# block 1

### The clock network, block 1

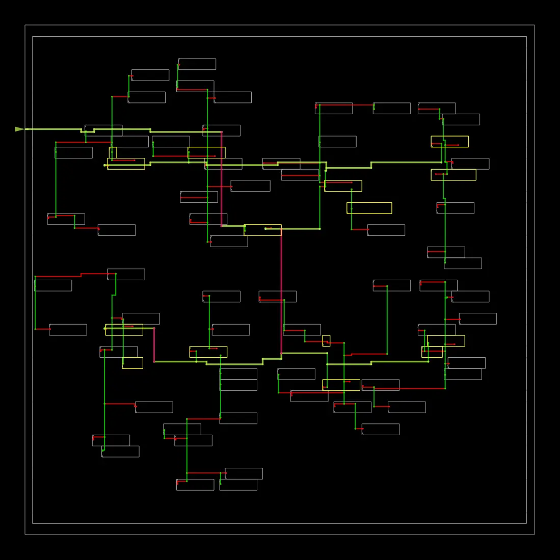

==> config.mk <==
export PLATFORM = sky130hd
export DESIGN_NAME = tms9919_sndlist_player
export DESIGN_NICKNAME = d
export VERILOG_FILES = /design/src/rtl/tms9919_pkg.sv /design/src/rtl/tms9919_sndlist_player.sv
export SDC_FILE = /design/constraint.sdc
export NUM_CORES = 1
export LEC_CHECK = 0
export ABC_AREA = 1
export CAP_MARGIN = 0
export CORE_MARGIN = 1.5
export CORE_UTILIZATION = 25
export DETAILED_ROUTE_END_ITERATION = 12
export GPL_TIMING_DRIVEN = 0
export PLACE_DENSITY_LB_ADDON = 0.25
export SLEW_MARGIN = 20
export SYNTH_ARGS = -nofsm -noshare
export SYNTH_HDL_FRONTEND = slang
export SYNTH_SLANG_ARGS = --single-unit
export TNS_END_PERCENT = 5
==> constraint.sdc <==
create_clock -name clk_i -period 2.3 [get_ports clk_i]
set_clock_uncertainty 0.15 [all_clocks]
set_input_delay 0.575 -clock clk_i [delete_from_list [all_inputs] [get_ports clk_i]]
set_output_delay 0.575 -clock clk_i [all_outputs]
set_load 0.02 [all_outputs]
==> src/rtl/tms9919_pkg.sv <==
// Shared definitions for the tms9919 sound-list player: FSM encoding and list/mute byte constants.
// The mute sequence is present only when TMS9919_SNDLIST_MUTE_ON_STOP_EN is defined.
package tms9919_pkg;

    typedef enum logic [2:0] {
        StIdle     = 3'd0,
        StFetchCnt = 3'd1,
        StFetchCmd = 3'd2,
        StWrite    = 3'd3,
        StFetchDur = 3'd4,
        StWait     = 3'd5
`ifdef TMS9919_SNDLIST_MUTE_ON_STOP_EN
        ,
        StMute     = 3'd6
`endif
    } state_e;

    // A block whose duration byte is zero ends the list.
    localparam logic [7:0] ListTermDur = 8'h00;

`ifdef TMS9919_SNDLIST_MUTE_ON_STOP_EN
    // Maximum attenuation for tone 1, tone 2, tone 3 and noise.
    localparam logic [7:0] MuteByte0 = 8'h9F;
    localparam logic [7:0] MuteByte1 = 8'hBF;
    localparam logic [7:0] MuteByte2 = 8'hDF;
    localparam logic [7:0] MuteByte3 = 8'hFF;

    function automatic logic [7:0] mute_byte(input logic [1:0] idx);
        logic [7:0] b;
        unique case (idx)
            2'd0:    b = MuteByte0;
            2'd1:    b = MuteByte1;
            2'd2:    b = MuteByte2;
            default: b = MuteByte3;
        endcase
        return b;
    endfunction
`endif

endpackage

==> src/rtl/tms9919_sndlist_player.sv <==
// Plays TI-format sound lists ([N][N cmd bytes][D] blocks) from memory into the tms9919 write port.
// Define TMS9919_SNDLIST_MUTE_ON_STOP_EN to silence all four channels on termination.
module tms9919_sndlist_player
    import tms9919_pkg::*;
#(
    parameter int unsigned AddrBits = 16
) (
    input  logic                clk_i,
    input  logic                reset_i,
    input  logic                start_i,
    input  logic [AddrBits-1:0] start_addr_i,
    input  logic                stop_i,
    input  logic                frame_tick_i,
    output logic [AddrBits-1:0] mem_addr_o,
    output logic                mem_rd_o,
    input  logic                mem_ack_i,
    input  logic [7:0]          mem_data_i,
    output logic [7:0]          snd_d_o,
    output logic                snd_cs_o,
    output logic                snd_we_o,
    input  logic                snd_ready_i,
    output logic                busy_o,
    output logic                done_o
);

    state_e              state_q;
    logic [AddrBits-1:0] ptr_q;
    logic [AddrBits-1:0] mem_addr_q;
    logic                mem_rd_q;
    logic [7:0]          snd_d_q;
    logic [7:0]          cnt_q;
    logic [7:0]          delay_q;
    logic                busy_q;
    logic                done_q;
`ifdef TMS9919_SNDLIST_MUTE_ON_STOP_EN
    logic [1:0]          mute_idx_q;
`endif

    logic fetch_st;
    logic ack_ok;
    logic stop_ok;
    logic term;
    logic wr_fire;

    always_comb begin
        fetch_st = (state_q == StFetchCnt) || (state_q == StFetchCmd) || (state_q == StFetchDur);
        ack_ok   = fetch_st && mem_rd_q && mem_ack_i;
        stop_ok  = stop_i && (fetch_st || (state_q == StWrite) || (state_q == StWait));
        term     = stop_ok || (ack_ok && (state_q == StFetchDur) && (mem_data_i == ListTermDur));
        // Strobe is gated directly by ready so the write cycle is exactly the ready cycle.
        wr_fire  = (state_q == StWrite) && snd_ready_i && !stop_i;
`ifdef TMS9919_SNDLIST_MUTE_ON_STOP_EN
        if (state_q == StMute) begin
            wr_fire = snd_ready_i;
        end
`endif
    end

    always_ff @(posedge clk_i or posedge reset_i) begin
        if (reset_i) begin
            state_q    <= StIdle;
            ptr_q      <= '0;
            mem_addr_q <= '0;
            mem_rd_q   <= 1'b0;
            snd_d_q    <= 8'h00;
            cnt_q      <= 8'h00;
            delay_q    <= 8'h00;
            busy_q     <= 1'b0;
            done_q     <= 1'b0;
`ifdef TMS9919_SNDLIST_MUTE_ON_STOP_EN
            mute_idx_q <= 2'd0;
`endif
        end else begin
            done_q <= 1'b0;
            if (term) begin
                mem_rd_q <= 1'b0;
`ifdef TMS9919_SNDLIST_MUTE_ON_STOP_EN
                state_q    <= StMute;
                mute_idx_q <= 2'd0;
                snd_d_q    <= mute_byte(2'd0);
`else
                state_q <= StIdle;
                busy_q  <= 1'b0;
                done_q  <= 1'b1;
`endif
            end else begin
                unique case (state_q)
                    StIdle: begin
                        if (start_i) begin
                            ptr_q   <= start_addr_i;
                            busy_q  <= 1'b1;
                            state_q <= StFetchCnt;
                        end
                    end
                    StFetchCnt, StFetchCmd, StFetchDur: begin
                        // mem_rd_q is low for the cycle after every ack, giving the idle gap.
                        if (!mem_rd_q) begin
                            mem_rd_q   <= 1'b1;
                            mem_addr_q <= ptr_q;
                        end else if (mem_ack_i) begin
                            mem_rd_q <= 1'b0;
                            ptr_q    <= ptr_q + AddrBits'(1);
                            if (state_q == StFetchCnt) begin
                                cnt_q   <= mem_data_i;
                                state_q <= (mem_data_i != 8'h00) ? StFetchCmd : StFetchDur;
                            end else if (state_q == StFetchCmd) begin
                                snd_d_q <= mem_data_i;
                                state_q <= StWrite;
                            end else begin
                                delay_q <= mem_data_i;
                                state_q <= StWait;
                            end
                        end
                    end
                    StWrite: begin
                        if (wr_fire) begin
                            cnt_q   <= cnt_q - 8'd1;
                            state_q <= (cnt_q == 8'd1) ? StFetchDur : StFetchCmd;
                        end
                    end
                    StWait: begin
                        if (frame_tick_i) begin
                            delay_q <= delay_q - 8'd1;
                            if (delay_q == 8'd1) begin
                                state_q <= StFetchCnt;
                            end
                        end
                    end
`ifdef TMS9919_SNDLIST_MUTE_ON_STOP_EN
                    StMute: begin
                        if (wr_fire) begin
                            if (mute_idx_q == 2'd3) begin
                                state_q <= StIdle;
                                busy_q  <= 1'b0;
                                done_q  <= 1'b1;
                            end else begin
                                mute_idx_q <= mute_idx_q + 2'd1;
                                snd_d_q    <= mute_byte(mute_idx_q + 2'd1);
                            end
                        end
                    end
`endif
                    default: state_q <= StIdle;
                endcase
            end
        end
    end

    assign mem_addr_o = mem_addr_q;
    assign mem_rd_o   = mem_rd_q;
    assign snd_d_o    = snd_d_q;
    assign snd_cs_o   = wr_fire;
    assign snd_we_o   = wr_fire;
    assign busy_o     = busy_q;
    assign done_o     = done_q;

endmodule

# block 2

===== config.mk =====
export PLATFORM = sky130hd
export DESIGN_NAME = out_port_arbiter_flat
export DESIGN_NICKNAME = d
export VERILOG_FILES = /design/src/rtl/out_port_arbiter_if.sv /design/src/rtl/out_port_arbiter.sv /design/src/flat_wrapper.sv
export SDC_FILE = /design/constraint.sdc
export NUM_CORES = 1
export LEC_CHECK = 0
export ABC_AREA = 1
export CAP_MARGIN = 30
export CORE_ASPECT_RATIO = 0.9
export CORE_MARGIN = 8
export CORE_UTILIZATION = 49
export CTS_BUF_LIST = sky130_fd_sc_hd__clkbuf_16
export DETAILED_ROUTE_END_ITERATION = 8
export PLACE_DENSITY = 0.82
export SLEW_MARGIN = 20
export SYNTH_ARGS = -nofsm -noshare
export SYNTH_HDL_FRONTEND = slang
export SYNTH_SLANG_ARGS = --single-unit

===== constraint.sdc =====
create_clock -name CLK -period 5.55 [get_ports CLK]
set_input_delay 0.8325 -clock CLK [delete_from_list [all_inputs] [get_ports CLK]]
set_output_delay 0.8325 -clock CLK [all_outputs]
set_load 0.005 [all_outputs]

===== src/rtl/out_port_arbiter_if.sv =====
// Handshake and status bundle between the requesters, the arbiter and the downstream link.
// The arbiter connects through the master modport; the surrounding fabric uses slave.
interface out_port_arbiter_if #(
   parameter int unsigned N     = 5,
   parameter int unsigned WIDTH = 11,
   parameter int unsigned IDW   = 3,
   parameter int unsigned CNTW  = 16
);
   logic [N-1:0]       in_req;
   logic [N-1:0]       in_ack;
   logic [N*WIDTH-1:0] in_data;
   logic [N*IDW-1:0]   in_id;
   logic [N-1:0]       en_mask;
   logic               out_req;
   logic               out_ack;
   logic [WIDTH-1:0]   out_data;
   logic [IDW-1:0]     out_id;
   logic [N-1:0]       grant;
   logic               busy;
   logic [CNTW-1:0]    pkt_count;

   modport master (
      input  in_req, in_data, in_id, en_mask, out_ack,
      output in_ack, out_req, out_data, out_id, grant, busy, pkt_count
   );

   modport slave (
      output in_req, in_data, in_id, en_mask, out_ack,
      input  in_ack, out_req, out_data, out_id, grant, busy, pkt_count
   );
endinterface


===== src/rtl/out_port_arbiter.sv =====
// Round-robin arbiter sharing one router output link between N 4-phase requesters.
// Each transfer: grant/ack input, wait input release, request output, wait output release.
module out_port_arbiter #(
   parameter int unsigned N     = 5,
   parameter int unsigned WIDTH = 11,
   parameter int unsigned IDW   = 3,
   parameter int unsigned CNTW  = 16
) (
   input logic              CLK,
   input logic              RESET,
   out_port_arbiter_if.master bus
);
   localparam int unsigned IW = (N > 1) ? $clog2(N) : 1;

   typedef enum logic [1:0] {
      ST_IDLE,
      ST_IN_ACK,
      ST_OUT_REQ,
      ST_OUT_REL
   } state_t;

   state_t           state_q, state_d;
   logic [IW-1:0]    last_q, last_d;
   logic [IW-1:0]    gidx_q, gidx_d;
   logic [N-1:0]     in_ack_q, in_ack_d;
   logic [N-1:0]     grant_q, grant_d;
   logic             out_req_q, out_req_d;
   logic [WIDTH-1:0] out_data_q, out_data_d;
   logic [IDW-1:0]   out_id_q, out_id_d;
   logic [CNTW-1:0]  pkt_count_q, pkt_count_d;

   logic [N-1:0]     eligible;
   logic [IW-1:0]    win;
   logic             found;
   logic [31:0]      idx;

   assign eligible = bus.in_req & bus.en_mask;

   // Cyclic search starting just after the previous owner.
   always_comb begin
      win   = '0;
      found = 1'b0;
      idx   = '0;
      for (int unsigned k = 1; k <= N; k++) begin
         idx = (32'(last_q) + k) % N;
         if (!found && eligible[idx[IW-1:0]]) begin
            found = 1'b1;
            win   = idx[IW-1:0];
         end
      end
   end

   always_comb begin
      state_d     = state_q;
      last_d      = last_q;
      gidx_d      = gidx_q;
      in_ack_d    = in_ack_q;
      grant_d     = grant_q;
      out_req_d   = out_req_q;
      out_data_d  = out_data_q;
      out_id_d    = out_id_q;
      pkt_count_d = pkt_count_q;
      unique case (state_q)
         ST_IDLE: begin
            if (found) begin
               gidx_d        = win;
               out_data_d    = bus.in_data[win*WIDTH +: WIDTH];
               out_id_d      = bus.in_id[win*IDW +: IDW];
               in_ack_d      = '0;
               in_ack_d[win] = 1'b1;
               grant_d       = '0;
               grant_d[win]  = 1'b1;
               state_d       = ST_IN_ACK;
            end
         end
         ST_IN_ACK: begin
            if (!bus.in_req[gidx_q]) begin
               in_ack_d  = '0;
               out_req_d = 1'b1;
               state_d   = ST_OUT_REQ;
            end
         end
         ST_OUT_REQ: begin
            if (bus.out_ack) begin
               out_req_d = 1'b0;
               state_d   = ST_OUT_REL;
            end
         end
         ST_OUT_REL: begin
            if (!bus.out_ack) begin
               last_d      = gidx_q;
               pkt_count_d = pkt_count_q + CNTW'(1);
               grant_d     = '0;
               state_d     = ST_IDLE;
            end
         end
         default: state_d = ST_IDLE;
      endcase
   end

   always_ff @(posedge CLK or posedge RESET) begin
      if (RESET) begin
         state_q     <= ST_IDLE;
         last_q      <= IW'(N - 1);
         gidx_q      <= '0;
         in_ack_q    <= '0;
         grant_q     <= '0;
         out_req_q   <= 1'b0;
         out_data_q  <= '0;
         out_id_q    <= '0;
         pkt_count_q <= '0;
      end else begin
         state_q     <= state_d;
         last_q      <= last_d;
         gidx_q      <= gidx_d;
         in_ack_q    <= in_ack_d;
         grant_q     <= grant_d;
         out_req_q   <= out_req_d;
         out_data_q  <= out_data_d;
         out_id_q    <= out_id_d;
         pkt_count_q <= pkt_count_d;
      end
   end

   assign bus.in_ack    = in_ack_q;
   assign bus.grant     = grant_q;
   assign bus.out_req   = out_req_q;
   assign bus.out_data  = out_data_q;
   assign bus.out_id    = out_id_q;
   assign bus.pkt_count = pkt_count_q;
   assign bus.busy      = (state_q != ST_IDLE);

endmodule


===== src/flat_wrapper.sv =====
// flat-port wrapper written by rule: the top's interface ports become plain ports
module out_port_arbiter_flat 
#(
   parameter int unsigned N     = 5,
   parameter int unsigned WIDTH = 11,
   parameter int unsigned IDW   = 3,
   parameter int unsigned CNTW  = 16
)
  (CLK, RESET, bus_in_req, bus_in_data, bus_in_id, bus_en_mask, bus_out_ack, bus_in_ack, bus_out_req, bus_out_data, bus_out_id, bus_grant, bus_busy, bus_pkt_count);
  out_port_arbiter_if #(.N(N), .WIDTH(WIDTH), .IDW(IDW), .CNTW(CNTW)) bus_i ();
  input logic CLK;
  input logic RESET;
  input wire logic [$bits(bus_i.in_req)-1:0] bus_in_req;
  input wire logic [$bits(bus_i.in_data)-1:0] bus_in_data;
  input wire logic [$bits(bus_i.in_id)-1:0] bus_in_id;
  input wire logic [$bits(bus_i.en_mask)-1:0] bus_en_mask;
  input wire logic [$bits(bus_i.out_ack)-1:0] bus_out_ack;
  output wire logic [$bits(bus_i.in_ack)-1:0] bus_in_ack;
  output wire logic [$bits(bus_i.out_req)-1:0] bus_out_req;
  output wire logic [$bits(bus_i.out_data)-1:0] bus_out_data;
  output wire logic [$bits(bus_i.out_id)-1:0] bus_out_id;
  output wire logic [$bits(bus_i.grant)-1:0] bus_grant;
  output wire logic [$bits(bus_i.busy)-1:0] bus_busy;
  output wire logic [$bits(bus_i.pkt_count)-1:0] bus_pkt_count;
  assign bus_i.in_req = bus_in_req;
  assign bus_i.in_data = bus_in_data;
  assign bus_i.in_id = bus_in_id;
  assign bus_i.en_mask = bus_en_mask;
  assign bus_i.out_ack = bus_out_ack;
  assign bus_in_ack = bus_i.in_ack;
  assign bus_out_req = bus_i.out_req;
  assign bus_out_data = bus_i.out_data;
  assign bus_out_id = bus_i.out_id;
  assign bus_grant = bus_i.grant;
  assign bus_busy = bus_i.busy;
  assign bus_pkt_count = bus_i.pkt_count;
  out_port_arbiter #(.N(N), .WIDTH(WIDTH), .IDW(IDW), .CNTW(CNTW)) u_core (.CLK(CLK), .RESET(RESET), .bus(bus_i));
endmodule

# block 3

==> src/rtl/rv_run_monitor.sv <==
// rv_run_monitor: automatic pass/fail run checker for the single-cycle RV32I core
// Snoops the register-file write port and the PC, checks successive writes to
// WATCH_REG against a loadable table, and treats a PC self-loop as program end.
// Inputs : clk, reset (sync, active-high), start, clear, exp_we/exp_addr/exp_data
//          (table load), exp_len, rf_we/rf_rd/rf_wdata (core write port), pc.
// Outputs: busy, done, pass, fail_code (1 mismatch, 2 missing, 3 misaligned PC,
//          4 extra write, 5 timeout), match_cnt, cycle_cnt, last_wdata.
// Define RV_RUN_MONITOR_PC_ALIGN_EN to enable the PC alignment check (code 3).
module rv_run_monitor #(
  parameter int XLEN        = 32,
  parameter int DEPTH       = 16,
  parameter int WATCH_REG   = 3,
  parameter int HALT_CYCLES = 4,
  parameter int MAX_CYCLES  = 1024
) (
  input  logic                        clk,
  input  logic                        reset,
  input  logic                        start,
  input  logic                        clear,
  input  logic                        exp_we,
  input  logic [$clog2(DEPTH)-1:0]    exp_addr,
  input  logic [XLEN-1:0]             exp_data,
  input  logic [$clog2(DEPTH):0]      exp_len,
  input  logic                        rf_we,
  input  logic [4:0]                  rf_rd,
  input  logic [XLEN-1:0]             rf_wdata,
  input  logic [XLEN-1:0]             pc,
  output logic                        busy,
  output logic                        done,
  output logic                        pass,
  output logic [2:0]                  fail_code,
  output logic [$clog2(DEPTH):0]      match_cnt,
  output logic [$clog2(MAX_CYCLES):0] cycle_cnt,
  output logic [XLEN-1:0]             last_wdata
);
  localparam int AW = $clog2(DEPTH);
  localparam int CW = $clog2(MAX_CYCLES) + 1;
  localparam int SW = $clog2(HALT_CYCLES) + 1;
  localparam logic [1:0] IDLE = 2'd0, RUN = 2'd1, PASS = 2'd2, FAIL = 2'd3;
  localparam logic [4:0] WR = 5'(WATCH_REG);
  localparam logic [SW-1:0] HALT_LAST = SW'(HALT_CYCLES - 2);
  localparam logic [CW-1:0] CYC_LAST = CW'(MAX_CYCLES - 1);
  localparam logic [AW:0] LEN_MAX = (AW + 1)'(DEPTH);
  logic [1:0] state;
  logic [XLEN-1:0] exp_mem [DEPTH];
  logic [AW:0] len_q, match_n;
  logic [XLEN-1:0] pc_q;
  logic [SW-1:0] stable_cnt;
  logic [CW-1:0] cycle_n;
  logic mis, same, watched, over, hit, bad, halt, tmo, fin;
  logic [2:0] code_n;
`ifdef RV_RUN_MONITOR_PC_ALIGN_EN
  assign mis = |pc[1:0];
`else
  assign mis = 1'b0;
`endif
  // halt fires on the cycle the unchanged-PC run reaches HALT_CYCLES-1,
  // so the final matching write of that same cycle still counts
  always_comb begin
    same    = pc == pc_q;
    watched = rf_we && rf_rd != 5'd0 && rf_rd == WR;
    over    = match_cnt >= len_q;
    hit     = watched && !over && rf_wdata == exp_mem[match_cnt[AW-1:0]];
    bad     = watched && !hit;
    match_n = match_cnt + (AW + 1)'(hit);
    cycle_n = cycle_cnt + 1'b1;
    halt    = same && stable_cnt == HALT_LAST;
    tmo     = cycle_n == CYC_LAST;
    fin     = bad || mis || halt || tmo;
    code_n  = bad ? (over ? 3'd4 : 3'd1) : mis ? 3'd3 :
              halt ? (match_n == len_q ? 3'd0 : 3'd2) : tmo ? 3'd5 : 3'd0;
  end
  always_ff @(posedge clk)
    if (!reset && !clear && state == IDLE && exp_we) exp_mem[exp_addr] <= exp_data;
  always_ff @(posedge clk) begin
    if (reset) begin
      state      <= IDLE;
      fail_code  <= '0;
      len_q      <= '0;
      match_cnt  <= '0;
      cycle_cnt  <= '0;
      stable_cnt <= '0;
      pc_q       <= '0;
      last_wdata <= '0;
    end else if (clear) begin
      state     <= IDLE;
      fail_code <= '0;
    end else if (state == IDLE && start) begin
      state      <= RUN;
      len_q      <= exp_len > LEN_MAX ? LEN_MAX : exp_len;
      match_cnt  <= '0;
      cycle_cnt  <= '0;
      stable_cnt <= '0;
      pc_q       <= pc;
      last_wdata <= '0;
    end else if (state == RUN) begin
      cycle_cnt  <= cycle_n;
      stable_cnt <= same ? stable_cnt + 1'b1 : '0;
      pc_q       <= pc;
      match_cnt  <= match_n;
      if (watched) last_wdata <= rf_wdata;
      if (fin) begin
        state     <= code_n == 3'd0 ? PASS : FAIL;
        fail_code <= code_n;
      end
    end
  end
  assign busy = state == RUN;
  assign done = state[1];
  assign pass = state == PASS;
endmodule

==> config.mk <==
export PLATFORM = sky130hd
export DESIGN_NAME = rv_run_monitor
export DESIGN_NICKNAME = d
export VERILOG_FILES = /design/src/rtl/rv_run_monitor.sv
export SDC_FILE = /design/constraint.sdc
export NUM_CORES = 1
export LEC_CHECK = 0
export CAP_MARGIN = 20
export CELL_PAD_IN_SITES_DETAIL_PLACEMENT = 1
export CELL_PAD_IN_SITES_GLOBAL_PLACEMENT = 2
export CORE_ASPECT_RATIO = 2
export CORE_MARGIN = 2
export CORE_UTILIZATION = 47
export DETAILED_ROUTE_END_ITERATION = 10
export HOLD_SLACK_MARGIN = 0.08
export PLACE_DENSITY_LB_ADDON = 0.05
export SYNTH_ARGS = -nofsm -noshare
export SYNTH_HDL_FRONTEND = slang
export SYNTH_SLANG_ARGS = --single-unit
==> constraint.sdc <==
create_clock -name clk -period 7.5 [get_ports clk]
set_input_delay 1.5 -clock clk [delete_from_list [all_inputs] [get_ports clk]]
set_output_delay 1.5 -clock clk [all_outputs]
set_load 0.05 [all_outputs]
# block 4

--- src/rtl/io_trap_queue.sv ---
`default_nettype none
// ============================================================================
// Module   : io_trap_queue
// Purpose  : FIFO of trapped guest I/O cycles with NMI sequencing to the host.
// Revision : 1.0  initial release
// ============================================================================
module io_trap_queue #(
    parameter int ADDR_W     = 16,
    parameter int DEPTH      = 4,
    parameter int NMI_CYCLES = 8
) (
    input  logic                       clk,
    input  logic                       reset,
    input  logic                       trap_enable,
    input  logic                       viol_valid,
    input  logic [ADDR_W-1:0]          viol_addr,
    input  logic [7:0]                 viol_data,
    input  logic                       viol_write,
    input  logic                       pop,
    input  logic                       untrap,
    input  logic                       flush,
    output logic [ADDR_W-1:0]          head_addr,
    output logic [7:0]                 head_data,
    output logic                       head_write,
    output logic [$clog2(DEPTH):0]     count,
    output logic                       empty,
    output logic                       full,
    output logic                       overflow,
    output logic                       trap_state,
    output logic                       nmi_n
);

    localparam int PW      = $clog2(DEPTH);
    localparam int CNT_W   = PW + 1;
    localparam int CW      = (NMI_CYCLES > 1) ? $clog2(NMI_CYCLES) : 1;
    localparam int ENTRY_W = ADDR_W + 9;

    typedef enum logic [1:0] {
        ST_IDLE    = 2'd0,
        ST_NMI     = 2'd1,
        ST_TRAPPED = 2'd2
    } state_t;

    logic [ENTRY_W-1:0] mem_q [DEPTH];
    logic [PW-1:0]      wr_ptr_q, wr_ptr_d;
    logic [PW-1:0]      rd_ptr_q, rd_ptr_d;
    logic [CNT_W-1:0]   count_q, count_d;
    logic               overflow_q, overflow_d;
    logic [ENTRY_W-1:0] head_q, head_d;

    state_t             state_q;
    logic [CW-1:0]      nmi_cnt_q;
    logic               nmi_n_q;
    logic               trap_state_q;

    logic               is_full;
    logic               is_empty;
    logic               push_req;
    logic               do_push;
    logic               do_pop;
    logic [ENTRY_W-1:0] new_entry;

    always_comb begin
        is_full   = (count_q == CNT_W'(DEPTH));
        is_empty  = (count_q == '0);
        push_req  = viol_valid & trap_enable;
        // A pop frees the slot in the same cycle, so a full FIFO can still accept.
        do_push   = push_req & (~is_full | pop) & ~flush;
        do_pop    = pop & ~is_empty & ~flush;
        new_entry = {viol_addr, viol_data, viol_write};

        wr_ptr_d   = wr_ptr_q;
        rd_ptr_d   = rd_ptr_q;
        count_d    = count_q;
        overflow_d = overflow_q;
        head_d     = head_q;

        if (flush) begin
            wr_ptr_d   = '0;
            rd_ptr_d   = '0;
            count_d    = '0;
            overflow_d = 1'b0;
        end else begin
            if (do_push) wr_ptr_d = wr_ptr_q + PW'(1);
            if (do_pop)  rd_ptr_d = rd_ptr_q + PW'(1);
            if (do_push && !do_pop)      count_d = count_q + CNT_W'(1);
            else if (do_pop && !do_push) count_d = count_q - CNT_W'(1);
            if (push_req && is_full && !pop) overflow_d = 1'b1;
        end

        // The new head may be the entry being written this very cycle.
        if (count_d != '0) begin
            if (do_push && (rd_ptr_d == wr_ptr_q)) head_d = new_entry;
            else                                   head_d = mem_q[rd_ptr_d];
        end
    end

    always_ff @(posedge clk) begin
        if (do_push) mem_q[wr_ptr_q] <= new_entry;
    end

    always_ff @(posedge clk) begin
        if (reset) begin
            wr_ptr_q   <= '0;
            rd_ptr_q   <= '0;
            count_q    <= '0;
            overflow_q <= 1'b0;
            head_q     <= '0;
        end else begin
            wr_ptr_q   <= wr_ptr_d;
            rd_ptr_q   <= rd_ptr_d;
            count_q    <= count_d;
            overflow_q <= overflow_d;
            head_q     <= head_d;
        end
    end

    always_ff @(posedge clk) begin
        if (reset) begin
            state_q      <= ST_IDLE;
            nmi_cnt_q    <= '0;
            nmi_n_q      <= 1'b1;
            trap_state_q <= 1'b0;
        end else if (!trap_enable) begin
            state_q      <= ST_IDLE;
            nmi_n_q      <= 1'b1;
            trap_state_q <= 1'b0;
        end else begin
            case (state_q)
                ST_IDLE: begin
                    if (do_push || !is_empty) begin
                        state_q      <= ST_NMI;
                        nmi_cnt_q    <= CW'(NMI_CYCLES - 1);
                        nmi_n_q      <= 1'b0;
                        trap_state_q <= 1'b1;
                    end
                end
                ST_NMI: begin
                    if (nmi_cnt_q == '0) begin
                        state_q <= ST_TRAPPED;
                        nmi_n_q <= 1'b1;
                    end else begin
                        nmi_cnt_q <= nmi_cnt_q - CW'(1);
                    end
                end
                ST_TRAPPED: begin
                    if (untrap) begin
                        if (count_d != '0) begin
                            state_q   <= ST_NMI;
                            nmi_cnt_q <= CW'(NMI_CYCLES - 1);
                            nmi_n_q   <= 1'b0;
                        end else begin
                            state_q      <= ST_IDLE;
                            trap_state_q <= 1'b0;
                        end
                    end
                end
                default: begin
                    state_q      <= ST_IDLE;
                    nmi_n_q      <= 1'b1;
                    trap_state_q <= 1'b0;
                end
            endcase
        end
    end

    assign head_addr  = head_q[ENTRY_W-1:9];
    assign head_data  = head_q[8:1];
    assign head_write = head_q[0];
    assign count      = count_q;
    assign empty      = (count_q == '0);
    assign full       = (count_q == CNT_W'(DEPTH));
    assign overflow   = overflow_q;
    assign trap_state = trap_state_q;
    assign nmi_n      = nmi_n_q;

endmodule
`default_nettype wire

--- config.mk ---
export PLATFORM = sky130hd
export DESIGN_NAME = io_trap_queue
export DESIGN_NICKNAME = d
export VERILOG_FILES = /design/src/rtl/io_trap_queue.sv
export SDC_FILE = /design/constraint.sdc
export NUM_CORES = 1
export LEC_CHECK = 0
export ABC_AREA = 1
export CAP_MARGIN = 15
export CELL_PAD_IN_SITES_DETAIL_PLACEMENT = 2
export CELL_PAD_IN_SITES_GLOBAL_PLACEMENT = 2
export CORE_MARGIN = 3
export CORE_UTILIZATION = 36
export DETAILED_ROUTE_END_ITERATION = 16
export PLACE_DENSITY = 0.83
export SLEW_MARGIN = 20
export SYNTH_ARGS = -nofsm -noshare
export SYNTH_HDL_FRONTEND = slang
export SYNTH_SLANG_ARGS = --single-unit
export TNS_END_PERCENT = 50
--- constraint.sdc ---
create_clock -name clk -period 3 [get_ports clk]
set_input_delay 0.6 -clock clk [delete_from_list [all_inputs] [get_ports clk]]
set_output_delay 0.6 -clock clk [all_outputs]
set_load 0.05 [all_outputs]
### Clock distribution, block 4

Bar = 50 µm.
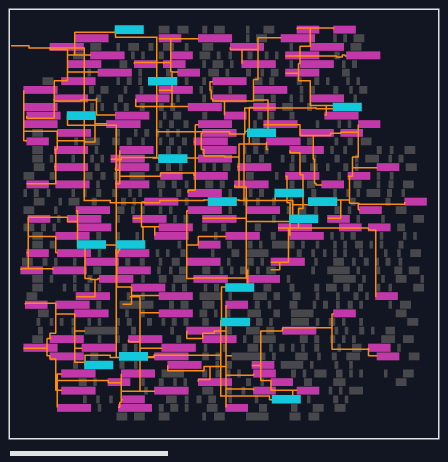
Orange stands for clock wires, length 2020 µm. Cyan stands for clock drivers, count 17. Magenta stands for flip-flops, count 140.
There are 18 routed clock nets. Position of the flops: all over the die.
clk latency late pin: 0.43 ns
Final Skew: 0.0111 ns

==> impl_metrics.csv, block 4 <==
group,metric,value,unit
status,status,"completed",
synth,ys_types,27,
route,drt-initial-drc-count,270,
global_route,grt_pass1_vias,5573,
layout,final_cell_mix,"nand2_1 (106), edfxtp_1 (100), nor2_1 (93)",
final_timing,worst_slack,0.282,ns
layout,buffer_area_share,12.0,%
layout,top_regs,"mem_q: 100 flops, head_q: 25 flops",
floorplanning,coreArea,16100,µm²
final_timing,worst-slew-pin-transition,0.528,ns
job,tool_warnings,32,
route,top_layer_used,"met4",
global_route,grt_overflow,0,
layout,antenna_cells,0,
global_route,grt_pass1_wl,31900,µm
route,via_count,4797,
critical_path,cpPeakStageDelay,0.80,ns
layout,inverters,52,
critical_path,start_kind,"flop",
global_route,use_met3,5.09,%
synth,synth_area,6030,µm²
synth,area_leaders,"edfxtp_1 (50%), dfxtp_1 (13%), nand2_1 (6.6%), nor2_1 (6.0%), a21oi_1 (4.9%)",
job,maxCapViolations,0,
floorplanning,initCoreUtil,37.4,%
critical_path,reg2reg_slack,0.41,ns
final_timing,rsz0062_at_grt,"false",
layout,largest_reg_flops,100,
synth,largest_area_cell,"edfxtp_1",
synth,yosys_warnings,0,
route,drc,0,
layout,comb_area,1870,µm²
floorplanning,io_pins,65,
layout,synthToLayoutAreaGrowth,27.2,%
route,drt_pass1_iterations,4,
synth,async_flop_share,0,%
global_route,antenna_found_initial,0,
synth,syn_area_per_cell,9.95,µm²
route,ant_nets,0,
floorplanning,tapCellCount,216,
global_route,grtUsageMet1,27.6,%
critical_path,crit_buf_inv,3,
final_timing,setup_viol_count_final,0,
hold_path,hold_depth,1,
hold_path,hp-class,"flop to flop",
layout,seq_share,49.6,%
global_route,grt_max_degree,52,
global_route,grt_util_met2,40.7,%
synth,synth_seq_share,63.1,%
critical_path,path_common_cell,"inv_1",
final_timing,hold_viol_final,0,
synth,ys_sh_aoi,13.2,%
synth,adder_share,1.87,%
synth,synth_flops,140,
critical_path,rr_endpoint,"head_q[3]",
clock_network,cts_buffers,17,
global_route,grt.busiest_layer,"met2",
clock_network,h-tree-depth,4,
place,gp_congestion,0.773,
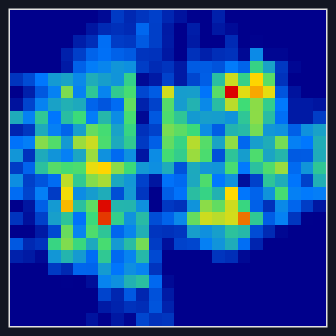
*Wire density map, block 1*
25 x 25 tiles, from dark blue (low) to red (high), scaled to the fullest tile. Values are wire area over tile area, all layers added.
The fullest tile reaches 0.52. 31% of the tiles are nearly empty. The emptiest ninth of the die: lower right.
Tot GR Track Use: 14.5%
drt wl/cell: 13.0 µm

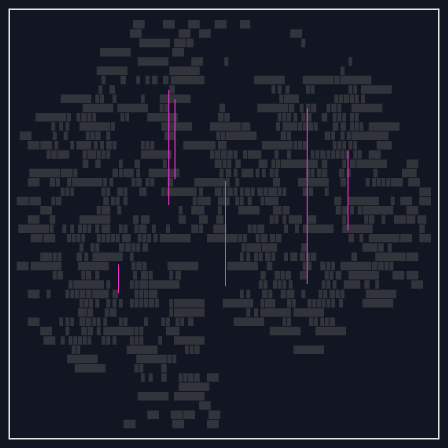
*M4 wires, block 1*
The layer holds 1.6% of the routed length. The longest straight run is 51.0 µm. 5 nets have wire on it. The layer carries 169 µm of wire. The wires run mostly vertical.
number of vias in the routed layout: 3715
Total Wirelength: 10700 µm

About 'The clock network' of block 1:
clock sinks: 62
CLK BUF: 11
clk latency late pin: 0.34 ns

==> impl_metrics.csv, block 1 <==
group,metric,value,unit
final_timing,worst_slack,0.130,ns
global_route,grtUsageMet1,18.0,%
status,status,"completed",
critical_path,r2r-start,"state_q[0]",
global_route,grt_overflow,0,
critical_path,criticalPathCategory,"flop to primary output",
route,drt-met1-wl,4810,µm
floorplanning,chipWidth,125,µm
floorplanning,die_h,125,µm
synth,ys_types,25,
synth,synth_area,3730,µm²
synth,synth_seq_share,41.5,%
critical_path,required,1.57,ns
route,drt-initial-drc-count,252,
place,dp.cells,803,
synth,ys_chip_area,3730,µm²
final_timing,rsz0062_at_grt,"false",
place,hpwl,7880,µm
final_timing,fmaxAchievable,0.461,GHz
critical_path,rr_endpoint,"mem_addr_o[2]",
global_route,antenna_found_initial,0,
layout,clk_share,6.50,%
route,drt_pass1_iterations,5,
synth,syn_nets,595,
place,gp_congestion,0.875,
layout,seq_cell_count,62,
critical_path,endpoint_kind,"primary output",
clock_network,ctsHoldBuffers,0,
synth,synth.most_common_cell,"nand2_1",
hold_path,hold_start,"delay_q[1]",
critical_path,cpLargestDelayFamily,"buffers and inverters",
place,place_ws,-0.575,ns
final_timing,holdWs,0.319,ns
layout,fin_nets,670,
layout,buffer_area_share,14.5,%
floorplanning,die-area,15700,µm²
layout,fillCellCount,1585,
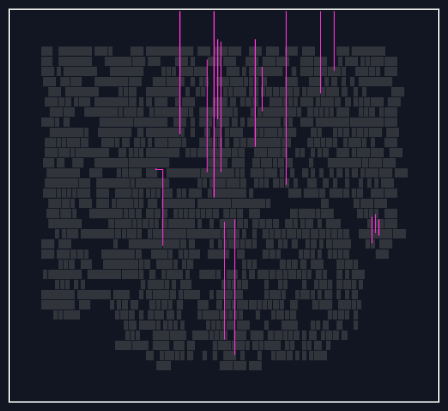
*M4 wires, block 2*
The wires run mostly vertical. The layer holds 2.9% of the routed length. The longest straight run is 49.6 µm. The layer carries 397 µm of wire.

==> impl_metrics.csv, block 2 <==
group,metric,value,unit
status,status,"completed",
synth,yosys_warnings,0,
synth,synthTopCellsByCount,"nand2_1 (187), nand3_1 (93), inv_1 (75)",
synth,netlist_logic_family_top,"simple AND/OR/NAND/NOR gates",
place,dp.cells,876,
critical_path,cp-startpoint,"u_core.last_q[0]",
place,gp_congestion,0.889,
route,routedWlPerCell,15.4,µm
final_timing,setup_viol_count_final,0,
global_route,grt_max_degree,35,
global_route,grt_pass1_wl,22300,µm
final_timing,hold_viol_final,0,
critical_path,cpPeakStageDelay,0.73,ns
synth,ys_sh_simple,43.2,%
synth,syn_inst,645,
synth,ys_sh_aoi,6.87,%
clock_network,cts.sinks,49,
hold_path,min_to,"u_core.bus.pkt_count[15]",
layout,final_cell_mix,"nand2_1 (187), clkdlybuf4s50_1 (124), nand3_1 (93)",
floorplanning,rows,32,
layout,largest_cell_class,"multi-input combinational cells",
place,place_ws,0.721,ns
layout,sh_comb_area,45.7,%
route,drt_pass1_iterations,5,
critical_path,cp_num_cells,24,
critical_path,start_kind,"flop",
final_timing,finalClockPeriodUsage,89.4,%
final_timing,rsz0062_at_grt,"false",
layout,drive_gt1_share,7.58,%
job,maxCapViolations,0,
final_timing,maxSlewViolCount,0,
synth,ys_cells,645,
final_timing,tns,0,ns
final_timing,finClkSkew,0.00454,ns
layout,nonClockBufferCount,128,
global_route,grt_util_met2,39.5,%
clock_network,cts_root_buf,"clkbuf_16",
layout,inverters,83,
global_route,grt_overflow,0,
synth,synthMuxAreaShare,0,%
global_route,grt_usage,22.5,%
clock_network,post_cts_buffers,0,
layout,fillCellCount,739,
final_timing,worst-slew-pin-transition,0.659,ns
layout,layout_top_cell,"nand2_1",
global_route,antenna_found_initial,0,
route,dr_wl_met3,911,µm
synth,syn_nets,754,
critical_path,reg2regPathDepth,24,
route,drc,0,
critical_path,path_common_cell,"nand2_1",
layout,fin_area,5800,µm²
route,drt-met1-wl,5740,µm
hold_path,hold_depth,1,
route,drt-initial-drc-count,348,
floorplanning,die-area,12000,µm²
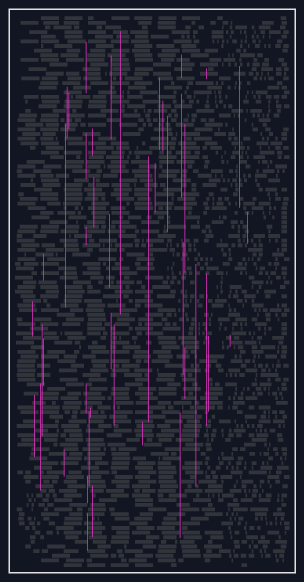
*M4 wires, block 3*
The wires run mostly vertical. The layer holds 3.1% of the routed length.
number of vias in the routed layout: 14200
Total Wirelength: 67300 µm

==> impl_metrics.csv, block 3 <==
group,metric,value,unit
status,status,"completed",
floorplanning,io_pins,170,
global_route,grt_max_degree,90,
global_route,grt_usage,24.6,%
global_route,grt.busiest_layer,"met2",
layout,clk_share,6.02,%
global_route,grt_pass1_wl,100000,µm
synth,ys_sh_aoi,4.59,%
route,routedWlPerCell,27.6,µm
layout,comb.multi_input.count,846,
clock_network,ctsHoldBuffers,0,
place,dp.cells,2342,
critical_path,slowest_stage,"dfxtp_4",
synth,synthMuxAreaShare,13.0,%
synth,largest_area_cell,"edfxtp_1",
layout,layout.cells.non_filler,2440,
layout,fin_nets,1859,
clock_network,cts_resized,0,
synth,netlist_logic_family_top,"multiplexers",
layout,top_register,"exp_mem",
clock_network,insertion_delay,0.60,ns
final_timing,holdWs,0.466,ns
layout,seq_share,59.4,%
final_timing,fmaxAchievable,0.189,GHz
synth,syn_nets,1681,
hold_path,hold_depth,2,
final_timing,rsz0062_at_grt,"false",
critical_path,required,7.98,ns
job,tool_warnings,28,
layout,comb_area,7230,µm²
clock_network,post_cts_buffers,0,
synth,edf_count,512,
clock_network,cts_root_buf,"clkbuf_16",
layout,sh_comb_area,24.8,%
final_timing,relSlewSlack,26.8,%
floorplanning,die_h,330,µm
synth,ys_cells,1554,
synth,synth_area,24900,µm²
synth,synthTopCellsByCount,"edfxtp_1 (512), nand2_1 (145), mux4_2 (102)",
global_route,grt_util_met2,44.8,%
synth,yosys_warnings,0,
place,portBuffers,169,
route,drt-vias-per-instance,5.84,
critical_path,cp_num_cells,18,
layout,inverters,16,
final_timing,finClkSkew,0.0178,ns
layout,largest_cell_class,"registers",
critical_path,start_kind,"flop",
critical_path,crit_path_end,"fail_code[1]",
global_route,grtUsageMet1,30.4,%
floorplanning,chipWidth,167,µm
final_timing,maxSlewViolCount,0,
global_route,grt_overflow,0,
final_timing,hold_viol_final,0,

==> notes/layouts.md <==
Pictures saved along the way, in no particular order.

Placed cells, one colour a class.
picture 1
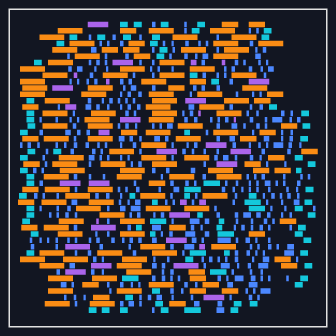
picture 2
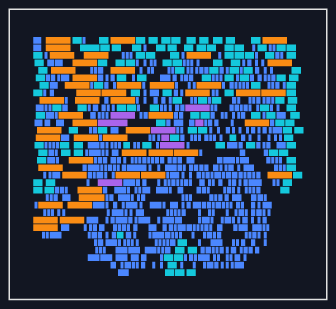
picture 3
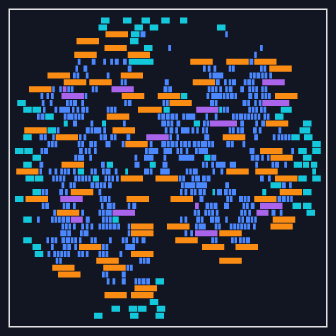
picture 4
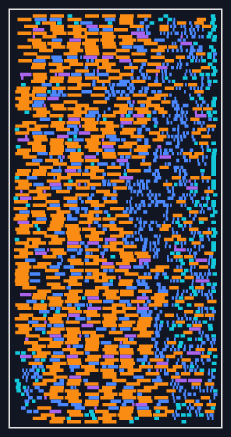
Block 4 is picture 1.
Block 2 is picture 2.
Block 1 is picture 3.
Block 3 is picture 4.
The one with the fewest sequential cells is picture 2.
The one with the lowest utilization is picture 3.

Key to picture 4:
Cyan stands for remaining buffers and delay cells, cells 206, share of their area 6.9%. Orange stands for sequential cells, cells 609, share of their area 61%. Purple stands for clock drivers and dummy loads, cells 97, share of their area 6.2%. Blue stands for combinational and other logic, cells 862, share of their area 26%.


# block 5

### Where the registers sit, block 5

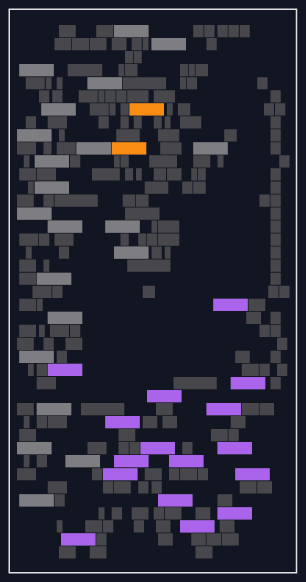

==> src/rtl/fetch_mem_arbiter.sv <==
// fetch_mem_arbiter: shares a single-port instruction memory between the
// pipeline fetch stage and the program loader, sequencing every access with
// a fixed read latency and cancelling fetches on a branch redirect.
// Optional feature macro: FETCH_ARB_STARVE_GUARD_EN (loader starvation guard).
// Default build (macro undefined): fetch has strict priority over the loader.
module fetch_mem_arbiter #(
  parameter int unsigned ADDR_W     = 16,
  parameter int unsigned DATA_W     = 16,
  parameter int unsigned MEM_LAT    = 2,
  parameter int unsigned STARVE_MAX = 4
) (
  input  logic              clk,
  input  logic              rst,
  input  logic              f_req,
  input  logic [ADDR_W-1:0] f_addr,
  input  logic              redirect,
  output logic [DATA_W-1:0] f_rdata,
  output logic              f_valid,
  output logic              stall_f,
  input  logic              l_req,
  input  logic              l_we,
  input  logic [ADDR_W-1:0] l_addr,
  input  logic [DATA_W-1:0] l_wdata,
  output logic [DATA_W-1:0] l_rdata,
  output logic              l_gnt,
  output logic              l_done,
  output logic              m_en,
  output logic              m_we,
  output logic [ADDR_W-1:0] m_addr,
  output logic [DATA_W-1:0] m_wdata,
  input  logic [DATA_W-1:0] m_rdata
);

  localparam int unsigned      CNT_W    = $clog2(MEM_LAT + 1);
  localparam logic [CNT_W-1:0] CNT_LAST = CNT_W'(MEM_LAT);

  // Elaboration-time sanity check of the configuration
  if (MEM_LAT < 1 || STARVE_MAX < 1) begin : g_param_check
    $error("fetch_mem_arbiter: MEM_LAT and STARVE_MAX must both be >= 1");
  end

  typedef enum logic [1:0] {
    IDLE  = 2'd0,
    FETCH = 2'd1,
    LOAD  = 2'd2
  } state_t;

  state_t            state, state_n;
  logic [CNT_W-1:0]  cnt, cnt_n;
  logic              cxl, cxl_n;
  logic              m_en_n, m_we_n;
  logic [ADDR_W-1:0] m_addr_n;
  logic [DATA_W-1:0] m_wdata_n;

  logic              fetch_done;
  logic              load_done;
  logic              arb;
  logic              l_win;
  logic              grant_l;

  // Completion cycles: a fetch or a loader read ends when the data returns,
  // a loader write ends in its single m_en cycle.
  assign fetch_done = (state == FETCH) && (cnt == CNT_LAST);
  assign load_done  = (state == LOAD) &&
                      (m_we ? (cnt == '0) : (cnt == CNT_LAST));

`ifdef FETCH_ARB_STARVE_GUARD_EN
  localparam int unsigned       SCNT_W   = $clog2(STARVE_MAX + 1);
  localparam logic [SCNT_W-1:0] SCNT_MAX = SCNT_W'(STARVE_MAX);

  logic [SCNT_W-1:0] scnt, scnt_n;

  // Loader wins when fetch is quiet or has used up its consecutive grants
  assign l_win = l_req && (!f_req || (scnt == SCNT_MAX));

  // Count fetch grants taken while the loader is waiting
  always_comb begin
    scnt_n = scnt;
    if (!l_req || grant_l) begin
      scnt_n = '0;
    end else if (arb && f_req && (scnt != SCNT_MAX)) begin
      scnt_n = scnt + 1'b1;
    end
  end

  // Starvation counter register
  always_ff @(posedge clk) begin
    if (rst) begin
      scnt <= '0;
    end else begin
      scnt <= scnt_n;
    end
  end
`else
  // Strict fetch priority: loader only gets the port when fetch is quiet
  assign l_win = l_req && !f_req;
`endif

  // Next-state, latency counter, cancel flag and memory command decode
  always_comb begin
    state_n   = state;
    cnt_n     = cnt;
    cxl_n     = cxl;
    m_en_n    = 1'b0;
    m_we_n    = 1'b0;
    m_addr_n  = m_addr;
    m_wdata_n = m_wdata;
    arb       = 1'b0;
    grant_l   = 1'b0;

    case (state)
      IDLE: begin
        arb = 1'b1;
      end
      FETCH: begin
        if (fetch_done) begin
          arb   = 1'b1;
          cxl_n = 1'b0;
        end else begin
          cnt_n = cnt + 1'b1;
          if (redirect) begin
            cxl_n = 1'b1;
          end
        end
      end
      LOAD: begin
        if (load_done) begin
          arb = 1'b1;
        end else begin
          cnt_n = cnt + 1'b1;
        end
      end
      default: begin
        state_n = IDLE;
        cnt_n   = '0;
        cxl_n   = 1'b0;
      end
    endcase

    if (arb) begin
      if (l_win) begin
        grant_l   = 1'b1;
        state_n   = LOAD;
        cnt_n     = '0;
        m_en_n    = 1'b1;
        m_we_n    = l_we;
        m_addr_n  = l_addr;
        m_wdata_n = l_wdata;
      end else if (f_req) begin
        state_n   = FETCH;
        cnt_n     = '0;
        m_en_n    = 1'b1;
        m_addr_n  = f_addr;
      end else begin
        state_n   = IDLE;
        cnt_n     = '0;
      end
    end
  end

  // State and registered memory command
  always_ff @(posedge clk) begin
    if (rst) begin
      state   <= IDLE;
      cnt     <= '0;
      cxl     <= 1'b0;
      m_en    <= 1'b0;
      m_we    <= 1'b0;
      m_addr  <= '0;
      m_wdata <= '0;
    end else begin
      state   <= state_n;
      cnt     <= cnt_n;
      cxl     <= cxl_n;
      m_en    <= m_en_n;
      m_we    <= m_we_n;
      m_addr  <= m_addr_n;
      m_wdata <= m_wdata_n;
    end
  end

  // Requester-facing strobes; read data passes straight through from memory
  assign f_valid = !rst && fetch_done && !cxl && !redirect;
  assign f_rdata = f_valid ? m_rdata : '0;
  assign stall_f = !rst && f_req && !f_valid;
  assign l_gnt   = !rst && grant_l;
  assign l_done  = !rst && load_done;
  assign l_rdata = (l_done && !m_we) ? m_rdata : '0;

endmodule

==> config.mk <==
export PLATFORM = sky130hd
export DESIGN_NAME = fetch_mem_arbiter
export DESIGN_NICKNAME = d
export VERILOG_FILES = /design/src/rtl/fetch_mem_arbiter.sv
export SDC_FILE = /design/constraint.sdc
export NUM_CORES = 1
export LEC_CHECK = 0
export CAP_MARGIN = 0
export CORE_ASPECT_RATIO = 2
export CORE_UTILIZATION = 35
export DETAILED_ROUTE_END_ITERATION = 10
export DONT_BUFFER_PORTS = 1
export PLACE_DENSITY = 0.6
export SLEW_MARGIN = 30
export SYNTH_ARGS = -nofsm -noshare
export SYNTH_HDL_FRONTEND = slang
export SYNTH_SLANG_ARGS = --single-unit
==> constraint.sdc <==
create_clock -name clk -period 2.45 [get_ports clk]
set_input_delay 0.49 -clock clk [delete_from_list [all_inputs] [get_ports clk]]
set_output_delay 0.49 -clock clk [all_outputs]
set_load 0.005 [all_outputs]
# block 6

[src/rtl/alu_pkg.sv]
// Shared definitions for the execution-unit arithmetic datapath.
// Holds the default register width and the select-code enums used by
// the operand-B and write-back multiplexers.
package alu_pkg;

  localparam int REGISTER_DATA_BITS = 8;

  typedef enum logic {
    REGISTER_FILE = 1'b0,
    IMMEDIATE     = 1'b1
  } b_sel_t;

  typedef enum logic [1:0] {
    ALU_OUTPUT     = 2'd0,
    INST_IMMEDIATE = 2'd1,
    MEM_LOAD       = 2'd2,
    REG_FILE_RD0   = 2'd3
  } wb_sel_t;

endpackage

[src/rtl/alu_datapath_if.sv]
// Bus bundle between the decode/register-file side (master) and the
// arithmetic datapath (slave). Clock and reset are kept outside.
interface alu_datapath_if #(
  parameter int DATA_BITS = 8
);

  logic [DATA_BITS-1:0] a;
  logic [DATA_BITS-1:0] reg_b;
  logic [DATA_BITS-1:0] imm;
  logic                 b_sel;
  logic                 subtract;
  logic [DATA_BITS-1:0] load_data;
  logic [1:0]           result_sel;
  logic                 flags_en;
  logic [DATA_BITS-1:0] alu_result;
  logic [DATA_BITS-1:0] wb_data;
  logic                 carry;
  logic                 zero;
  logic                 carry_flag;
  logic                 zero_flag;
  logic                 overflow_flag;

  modport master (
    output a, reg_b, imm, b_sel, subtract, load_data, result_sel, flags_en,
    input  alu_result, wb_data, carry, zero, carry_flag, zero_flag, overflow_flag
  );

  modport slave (
    input  a, reg_b, imm, b_sel, subtract, load_data, result_sel, flags_en,
    output alu_result, wb_data, carry, zero, carry_flag, zero_flag, overflow_flag
  );

endinterface

[src/rtl/alu_adder.sv]
// Combinational add/subtract core. Subtraction is a + ~b + 1, so carry=1
// means "no borrow". Signed overflow is only built when ALU_OVERFLOW_EN
// is defined; otherwise the overflow output is a constant 0.
module alu_adder
  import alu_pkg::*;
#(
  parameter int DATA_BITS = REGISTER_DATA_BITS
) (
  input  logic [DATA_BITS-1:0] a,
  input  logic [DATA_BITS-1:0] b,
  input  logic                 subtract,
  output logic [DATA_BITS-1:0] result,
  output logic                 carry,
  output logic                 zero,
  output logic                 overflow
);

  localparam int MSB = DATA_BITS - 1;

  logic [DATA_BITS-1:0] b_eff;
  logic [DATA_BITS:0]   sum;

  assign b_eff  = subtract ? ~b : b;
  assign sum    = {1'b0, a} + {1'b0, b_eff} + {{DATA_BITS{1'b0}}, subtract};
  assign result = sum[DATA_BITS-1:0];
  assign carry  = sum[DATA_BITS];
  assign zero   = (result == '0);

`ifdef ALU_OVERFLOW_EN
  // Operands of equal sign producing a result of the other sign.
  assign overflow = (a[MSB] == b_eff[MSB]) && (result[MSB] != a[MSB]);
`else
  assign overflow = 1'b0;
`endif

endmodule

[src/rtl/alu_datapath.sv]
// Execution-unit arithmetic datapath: operand-B select, add/sub core,
// write-back select, and the registered carry/zero/overflow flags used
// by conditional jumps. Optional macro: ALU_OVERFLOW_EN builds the
// signed-overflow flag; without it overflow_flag is tied to 0.
module alu_datapath
  import alu_pkg::*;
#(
  parameter int DATA_BITS = REGISTER_DATA_BITS
) (
  input  logic           clk,
  input  logic           reset,
  alu_datapath_if.slave  bus
);

  logic [DATA_BITS-1:0] b_op;
  logic                 ovf;

  logic carry_flag_d, carry_flag_q;
  logic zero_flag_d,  zero_flag_q;
  logic ovf_flag_d,   ovf_flag_q;
  logic armed_d,      armed_q;

  assign b_op = (bus.b_sel == IMMEDIATE) ? bus.imm : bus.reg_b;

  alu_adder #(
    .DATA_BITS (DATA_BITS)
  ) u_adder (
    .a        (bus.a),
    .b        (b_op),
    .subtract (bus.subtract),
    .result   (bus.alu_result),
    .carry    (bus.carry),
    .zero     (bus.zero),
    .overflow (ovf)
  );

  assign bus.wb_data = (bus.result_sel == INST_IMMEDIATE) ? bus.imm       :
                       (bus.result_sel == MEM_LOAD)       ? bus.load_data :
                       (bus.result_sel == REG_FILE_RD0)   ? bus.a         :
                                                            bus.alu_result;

  // Next-state flags: capture on flags_en, but not on the first edge after
  // reset release (armed_q is still 0 there).
  always_comb begin
    armed_d      = 1'b1;
    carry_flag_d = carry_flag_q;
    zero_flag_d  = zero_flag_q;
    ovf_flag_d   = ovf_flag_q;
    if (armed_q && bus.flags_en) begin
      carry_flag_d = bus.carry;
      zero_flag_d  = bus.zero;
      ovf_flag_d   = ovf;
    end
  end

  // Flag register; zero_flag resets to 1 so an early jump-if-not-zero falls through.
  always_ff @(posedge clk or negedge reset) begin
    if (!reset) begin
      armed_q      <= 1'b0;
      carry_flag_q <= 1'b0;
      zero_flag_q  <= 1'b1;
      ovf_flag_q   <= 1'b0;
    end else begin
      armed_q      <= armed_d;
      carry_flag_q <= carry_flag_d;
      zero_flag_q  <= zero_flag_d;
      ovf_flag_q   <= ovf_flag_d;
    end
  end

  assign bus.carry_flag    = carry_flag_q;
  assign bus.zero_flag     = zero_flag_q;
  assign bus.overflow_flag = ovf_flag_q;

endmodule

[src/flat_wrapper.sv]
// flat-port wrapper written by rule: the top's interface ports become plain ports
module alu_datapath_flat import alu_pkg::*;
#(
  parameter int DATA_BITS = REGISTER_DATA_BITS
)
  (clk, reset, bus_a, bus_reg_b, bus_imm, bus_b_sel, bus_subtract, bus_load_data, bus_result_sel, bus_flags_en, bus_alu_result, bus_wb_data, bus_carry, bus_zero, bus_carry_flag, bus_zero_flag, bus_overflow_flag);
  alu_datapath_if #(.DATA_BITS(DATA_BITS)) bus_i ();
  input  logic clk;
  input  logic reset;
  input wire logic [$bits(bus_i.a)-1:0] bus_a;
  input wire logic [$bits(bus_i.reg_b)-1:0] bus_reg_b;
  input wire logic [$bits(bus_i.imm)-1:0] bus_imm;
  input wire logic [$bits(bus_i.b_sel)-1:0] bus_b_sel;
  input wire logic [$bits(bus_i.subtract)-1:0] bus_subtract;
  input wire logic [$bits(bus_i.load_data)-1:0] bus_load_data;
  input wire logic [$bits(bus_i.result_sel)-1:0] bus_result_sel;
  input wire logic [$bits(bus_i.flags_en)-1:0] bus_flags_en;
  output wire logic [$bits(bus_i.alu_result)-1:0] bus_alu_result;
  output wire logic [$bits(bus_i.wb_data)-1:0] bus_wb_data;
  output wire logic [$bits(bus_i.carry)-1:0] bus_carry;
  output wire logic [$bits(bus_i.zero)-1:0] bus_zero;
  output wire logic [$bits(bus_i.carry_flag)-1:0] bus_carry_flag;
  output wire logic [$bits(bus_i.zero_flag)-1:0] bus_zero_flag;
  output wire logic [$bits(bus_i.overflow_flag)-1:0] bus_overflow_flag;
  assign bus_i.a = bus_a;
  assign bus_i.reg_b = bus_reg_b;
  assign bus_i.imm = bus_imm;
  assign bus_i.b_sel = bus_b_sel;
  assign bus_i.subtract = bus_subtract;
  assign bus_i.load_data = bus_load_data;
  assign bus_i.result_sel = bus_result_sel;
  assign bus_i.flags_en = bus_flags_en;
  assign bus_alu_result = bus_i.alu_result;
  assign bus_wb_data = bus_i.wb_data;
  assign bus_carry = bus_i.carry;
  assign bus_zero = bus_i.zero;
  assign bus_carry_flag = bus_i.carry_flag;
  assign bus_zero_flag = bus_i.zero_flag;
  assign bus_overflow_flag = bus_i.overflow_flag;
  alu_datapath #(.DATA_BITS(DATA_BITS)) u_core (.clk(clk), .reset(reset), .bus(bus_i));
endmodule
[config.mk]
export PLATFORM = sky130hd
export DESIGN_NAME = alu_datapath_flat
export DESIGN_NICKNAME = d
export VERILOG_FILES = /design/src/rtl/alu_pkg.sv /design/src/rtl/alu_datapath_if.sv /design/src/rtl/alu_adder.sv /design/src/rtl/alu_datapath.sv /design/src/flat_wrapper.sv
export SDC_FILE = /design/constraint.sdc
export NUM_CORES = 1
export LEC_CHECK = 0
export CORE_MARGIN = 2
export CORE_UTILIZATION = 32
export DETAILED_ROUTE_END_ITERATION = 10
export GPL_ROUTABILITY_DRIVEN = 0
export PLACE_DENSITY = 0.68
export SETUP_SLACK_MARGIN = 0.4
export SYNTH_ARGS = -nofsm -noshare
export SYNTH_HDL_FRONTEND = slang
export SYNTH_SLANG_ARGS = --single-unit
export TNS_END_PERCENT = 50
[constraint.sdc]
create_clock -name clk -period 4.07 [get_ports clk]
set_input_delay 0.407 -clock clk [delete_from_list [all_inputs] [get_ports clk]]
set_output_delay 0.407 -clock clk [all_outputs]
set_load 0.01 [all_outputs]
# block 7

===== config.mk =====
export PLATFORM = sky130hd
export DESIGN_NAME = instruction_memory_encoder_flat
export DESIGN_NICKNAME = d
export VERILOG_FILES = /design/src/rtl/instruction_memory_encoder_if.sv /design/src/rtl/instruction_memory_encoder.sv /design/src/flat_wrapper.sv
export SDC_FILE = /design/constraint.sdc
export NUM_CORES = 1
export LEC_CHECK = 0
export CAP_MARGIN = 20
export CORE_UTILIZATION = 43
export DETAILED_ROUTE_END_ITERATION = 6
export PLACE_DENSITY = 0.86
export SYNTH_ARGS = -nofsm -noshare
export SYNTH_HDL_FRONTEND = slang
export SYNTH_SLANG_ARGS = --single-unit

===== constraint.sdc =====
create_clock -name clk -period 4.7 [get_ports clk]
set_input_delay 1.41 -clock clk [delete_from_list [all_inputs] [get_ports clk]]
set_output_delay 1.41 -clock clk [all_outputs]
set_load 0.005 [all_outputs]

===== src/rtl/instruction_memory_encoder_if.sv =====
// Field/RAM bus for the instruction memory encoder (program loader).
// Default widths and type/opcode codes are defined here when no
// project-wide header has already provided them.
// Ports: none. Signals carry the field handshake (in_valid/in_ready,
// opcode, inst_type, reg1_add, reg2_add, imm8) and the RAM side
// (mem_we, mem_re, mem_addr, mem_data, mem_ack, mem_rdata).
// Modports: master = encoder, slave = source/RAM environment.

`ifndef dataLength
`define dataLength 16
`endif
`ifndef instructionLength
`define instructionLength 7
`endif
`ifndef instructionTypeLength
`define instructionTypeLength 3
`endif
`ifndef totalAddressLength
`define totalAddressLength 4
`endif
`ifndef ramAddressLength
`define ramAddressLength 8
`endif
`ifndef OPR1R2
`define OPR1R2 3'd0
`endif
`ifndef OPR1
`define OPR1 3'd1
`endif
`ifndef OPD8
`define OPD8 3'd2
`endif
`ifndef OP
`define OP 3'd3
`endif
`ifndef ADD
`define ADD 7'h01
`endif
`ifndef INC
`define INC 7'h05
`endif
`ifndef LDIL
`define LDIL 7'h10
`endif
`ifndef HALT
`define HALT 7'h7F
`endif

interface instruction_memory_encoder_if #(
    parameter int dataLength            = `dataLength,
    parameter int instructionLength     = `instructionLength,
    parameter int instructionTypeLength = `instructionTypeLength,
    parameter int totalAddressLength    = `totalAddressLength,
    parameter int ramAddrLength         = `ramAddressLength
);
    logic                             in_valid;
    logic                             in_ready;
    logic [instructionLength-1:0]     opcode;
    logic [instructionTypeLength-1:0] inst_type;
    logic [totalAddressLength-1:0]    reg1_add;
    logic [totalAddressLength-1:0]    reg2_add;
    logic [7:0]                       imm8;
    logic                             mem_we;
    logic                             mem_re;
    logic [ramAddrLength-1:0]         mem_addr;
    logic [dataLength-1:0]            mem_data;
    logic                             mem_ack;
    logic [dataLength-1:0]            mem_rdata;

    modport master (
        input  in_valid, opcode, inst_type, reg1_add, reg2_add, imm8,
        input  mem_ack, mem_rdata,
        output in_ready, mem_we, mem_re, mem_addr, mem_data
    );

    modport slave (
        output in_valid, opcode, inst_type, reg1_add, reg2_add, imm8,
        output mem_ack, mem_rdata,
        input  in_ready, mem_we, mem_re, mem_addr, mem_data
    );
endinterface


===== src/rtl/instruction_memory_encoder.sv =====
// Program loader: packs instruction fields into RAM words and writes them
// to consecutive addresses until HALT or the last RAM location.
// Ports: clk, rst (sync, active high), start pulse, base_addr, bus (field
// handshake + RAM write/read handshake), busy, done pulse, sticky err,
// word_count. Optional readback check: ENCODER_READBACK_VERIFY_EN.

module instruction_memory_encoder #(
    parameter int dataLength            = `dataLength,
    parameter int instructionLength     = `instructionLength,
    parameter int instructionTypeLength = `instructionTypeLength,
    parameter int totalAddressLength    = `totalAddressLength,
    parameter int ramAddrLength         = `ramAddressLength
) (
    input  logic                       clk,
    input  logic                       rst,
    input  logic                       start,
    input  logic [ramAddrLength-1:0]   base_addr,
    instruction_memory_encoder_if.master bus,
    output logic                       busy,
    output logic                       done,
    output logic                       err,
    output logic [ramAddrLength:0]     word_count
);

    localparam int OP_LSB = dataLength - instructionLength;
    localparam int R1_MSB = OP_LSB - 1;
    localparam int R2_MSB = OP_LSB - totalAddressLength - 1;

    typedef enum logic [2:0] {
        S_IDLE,
        S_ACCEPT,
        S_WRITE,
        S_VERIFY,
        S_DONE
    } state_t;

    state_t                   state_q, state_d;
    logic [ramAddrLength-1:0] addr_q, addr_d;
    logic [dataLength-1:0]    word_q, word_d;
    logic                     halt_q, halt_d;
    logic [ramAddrLength:0]   count_q, count_d;
    logic                     err_q, err_d;
    logic                     done_q, done_d;

    logic [dataLength-1:0]    word_enc;
    logic                     type_ok;
    logic                     advance;

    // Field packing: opcode on top, type-dependent fields below, rest 0.
    always_comb begin
        word_enc = '0;
        type_ok  = 1'b1;
        word_enc[dataLength-1 -: instructionLength] = bus.opcode;
        case (bus.inst_type)
            `OPR1R2: begin
                word_enc[R1_MSB -: totalAddressLength] = bus.reg1_add;
                word_enc[R2_MSB -: totalAddressLength] = bus.reg2_add;
            end
            `OPR1: word_enc[R1_MSB -: totalAddressLength] = bus.reg1_add;
            `OPD8: word_enc[R1_MSB -: 8] = bus.imm8;
            `OP:   ;
            default: type_ok = 1'b0;
        endcase
    end

    always_comb begin
        state_d = state_q;
        addr_d  = addr_q;
        word_d  = word_q;
        halt_d  = halt_q;
        count_d = count_q;
        err_d   = err_q;
        done_d  = 1'b0;
        advance = 1'b0;

        unique case (state_q)
            S_IDLE, S_DONE: begin
                if (start) begin
                    addr_d  = base_addr;
                    count_d = '0;
                    err_d   = 1'b0;
                    state_d = S_ACCEPT;
                end
            end
            S_ACCEPT: begin
                if (bus.in_valid) begin
                    if (type_ok) begin
                        word_d  = word_enc;
                        halt_d  = (bus.opcode == `HALT);
                        state_d = S_WRITE;
                    end else begin
                        err_d   = 1'b1;
                        state_d = S_DONE;
                    end
                end
            end
            S_WRITE: begin
                if (bus.mem_ack) begin
                    count_d = count_q + 1'b1;
`ifdef ENCODER_READBACK_VERIFY_EN
                    state_d = S_VERIFY;
`else
                    advance = 1'b1;
`endif
                end
            end
            S_VERIFY: begin
`ifdef ENCODER_READBACK_VERIFY_EN
                if (bus.mem_ack) begin
                    if (bus.mem_rdata != word_q) begin
                        err_d   = 1'b1;
                        state_d = S_DONE;
                    end else begin
                        advance = 1'b1;
                    end
                end
`else
                state_d = S_IDLE;
`endif
            end
            default: state_d = S_IDLE;
        endcase

        // Word committed: finish on HALT, stop at the top of RAM, else next.
        if (advance) begin
            if (halt_q) begin
                done_d  = 1'b1;
                state_d = S_DONE;
            end else if (&addr_q) begin
                err_d   = 1'b1;
                state_d = S_DONE;
            end else begin
                addr_d  = addr_q + 1'b1;
                state_d = S_ACCEPT;
            end
        end
    end

    always_ff @(posedge clk) begin
        if (rst) begin
            state_q <= S_IDLE;
            addr_q  <= '0;
            word_q  <= '0;
            halt_q  <= 1'b0;
            count_q <= '0;
            err_q   <= 1'b0;
            done_q  <= 1'b0;
        end else begin
            state_q <= state_d;
            addr_q  <= addr_d;
            word_q  <= word_d;
            halt_q  <= halt_d;
            count_q <= count_d;
            err_q   <= err_d;
            done_q  <= done_d;
        end
    end

    assign bus.in_ready = (state_q == S_ACCEPT);
    assign bus.mem_we   = (state_q == S_WRITE);
    assign bus.mem_addr = addr_q;
    assign bus.mem_data = word_q;

`ifdef ENCODER_READBACK_VERIFY_EN
    assign bus.mem_re = (state_q == S_VERIFY);
`else
    logic unused_rdata;
    assign bus.mem_re   = 1'b0;
    assign unused_rdata = ^bus.mem_rdata;
`endif

    assign busy       = (state_q == S_ACCEPT) || (state_q == S_WRITE)
                     || (state_q == S_VERIFY);
    assign done       = done_q;
    assign err        = err_q;
    assign word_count = count_q;

endmodule


===== src/flat_wrapper.sv =====
// flat-port wrapper written by rule: the top's interface ports become plain ports
module instruction_memory_encoder_flat 
#(
    parameter int dataLength            = `dataLength,
    parameter int instructionLength     = `instructionLength,
    parameter int instructionTypeLength = `instructionTypeLength,
    parameter int totalAddressLength    = `totalAddressLength,
    parameter int ramAddrLength         = `ramAddressLength
)
  (clk, rst, start, base_addr, busy, done, err, word_count, bus_in_valid, bus_opcode, bus_inst_type, bus_reg1_add, bus_reg2_add, bus_imm8, bus_mem_ack, bus_mem_rdata, bus_in_ready, bus_mem_we, bus_mem_re, bus_mem_addr, bus_mem_data);
  instruction_memory_encoder_if #(.dataLength(dataLength), .instructionLength(instructionLength), .instructionTypeLength(instructionTypeLength), .totalAddressLength(totalAddressLength), .ramAddrLength(ramAddrLength)) bus_i ();
  input  logic clk;
  input  logic rst;
  input  logic start;
  input  logic [ramAddrLength-1:0] base_addr;
  output logic busy;
  output logic done;
  output logic err;
  output logic [ramAddrLength:0] word_count;
  input wire logic [$bits(bus_i.in_valid)-1:0] bus_in_valid;
  input wire logic [$bits(bus_i.opcode)-1:0] bus_opcode;
  input wire logic [$bits(bus_i.inst_type)-1:0] bus_inst_type;
  input wire logic [$bits(bus_i.reg1_add)-1:0] bus_reg1_add;
  input wire logic [$bits(bus_i.reg2_add)-1:0] bus_reg2_add;
  input wire logic [$bits(bus_i.imm8)-1:0] bus_imm8;
  input wire logic [$bits(bus_i.mem_ack)-1:0] bus_mem_ack;
  input wire logic [$bits(bus_i.mem_rdata)-1:0] bus_mem_rdata;
  output wire logic [$bits(bus_i.in_ready)-1:0] bus_in_ready;
  output wire logic [$bits(bus_i.mem_we)-1:0] bus_mem_we;
  output wire logic [$bits(bus_i.mem_re)-1:0] bus_mem_re;
  output wire logic [$bits(bus_i.mem_addr)-1:0] bus_mem_addr;
  output wire logic [$bits(bus_i.mem_data)-1:0] bus_mem_data;
  assign bus_i.in_valid = bus_in_valid;
  assign bus_i.opcode = bus_opcode;
  assign bus_i.inst_type = bus_inst_type;
  assign bus_i.reg1_add = bus_reg1_add;
  assign bus_i.reg2_add = bus_reg2_add;
  assign bus_i.imm8 = bus_imm8;
  assign bus_i.mem_ack = bus_mem_ack;
  assign bus_i.mem_rdata = bus_mem_rdata;
  assign bus_in_ready = bus_i.in_ready;
  assign bus_mem_we = bus_i.mem_we;
  assign bus_mem_re = bus_i.mem_re;
  assign bus_mem_addr = bus_i.mem_addr;
  assign bus_mem_data = bus_i.mem_data;
  instruction_memory_encoder #(.dataLength(dataLength), .instructionLength(instructionLength), .instructionTypeLength(instructionTypeLength), .totalAddressLength(totalAddressLength), .ramAddrLength(ramAddrLength)) u_core (.clk(clk), .rst(rst), .start(start), .base_addr(base_addr), .bus(bus_i), .busy(busy), .done(done), .err(err), .word_count(word_count));
endmodule

# block 8

## src/rtl/pc_sequencer.sv

```systemverilog
// Program counter, condition flags, branch evaluation and per-stage valid tracking
// for the in-order pipeline, including taken-branch flush and the halt drain sequence.
module pc_sequencer #(
  parameter int PC_W      = 16,
  parameter int OFF_W     = 9,
  parameter int OFF_SHIFT = 2,
  parameter int PC_INC    = 4,
  parameter int STAGES    = 4,
  parameter int BR_STAGE  = 2,
  parameter int RESET_PC  = 0
) (
  input  logic              clk,
  input  logic              rst_n,
  input  logic              stall,
  input  logic              flags_we,
  input  logic [2:0]        flags_in,
  input  logic              br_valid,
  input  logic [2:0]        br_cond,
  input  logic [PC_W-1:0]   br_base,
  input  logic [OFF_W-1:0]  br_off,
  input  logic              hlt_req,
  output logic [PC_W-1:0]   pc,
  output logic              fetch_valid,
  output logic [STAGES-1:0] stage_valid,
  output logic              taken,
  output logic              flush,
  output logic              hlt
);

  localparam int              CNT_W     = $clog2(STAGES);
  localparam logic [CNT_W-1:0] DRAIN_CNT = CNT_W'(STAGES - 1 - BR_STAGE);
  localparam logic [PC_W-1:0] PC_STEP   = PC_W'(PC_INC);
  localparam logic [PC_W-1:0] PC_RST    = PC_W'(RESET_PC);

  typedef enum logic [1:0] {RUN, DRAIN, HALTED} state_t;

  state_t              state, state_nxt;
  logic [CNT_W-1:0]    cnt, cnt_nxt;
  logic [PC_W-1:0]     pc_nxt;
  logic [STAGES-1:0]   sv_nxt, flushed_sv;
  logic [2:0]          flags;
  logic                n_f, v_f, z_f;
  logic                cond_met, run, br_q, hlt_q;
  logic [PC_W-1:0]     off_ext, target;

  assign {n_f, v_f, z_f} = flags;

  // Conditions look only at the registered flags, never at same-cycle flags_in.
  always_comb begin
    // NOTE: every combinational output gets a default first so no latch is inferred.
    cond_met = 1'b1;
    case (br_cond)
      3'b000:  cond_met = !z_f;
      3'b001:  cond_met = z_f;
      3'b010:  cond_met = !(z_f | n_f);
      3'b011:  cond_met = n_f;
      3'b100:  cond_met = z_f | !n_f;
      3'b101:  cond_met = n_f | z_f;
      3'b110:  cond_met = v_f;
      default: cond_met = 1'b1;
    endcase
  end

  assign run         = (state == RUN);
  assign br_q        = run & br_valid & stage_valid[BR_STAGE];
  assign hlt_q       = run & hlt_req & stage_valid[BR_STAGE];
  assign taken       = br_q & ~hlt_q & cond_met;
  assign flush       = taken | hlt_q;
  assign fetch_valid = run & ~flush;
  assign hlt         = (state == HALTED);

  assign off_ext = PC_W'($signed(br_off));
  assign target  = br_base + (off_ext << OFF_SHIFT);

  // Squash stages up to the resolving one; the branch/halt itself moves on.
  always_comb begin
    flushed_sv = '0;
    for (int i = BR_STAGE + 1; i < STAGES; i++)
      flushed_sv[i] = (i == BR_STAGE + 1) ? 1'b1 : stage_valid[i-1];
  end

  always_comb begin
    state_nxt = state;
    cnt_nxt   = cnt;
    pc_nxt    = pc;
    sv_nxt    = stage_valid;
    case (state)
      RUN: begin
        if (hlt_q) begin
          state_nxt = DRAIN;
          cnt_nxt   = DRAIN_CNT;
          sv_nxt    = flushed_sv;
        end else if (taken) begin
          pc_nxt = target;
          sv_nxt = flushed_sv;
        end else if (stall) begin
          sv_nxt    = {stage_valid[STAGES-2:0], stage_valid[0]};
          sv_nxt[1] = 1'b0;
        end else begin
          pc_nxt = pc + PC_STEP;
          sv_nxt = {stage_valid[STAGES-2:0], 1'b1};
        end
      end
      DRAIN: begin
        sv_nxt  = {stage_valid[STAGES-2:0], 1'b0};
        cnt_nxt = cnt - CNT_W'(1);
        if (cnt_nxt == '0) state_nxt = HALTED;
      end
      HALTED:  sv_nxt = '0;
      default: state_nxt = RUN;
    endcase
  end

  // NOTE: state registers use non-blocking assignments so all update together at the edge.
  always_ff @(posedge clk or negedge rst_n) begin
    if (!rst_n) begin
      state       <= RUN;
      cnt         <= '0;
      pc          <= PC_RST;
      stage_valid <= '0;
    end else begin
      state       <= state_nxt;
      cnt         <= cnt_nxt;
      pc          <= pc_nxt;
      stage_valid <= sv_nxt;
    end
  end

  always_ff @(posedge clk or negedge rst_n) begin
    if (!rst_n)                      flags <= 3'b000;
    else if (flags_we && !hlt)       flags <= flags_in;
  end

endmodule
```

## config.mk

```make
export PLATFORM = sky130hd
export DESIGN_NAME = pc_sequencer
export DESIGN_NICKNAME = d
export VERILOG_FILES = /design/src/rtl/pc_sequencer.sv
export SDC_FILE = /design/constraint.sdc
export NUM_CORES = 1
export LEC_CHECK = 0
export ABC_AREA = 1
export ABC_CLOCK_PERIOD_IN_PS = 1800
export CORE_MARGIN = 2
export CORE_UTILIZATION = 45
export DETAILED_ROUTE_END_ITERATION = 7
export PLACE_DENSITY = 0.84
export SKIP_CTS_REPAIR_TIMING = 1
export SLEW_MARGIN = 0
export SYNTH_ARGS = -nofsm -noshare
export SYNTH_HDL_FRONTEND = slang
export SYNTH_SLANG_ARGS = --single-unit
```

## constraint.sdc

```tcl
create_clock -name clk -period 1.8 [get_ports clk]
set_clock_uncertainty 0.15 [all_clocks]
set_input_delay 0.36 -clock clk [delete_from_list [all_inputs] [get_ports clk]]
set_output_delay 0.36 -clock clk [all_outputs]
set_load 0.1 [all_outputs]
```

### Wire density map, block 7

14 x 14 tiles, from dark blue (low) to red (high), scaled to the fullest tile. Values are wire area over tile area, all layers added.
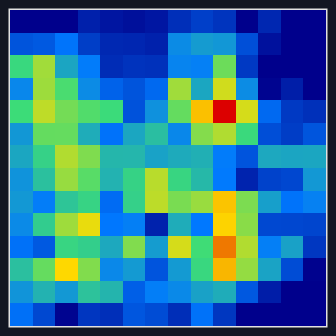
The emptiest ninth of the die: upper right. The fullest tile reaches 0.52. 11% of the tiles are nearly empty. The mean over all tiles is 0.16. 21% of the tiles are over half the peak.

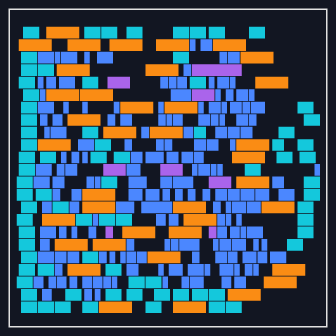
*Placed cells, one colour a class, block 7*
Blue stands for combinational and other logic, cells 172, share of their area 40%. Cyan stands for remaining buffers and delay cells, cells 77, share of their area 28%. Orange stands for sequential cells, cells 38, share of their area 28%. Purple stands for clock drivers and dummy loads, cells 8, share of their area 4.0%.
Rows: 23
Final Util: 67.2%
Seq/total area: 27.3%

==> impl_metrics.csv, block 7 <==
group,metric,value,unit
layout,comb_area,1080,µm²
final_timing,post-route-min-period,3.17,ns
final_timing,worst-slew-pin-transition,0.830,ns
layout,antenna_cells,0,
critical_path,crit_path_end,"u_core.bus.mem_data[2]",
final_timing,hold_viol_final,0,
layout,fillCellCount,364,
layout,nClkBuffers,5,
synth,edf_count,0,
pwr,powerDensity,257,nW/µm²
final_timing,maxSlewViolCount,0,
global_route,grt_usage,20.5,%
final_timing,holdWs,0.453,ns
critical_path,worstPathArrival,3.38,ns
synth,syn_area_per_cell,8.58,µm²
pwr,pg_clk,272,µW
route,drt_pass1_iterations,4,
hold_path,hold_start,"u_core.bus.mem_data[3]",
route,drt-met1-wl,1990,µm
synth,area_leaders,"dfxtp_1 (40%), mux2i_1 (7.3%), a21oi_1 (6.3%), nand2_1 (4.9%), or4_1 (4.3%)",
route,drt-initial-drc-count,90,
global_route,grt_pass1_wl,7260,µm
final_timing,relSlewSlack,44.2,%
status,status,"completed",
route,top_layer_used,"met4",
place,hpwl,3330,µm
route,routedWlPerCell,13.3,µm
synth,async_flop_share,0,%
floorplanning,io_pins,94,
critical_path,criticalPathCategory,"primary input to flop",
route,via_count,1897,
synth,synth_area,1920,µm²
critical_path,critPathMaxFanout,26,
global_route,antenna_found_initial,0,
critical_path,cp_num_cells,4,
floorplanning,coreArea,4140,µm²
place,place_ws,1.22,ns
route,ant_nets,0,
critical_path,cpPeakStageDelay,0.63,ns
layout,largest_reg_flops,15,
synth,synth.most_common_cell,"dfxtp_1",
floorplanning,die-area,4740,µm²
critical_path,path_cells,"clkdlybuf4s50_1 > nand3b_2 > or4_1 > a21oi_1",
final_timing,finClkSkew,0.00203,ns
layout,layout_top_cell,"clkdlybuf4s50_1",
synth,synthMuxAreaShare,7.29,%
layout,clk_share,3.91,%
place,gp_congestion,0.778,
route,drc,0,
route,drt-vias-per-instance,5.50,
synth,adder_share,1.30,%
synth,synth_seq_share,39.6,%
critical_path,crit_buf_inv,1,
synth,largest_area_cell,"dfxtp_1",
pwr,combinationalPower,104,µW
pwr,internal_power,549,µW
route,dr_wl_met3,478,µm
final_timing,fmaxAchievable,0.315,GHz
layout,buffer_area_share,27.5,%
critical_path,slowest_stage,"nand3b_2",
critical_path,cp-startpoint,"bus_inst_type[2]",
synth,netlist_logic_family_top,"simple AND/OR/NAND/NOR gates",
synth,syn_inst,224,
layout,sh_comb_area,38.8,%
pwr,power.group.top,"sequential cells",
pwr,switching_power,168,µW
clock_network,cts_resized,0,
critical_path,required,4.91,ns
place,placed_area,2680,µm²
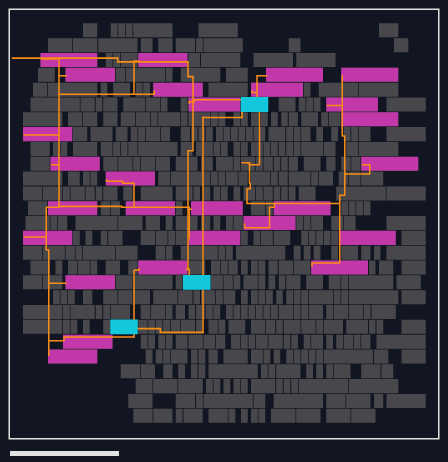
*Clock distribution, block 8*
Bar = 20 µm.
Orange stands for clock wires, length 445 µm. Magenta stands for flip-flops, count 27. Cyan stands for clock drivers, count 3.
There are 4 routed clock nets.

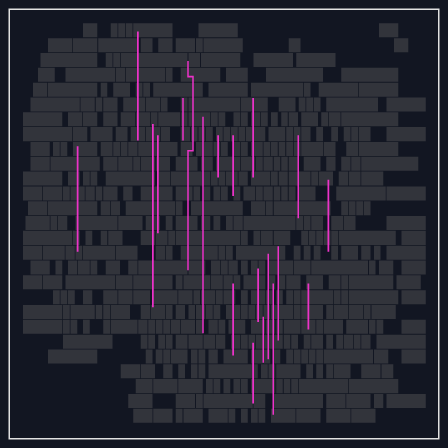
*M4 wires, block 8*
The layer holds 4.0% of the routed length. The layer carries 347 µm of wire. 20 nets have wire on it.

==> impl_metrics.csv, block 8 <==
group,metric,value,unit
status,status,"finished, violations left",
status,violations,"setup timing",
layout,largest_reg_flops,16,
place,placed_area,3860,µm²
pwr,p_leak,2.27,nW
critical_path,crit_path_end,"flush",
global_route,antenna_found_initial,0,
critical_path,cp-startpoint,"state[0]",
synth,largest_area_cell,"dfrtp_1",
route,drt-initial-drc-count,305,
global_route,grt_max_degree,28,
final_timing,setup_viol_count_final,23,
synth,synth_area,2500,µm²
global_route,grt_util_met2,48.0,%
critical_path,slowest_stage,"dfrtp_1",
global_route,grt_pass1_wl,12100,µm
place,hpwl,5780,µm
critical_path,critPathMaxFanout,4,
job,maxCapViolations,0,
pwr,powerDensity,349,nW/µm²
floorplanning,rows,27,
route,drt_wl_total,8590,µm
critical_path,endpoint_kind,"primary output",
critical_path,rr_endpoint,"pc[15]",
final_timing,worst_slack,-0.451,ns
floorplanning,coreArea,5440,µm²
critical_path,crit_buf_inv,3,
clock_network,cts.sinks,27,
layout,top_register,"pc",
place,gp_congestion,0.850,
pwr,seqPwrFrac,41.1,%
final_timing,finalClockPeriodUsage,125,%
final_timing,fmaxAchievable,0.444,GHz
layout,buffer_area_share,30.0,%
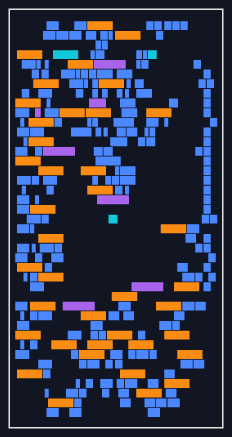
*Placed cells, one colour a class, block 5*
Cyan stands for remaining buffers and delay cells, cells 3, share of their area 1.4%. Purple stands for clock drivers and dummy loads, cells 7, share of their area 5.9%. Blue stands for combinational and other logic, cells 195, share of their area 61%. Orange stands for sequential cells, cells 39, share of their area 32%.
Core Region: 6360 µm²
fin area: 2540 µm²
Seq/total area: 30.7%

Notes on 'Where the registers sit' of block 5 above:
Orange stands for state, flops 2. Purple stands for m_wdata, flops 16.
Another 21 sequential cells are not coloured.

==> impl_metrics.csv, block 5 <==
group,metric,value,unit
synth,ys_sh_simple,31.5,%
final_timing,finClkSkew,0.00366,ns
status,status,"completed",
floorplanning,rows,41,
pwr,pwr-share-comb,12.4,%
layout,comb_area,1450,µm²
route,met2_length,2660,µm
final_timing,relSlewSlack,64.0,%
critical_path,cpLargestDelayFamily,"simple AND/OR/NAND/NOR gates",
final_timing,worst_slack,0.196,ns
route,drt-initial-drc-count,29,
clock_network,cts_tree,"built",
clock_network,post_cts_buffers,0,
pwr,pg_clk,639,µW
global_route,grt_util_met2,26.1,%
place,portBuffers,0,
synth,synth_seq_share,33.6,%
synth,top_area_share,33.6,%
synth,syn_area_per_cell,9.34,µm²
synth,ys_cells,249,
global_route,grt_pass1_wl,7250,µm
pwr,powerDensity,611,nW/µm²
critical_path,criticalPathCategory,"flop to primary output",
critical_path,cp_num_cells,6,
synth,adder_share,3.23,%
synth,edf_count,0,
critical_path,cp-startpoint,"state[0]",
synth,ys_chip_area,2330,µm²
global_route,grtUsageMet1,13.0,%
final_timing,maxSlewViolCount,0,
critical_path,critPathMaxFanout,6,
synth,ys_types,34,
synth,area_leaders,"dfxtp_1 (34%), mux2i_1 (14%), and2_1 (8.6%), nand2b_1 (5.4%), or2b_2 (5.3%)",
pwr,clockPowerShare,41.2,%
layout,largest_cell_class,"multi-input combinational cells",
layout,inverters,5,
clock_network,cts_buffer_depth,2,
layout,antenna_cells,0,
synth,synth.most_common_cell,"dfxtp_1",
pwr,p_leak,0.972,nW
place,gp_congestion,0.748,
pwr,internal_power,1.19,mW
synth,synth_flops,39,
route,via_count,1650,
layout,nClkBuffers,6,
place,hpwl,3670,µm
final_timing,holdWs,0.275,ns
hold_path,min_to,"cnt[0]",
synth,flop_cell,"dfxtp_1",
layout,layout_top_cell,"dfxtp_1",
critical_path,start_kind,"flop",
layout,final_cell_mix,"dfxtp_1 (39), and2_1 (32), mux2i_1 (32)",
critical_path,rr_endpoint,"m_addr[0]",
critical_path,crit_buf_inv,1,
synth,synthTopCellsByCount,"dfxtp_1 (39), and2_1 (32), mux2i_1 (32)",
critical_path,worstPathArrival,1.76,ns
hold_path,hold_start,"rst",
pwr,seqPwrFrac,46.4,%
critical_path,endpoint_kind,"primary output",
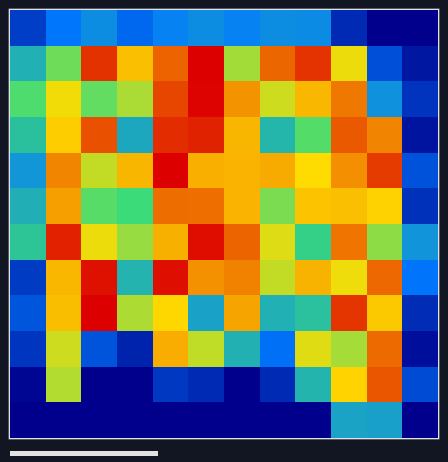
*Cell area per tile, block 6*
Bar = 20 µm. 12 x 12 tiles, from dark blue (low) to red (high), 0 to 100% covered.
The fullest tile reaches 100%. 11% of the tiles are nearly empty. The mean over all tiles is 53%. 38% of the tiles are over 75% full. The densest ninth of the die: centre.

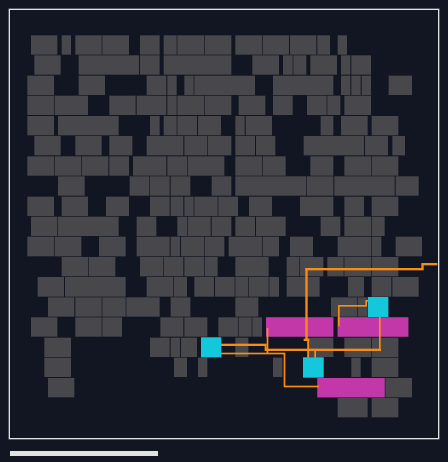
*Clock distribution, block 6*
Bar = 20 µm.
Cyan stands for clock drivers, count 3. Magenta stands for flip-flops, count 3. Orange stands for clock wires, length 95.0 µm.
There are 4 routed clock nets.
clock-net power: 53.8 µW
clock network fraction of design power: 10.8%
clk latency late pin: 0.24 ns

==> impl_metrics.csv, block 6 <==
group,metric,value,unit
status,status,"completed",
layout,buffer_area_share,44.0,%
pwr,seqPwrFrac,7.0,%
layout,largest_cell_class,"multi-input combinational cells",
layout,postLayoutCoreUtil,65.2,%
route,drt_pass1_iterations,4,
floorplanning,die_h,57.8,µm
floorplanning,die-area,3340,µm²
synth,ys_sh_aoi,13.7,%
layout,antenna_cells,0,
synth,ys_cells,105,
layout,drive_gt1_share,29.5,%
synth,synthTopCellsByCount,"mux2i_1 (10), xnor2_1 (10), nand2_1 (9)",
layout,fin_nets,238,
synth,syn_inst,105,
pwr,internal_power,311,µW
pwr,irDropWorstVdd,0.224,mV
final_timing,worst_slack,0.479,ns
route,dr_wl_met3,332,µm
clock_network,cts_tree,"built",
pwr,powerDensity,278,nW/µm²
critical_path,reg2reg_slack,3.09,ns
hold_path,hp-class,"primary input to async pin",
critical_path,cpPeakStageDelay,0.51,ns
final_timing,finClkSkew,0.00406,ns


==> notes/layouts.md <==
Pictures saved along the way, in no particular order.

Clock distribution.
panel A
Bar = 20 µm.
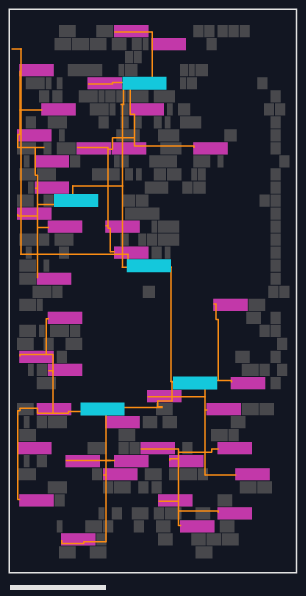
panel B
Bar = 20 µm.
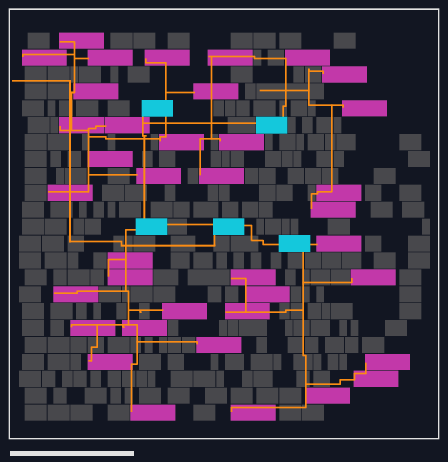
panel C
Bar = 50 µm.
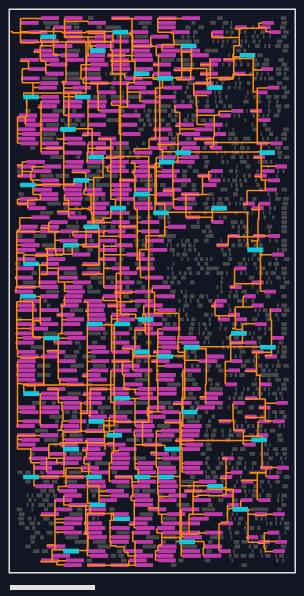
panel D
Bar = 20 µm.
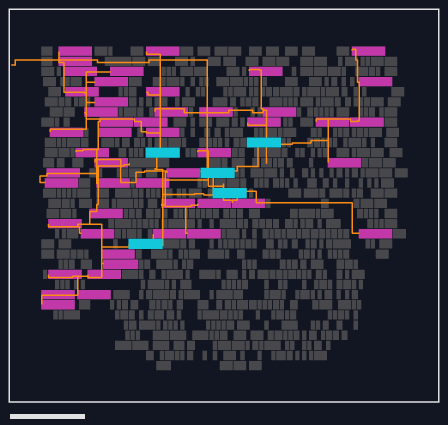
panel E
Bar = 50 µm.
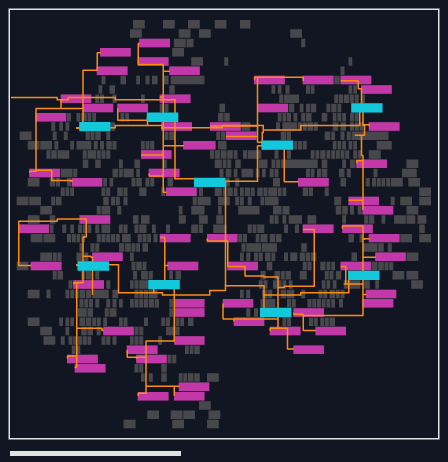
The one with the smallest die is panel B.
The one with the most sequential cells is panel C.
- panel C = block 3
- panel B = block 7
- panel A = block 5
- panel E = block 1
- panel D = block 2


==> layout pictures side by side <==
Wire density map.
(a)
23 x 21 tiles, from dark blue (low) to red (high), scaled to the fullest tile. Values are wire area over tile area, all layers added.
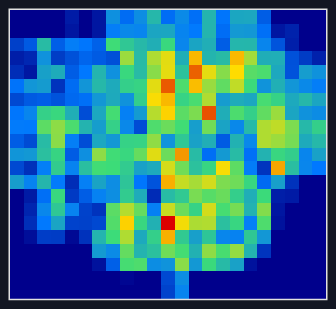
(b)
27 x 27 tiles, from dark blue (low) to red (high), scaled to the fullest tile. Values are wire area over tile area, all layers added.
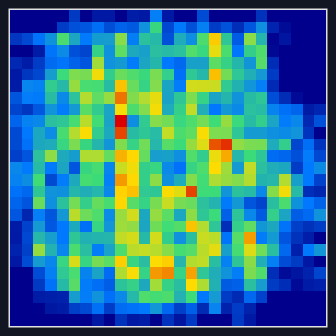
(c)
12 x 23 tiles, from dark blue (low) to red (high), scaled to the fullest tile. Values are wire area over tile area, all layers added.
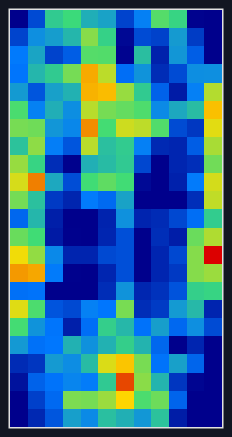
(d)
17 x 33 tiles, from dark blue (low) to red (high), scaled to the fullest tile. Values are wire area over tile area, all layers added.
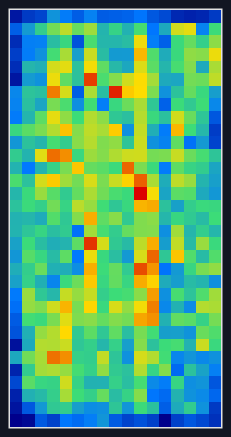
(e)
16 x 16 tiles, from dark blue (low) to red (high), scaled to the fullest tile. Values are wire area over tile area, all layers added.
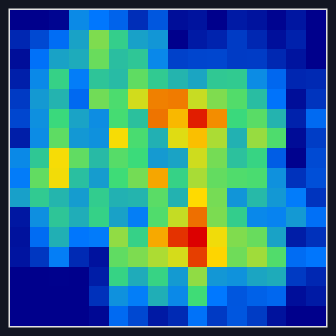
(f)
12 x 12 tiles, from dark blue (low) to red (high), scaled to the fullest tile. Values are wire area over tile area, all layers added.
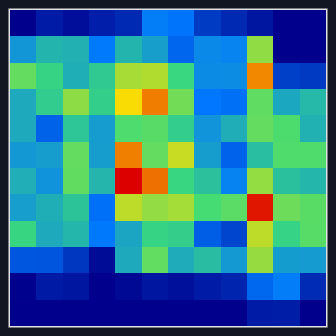
(b): block 4
(d): block 3
(f): block 6
(e): block 8
(c): block 5
(a): block 2

Key to (c):
The densest ninth of the die: top centre. The fullest tile reaches 0.37. 13% of the tiles are nearly empty.

Power is estimated from default activity; no workload was simulated.
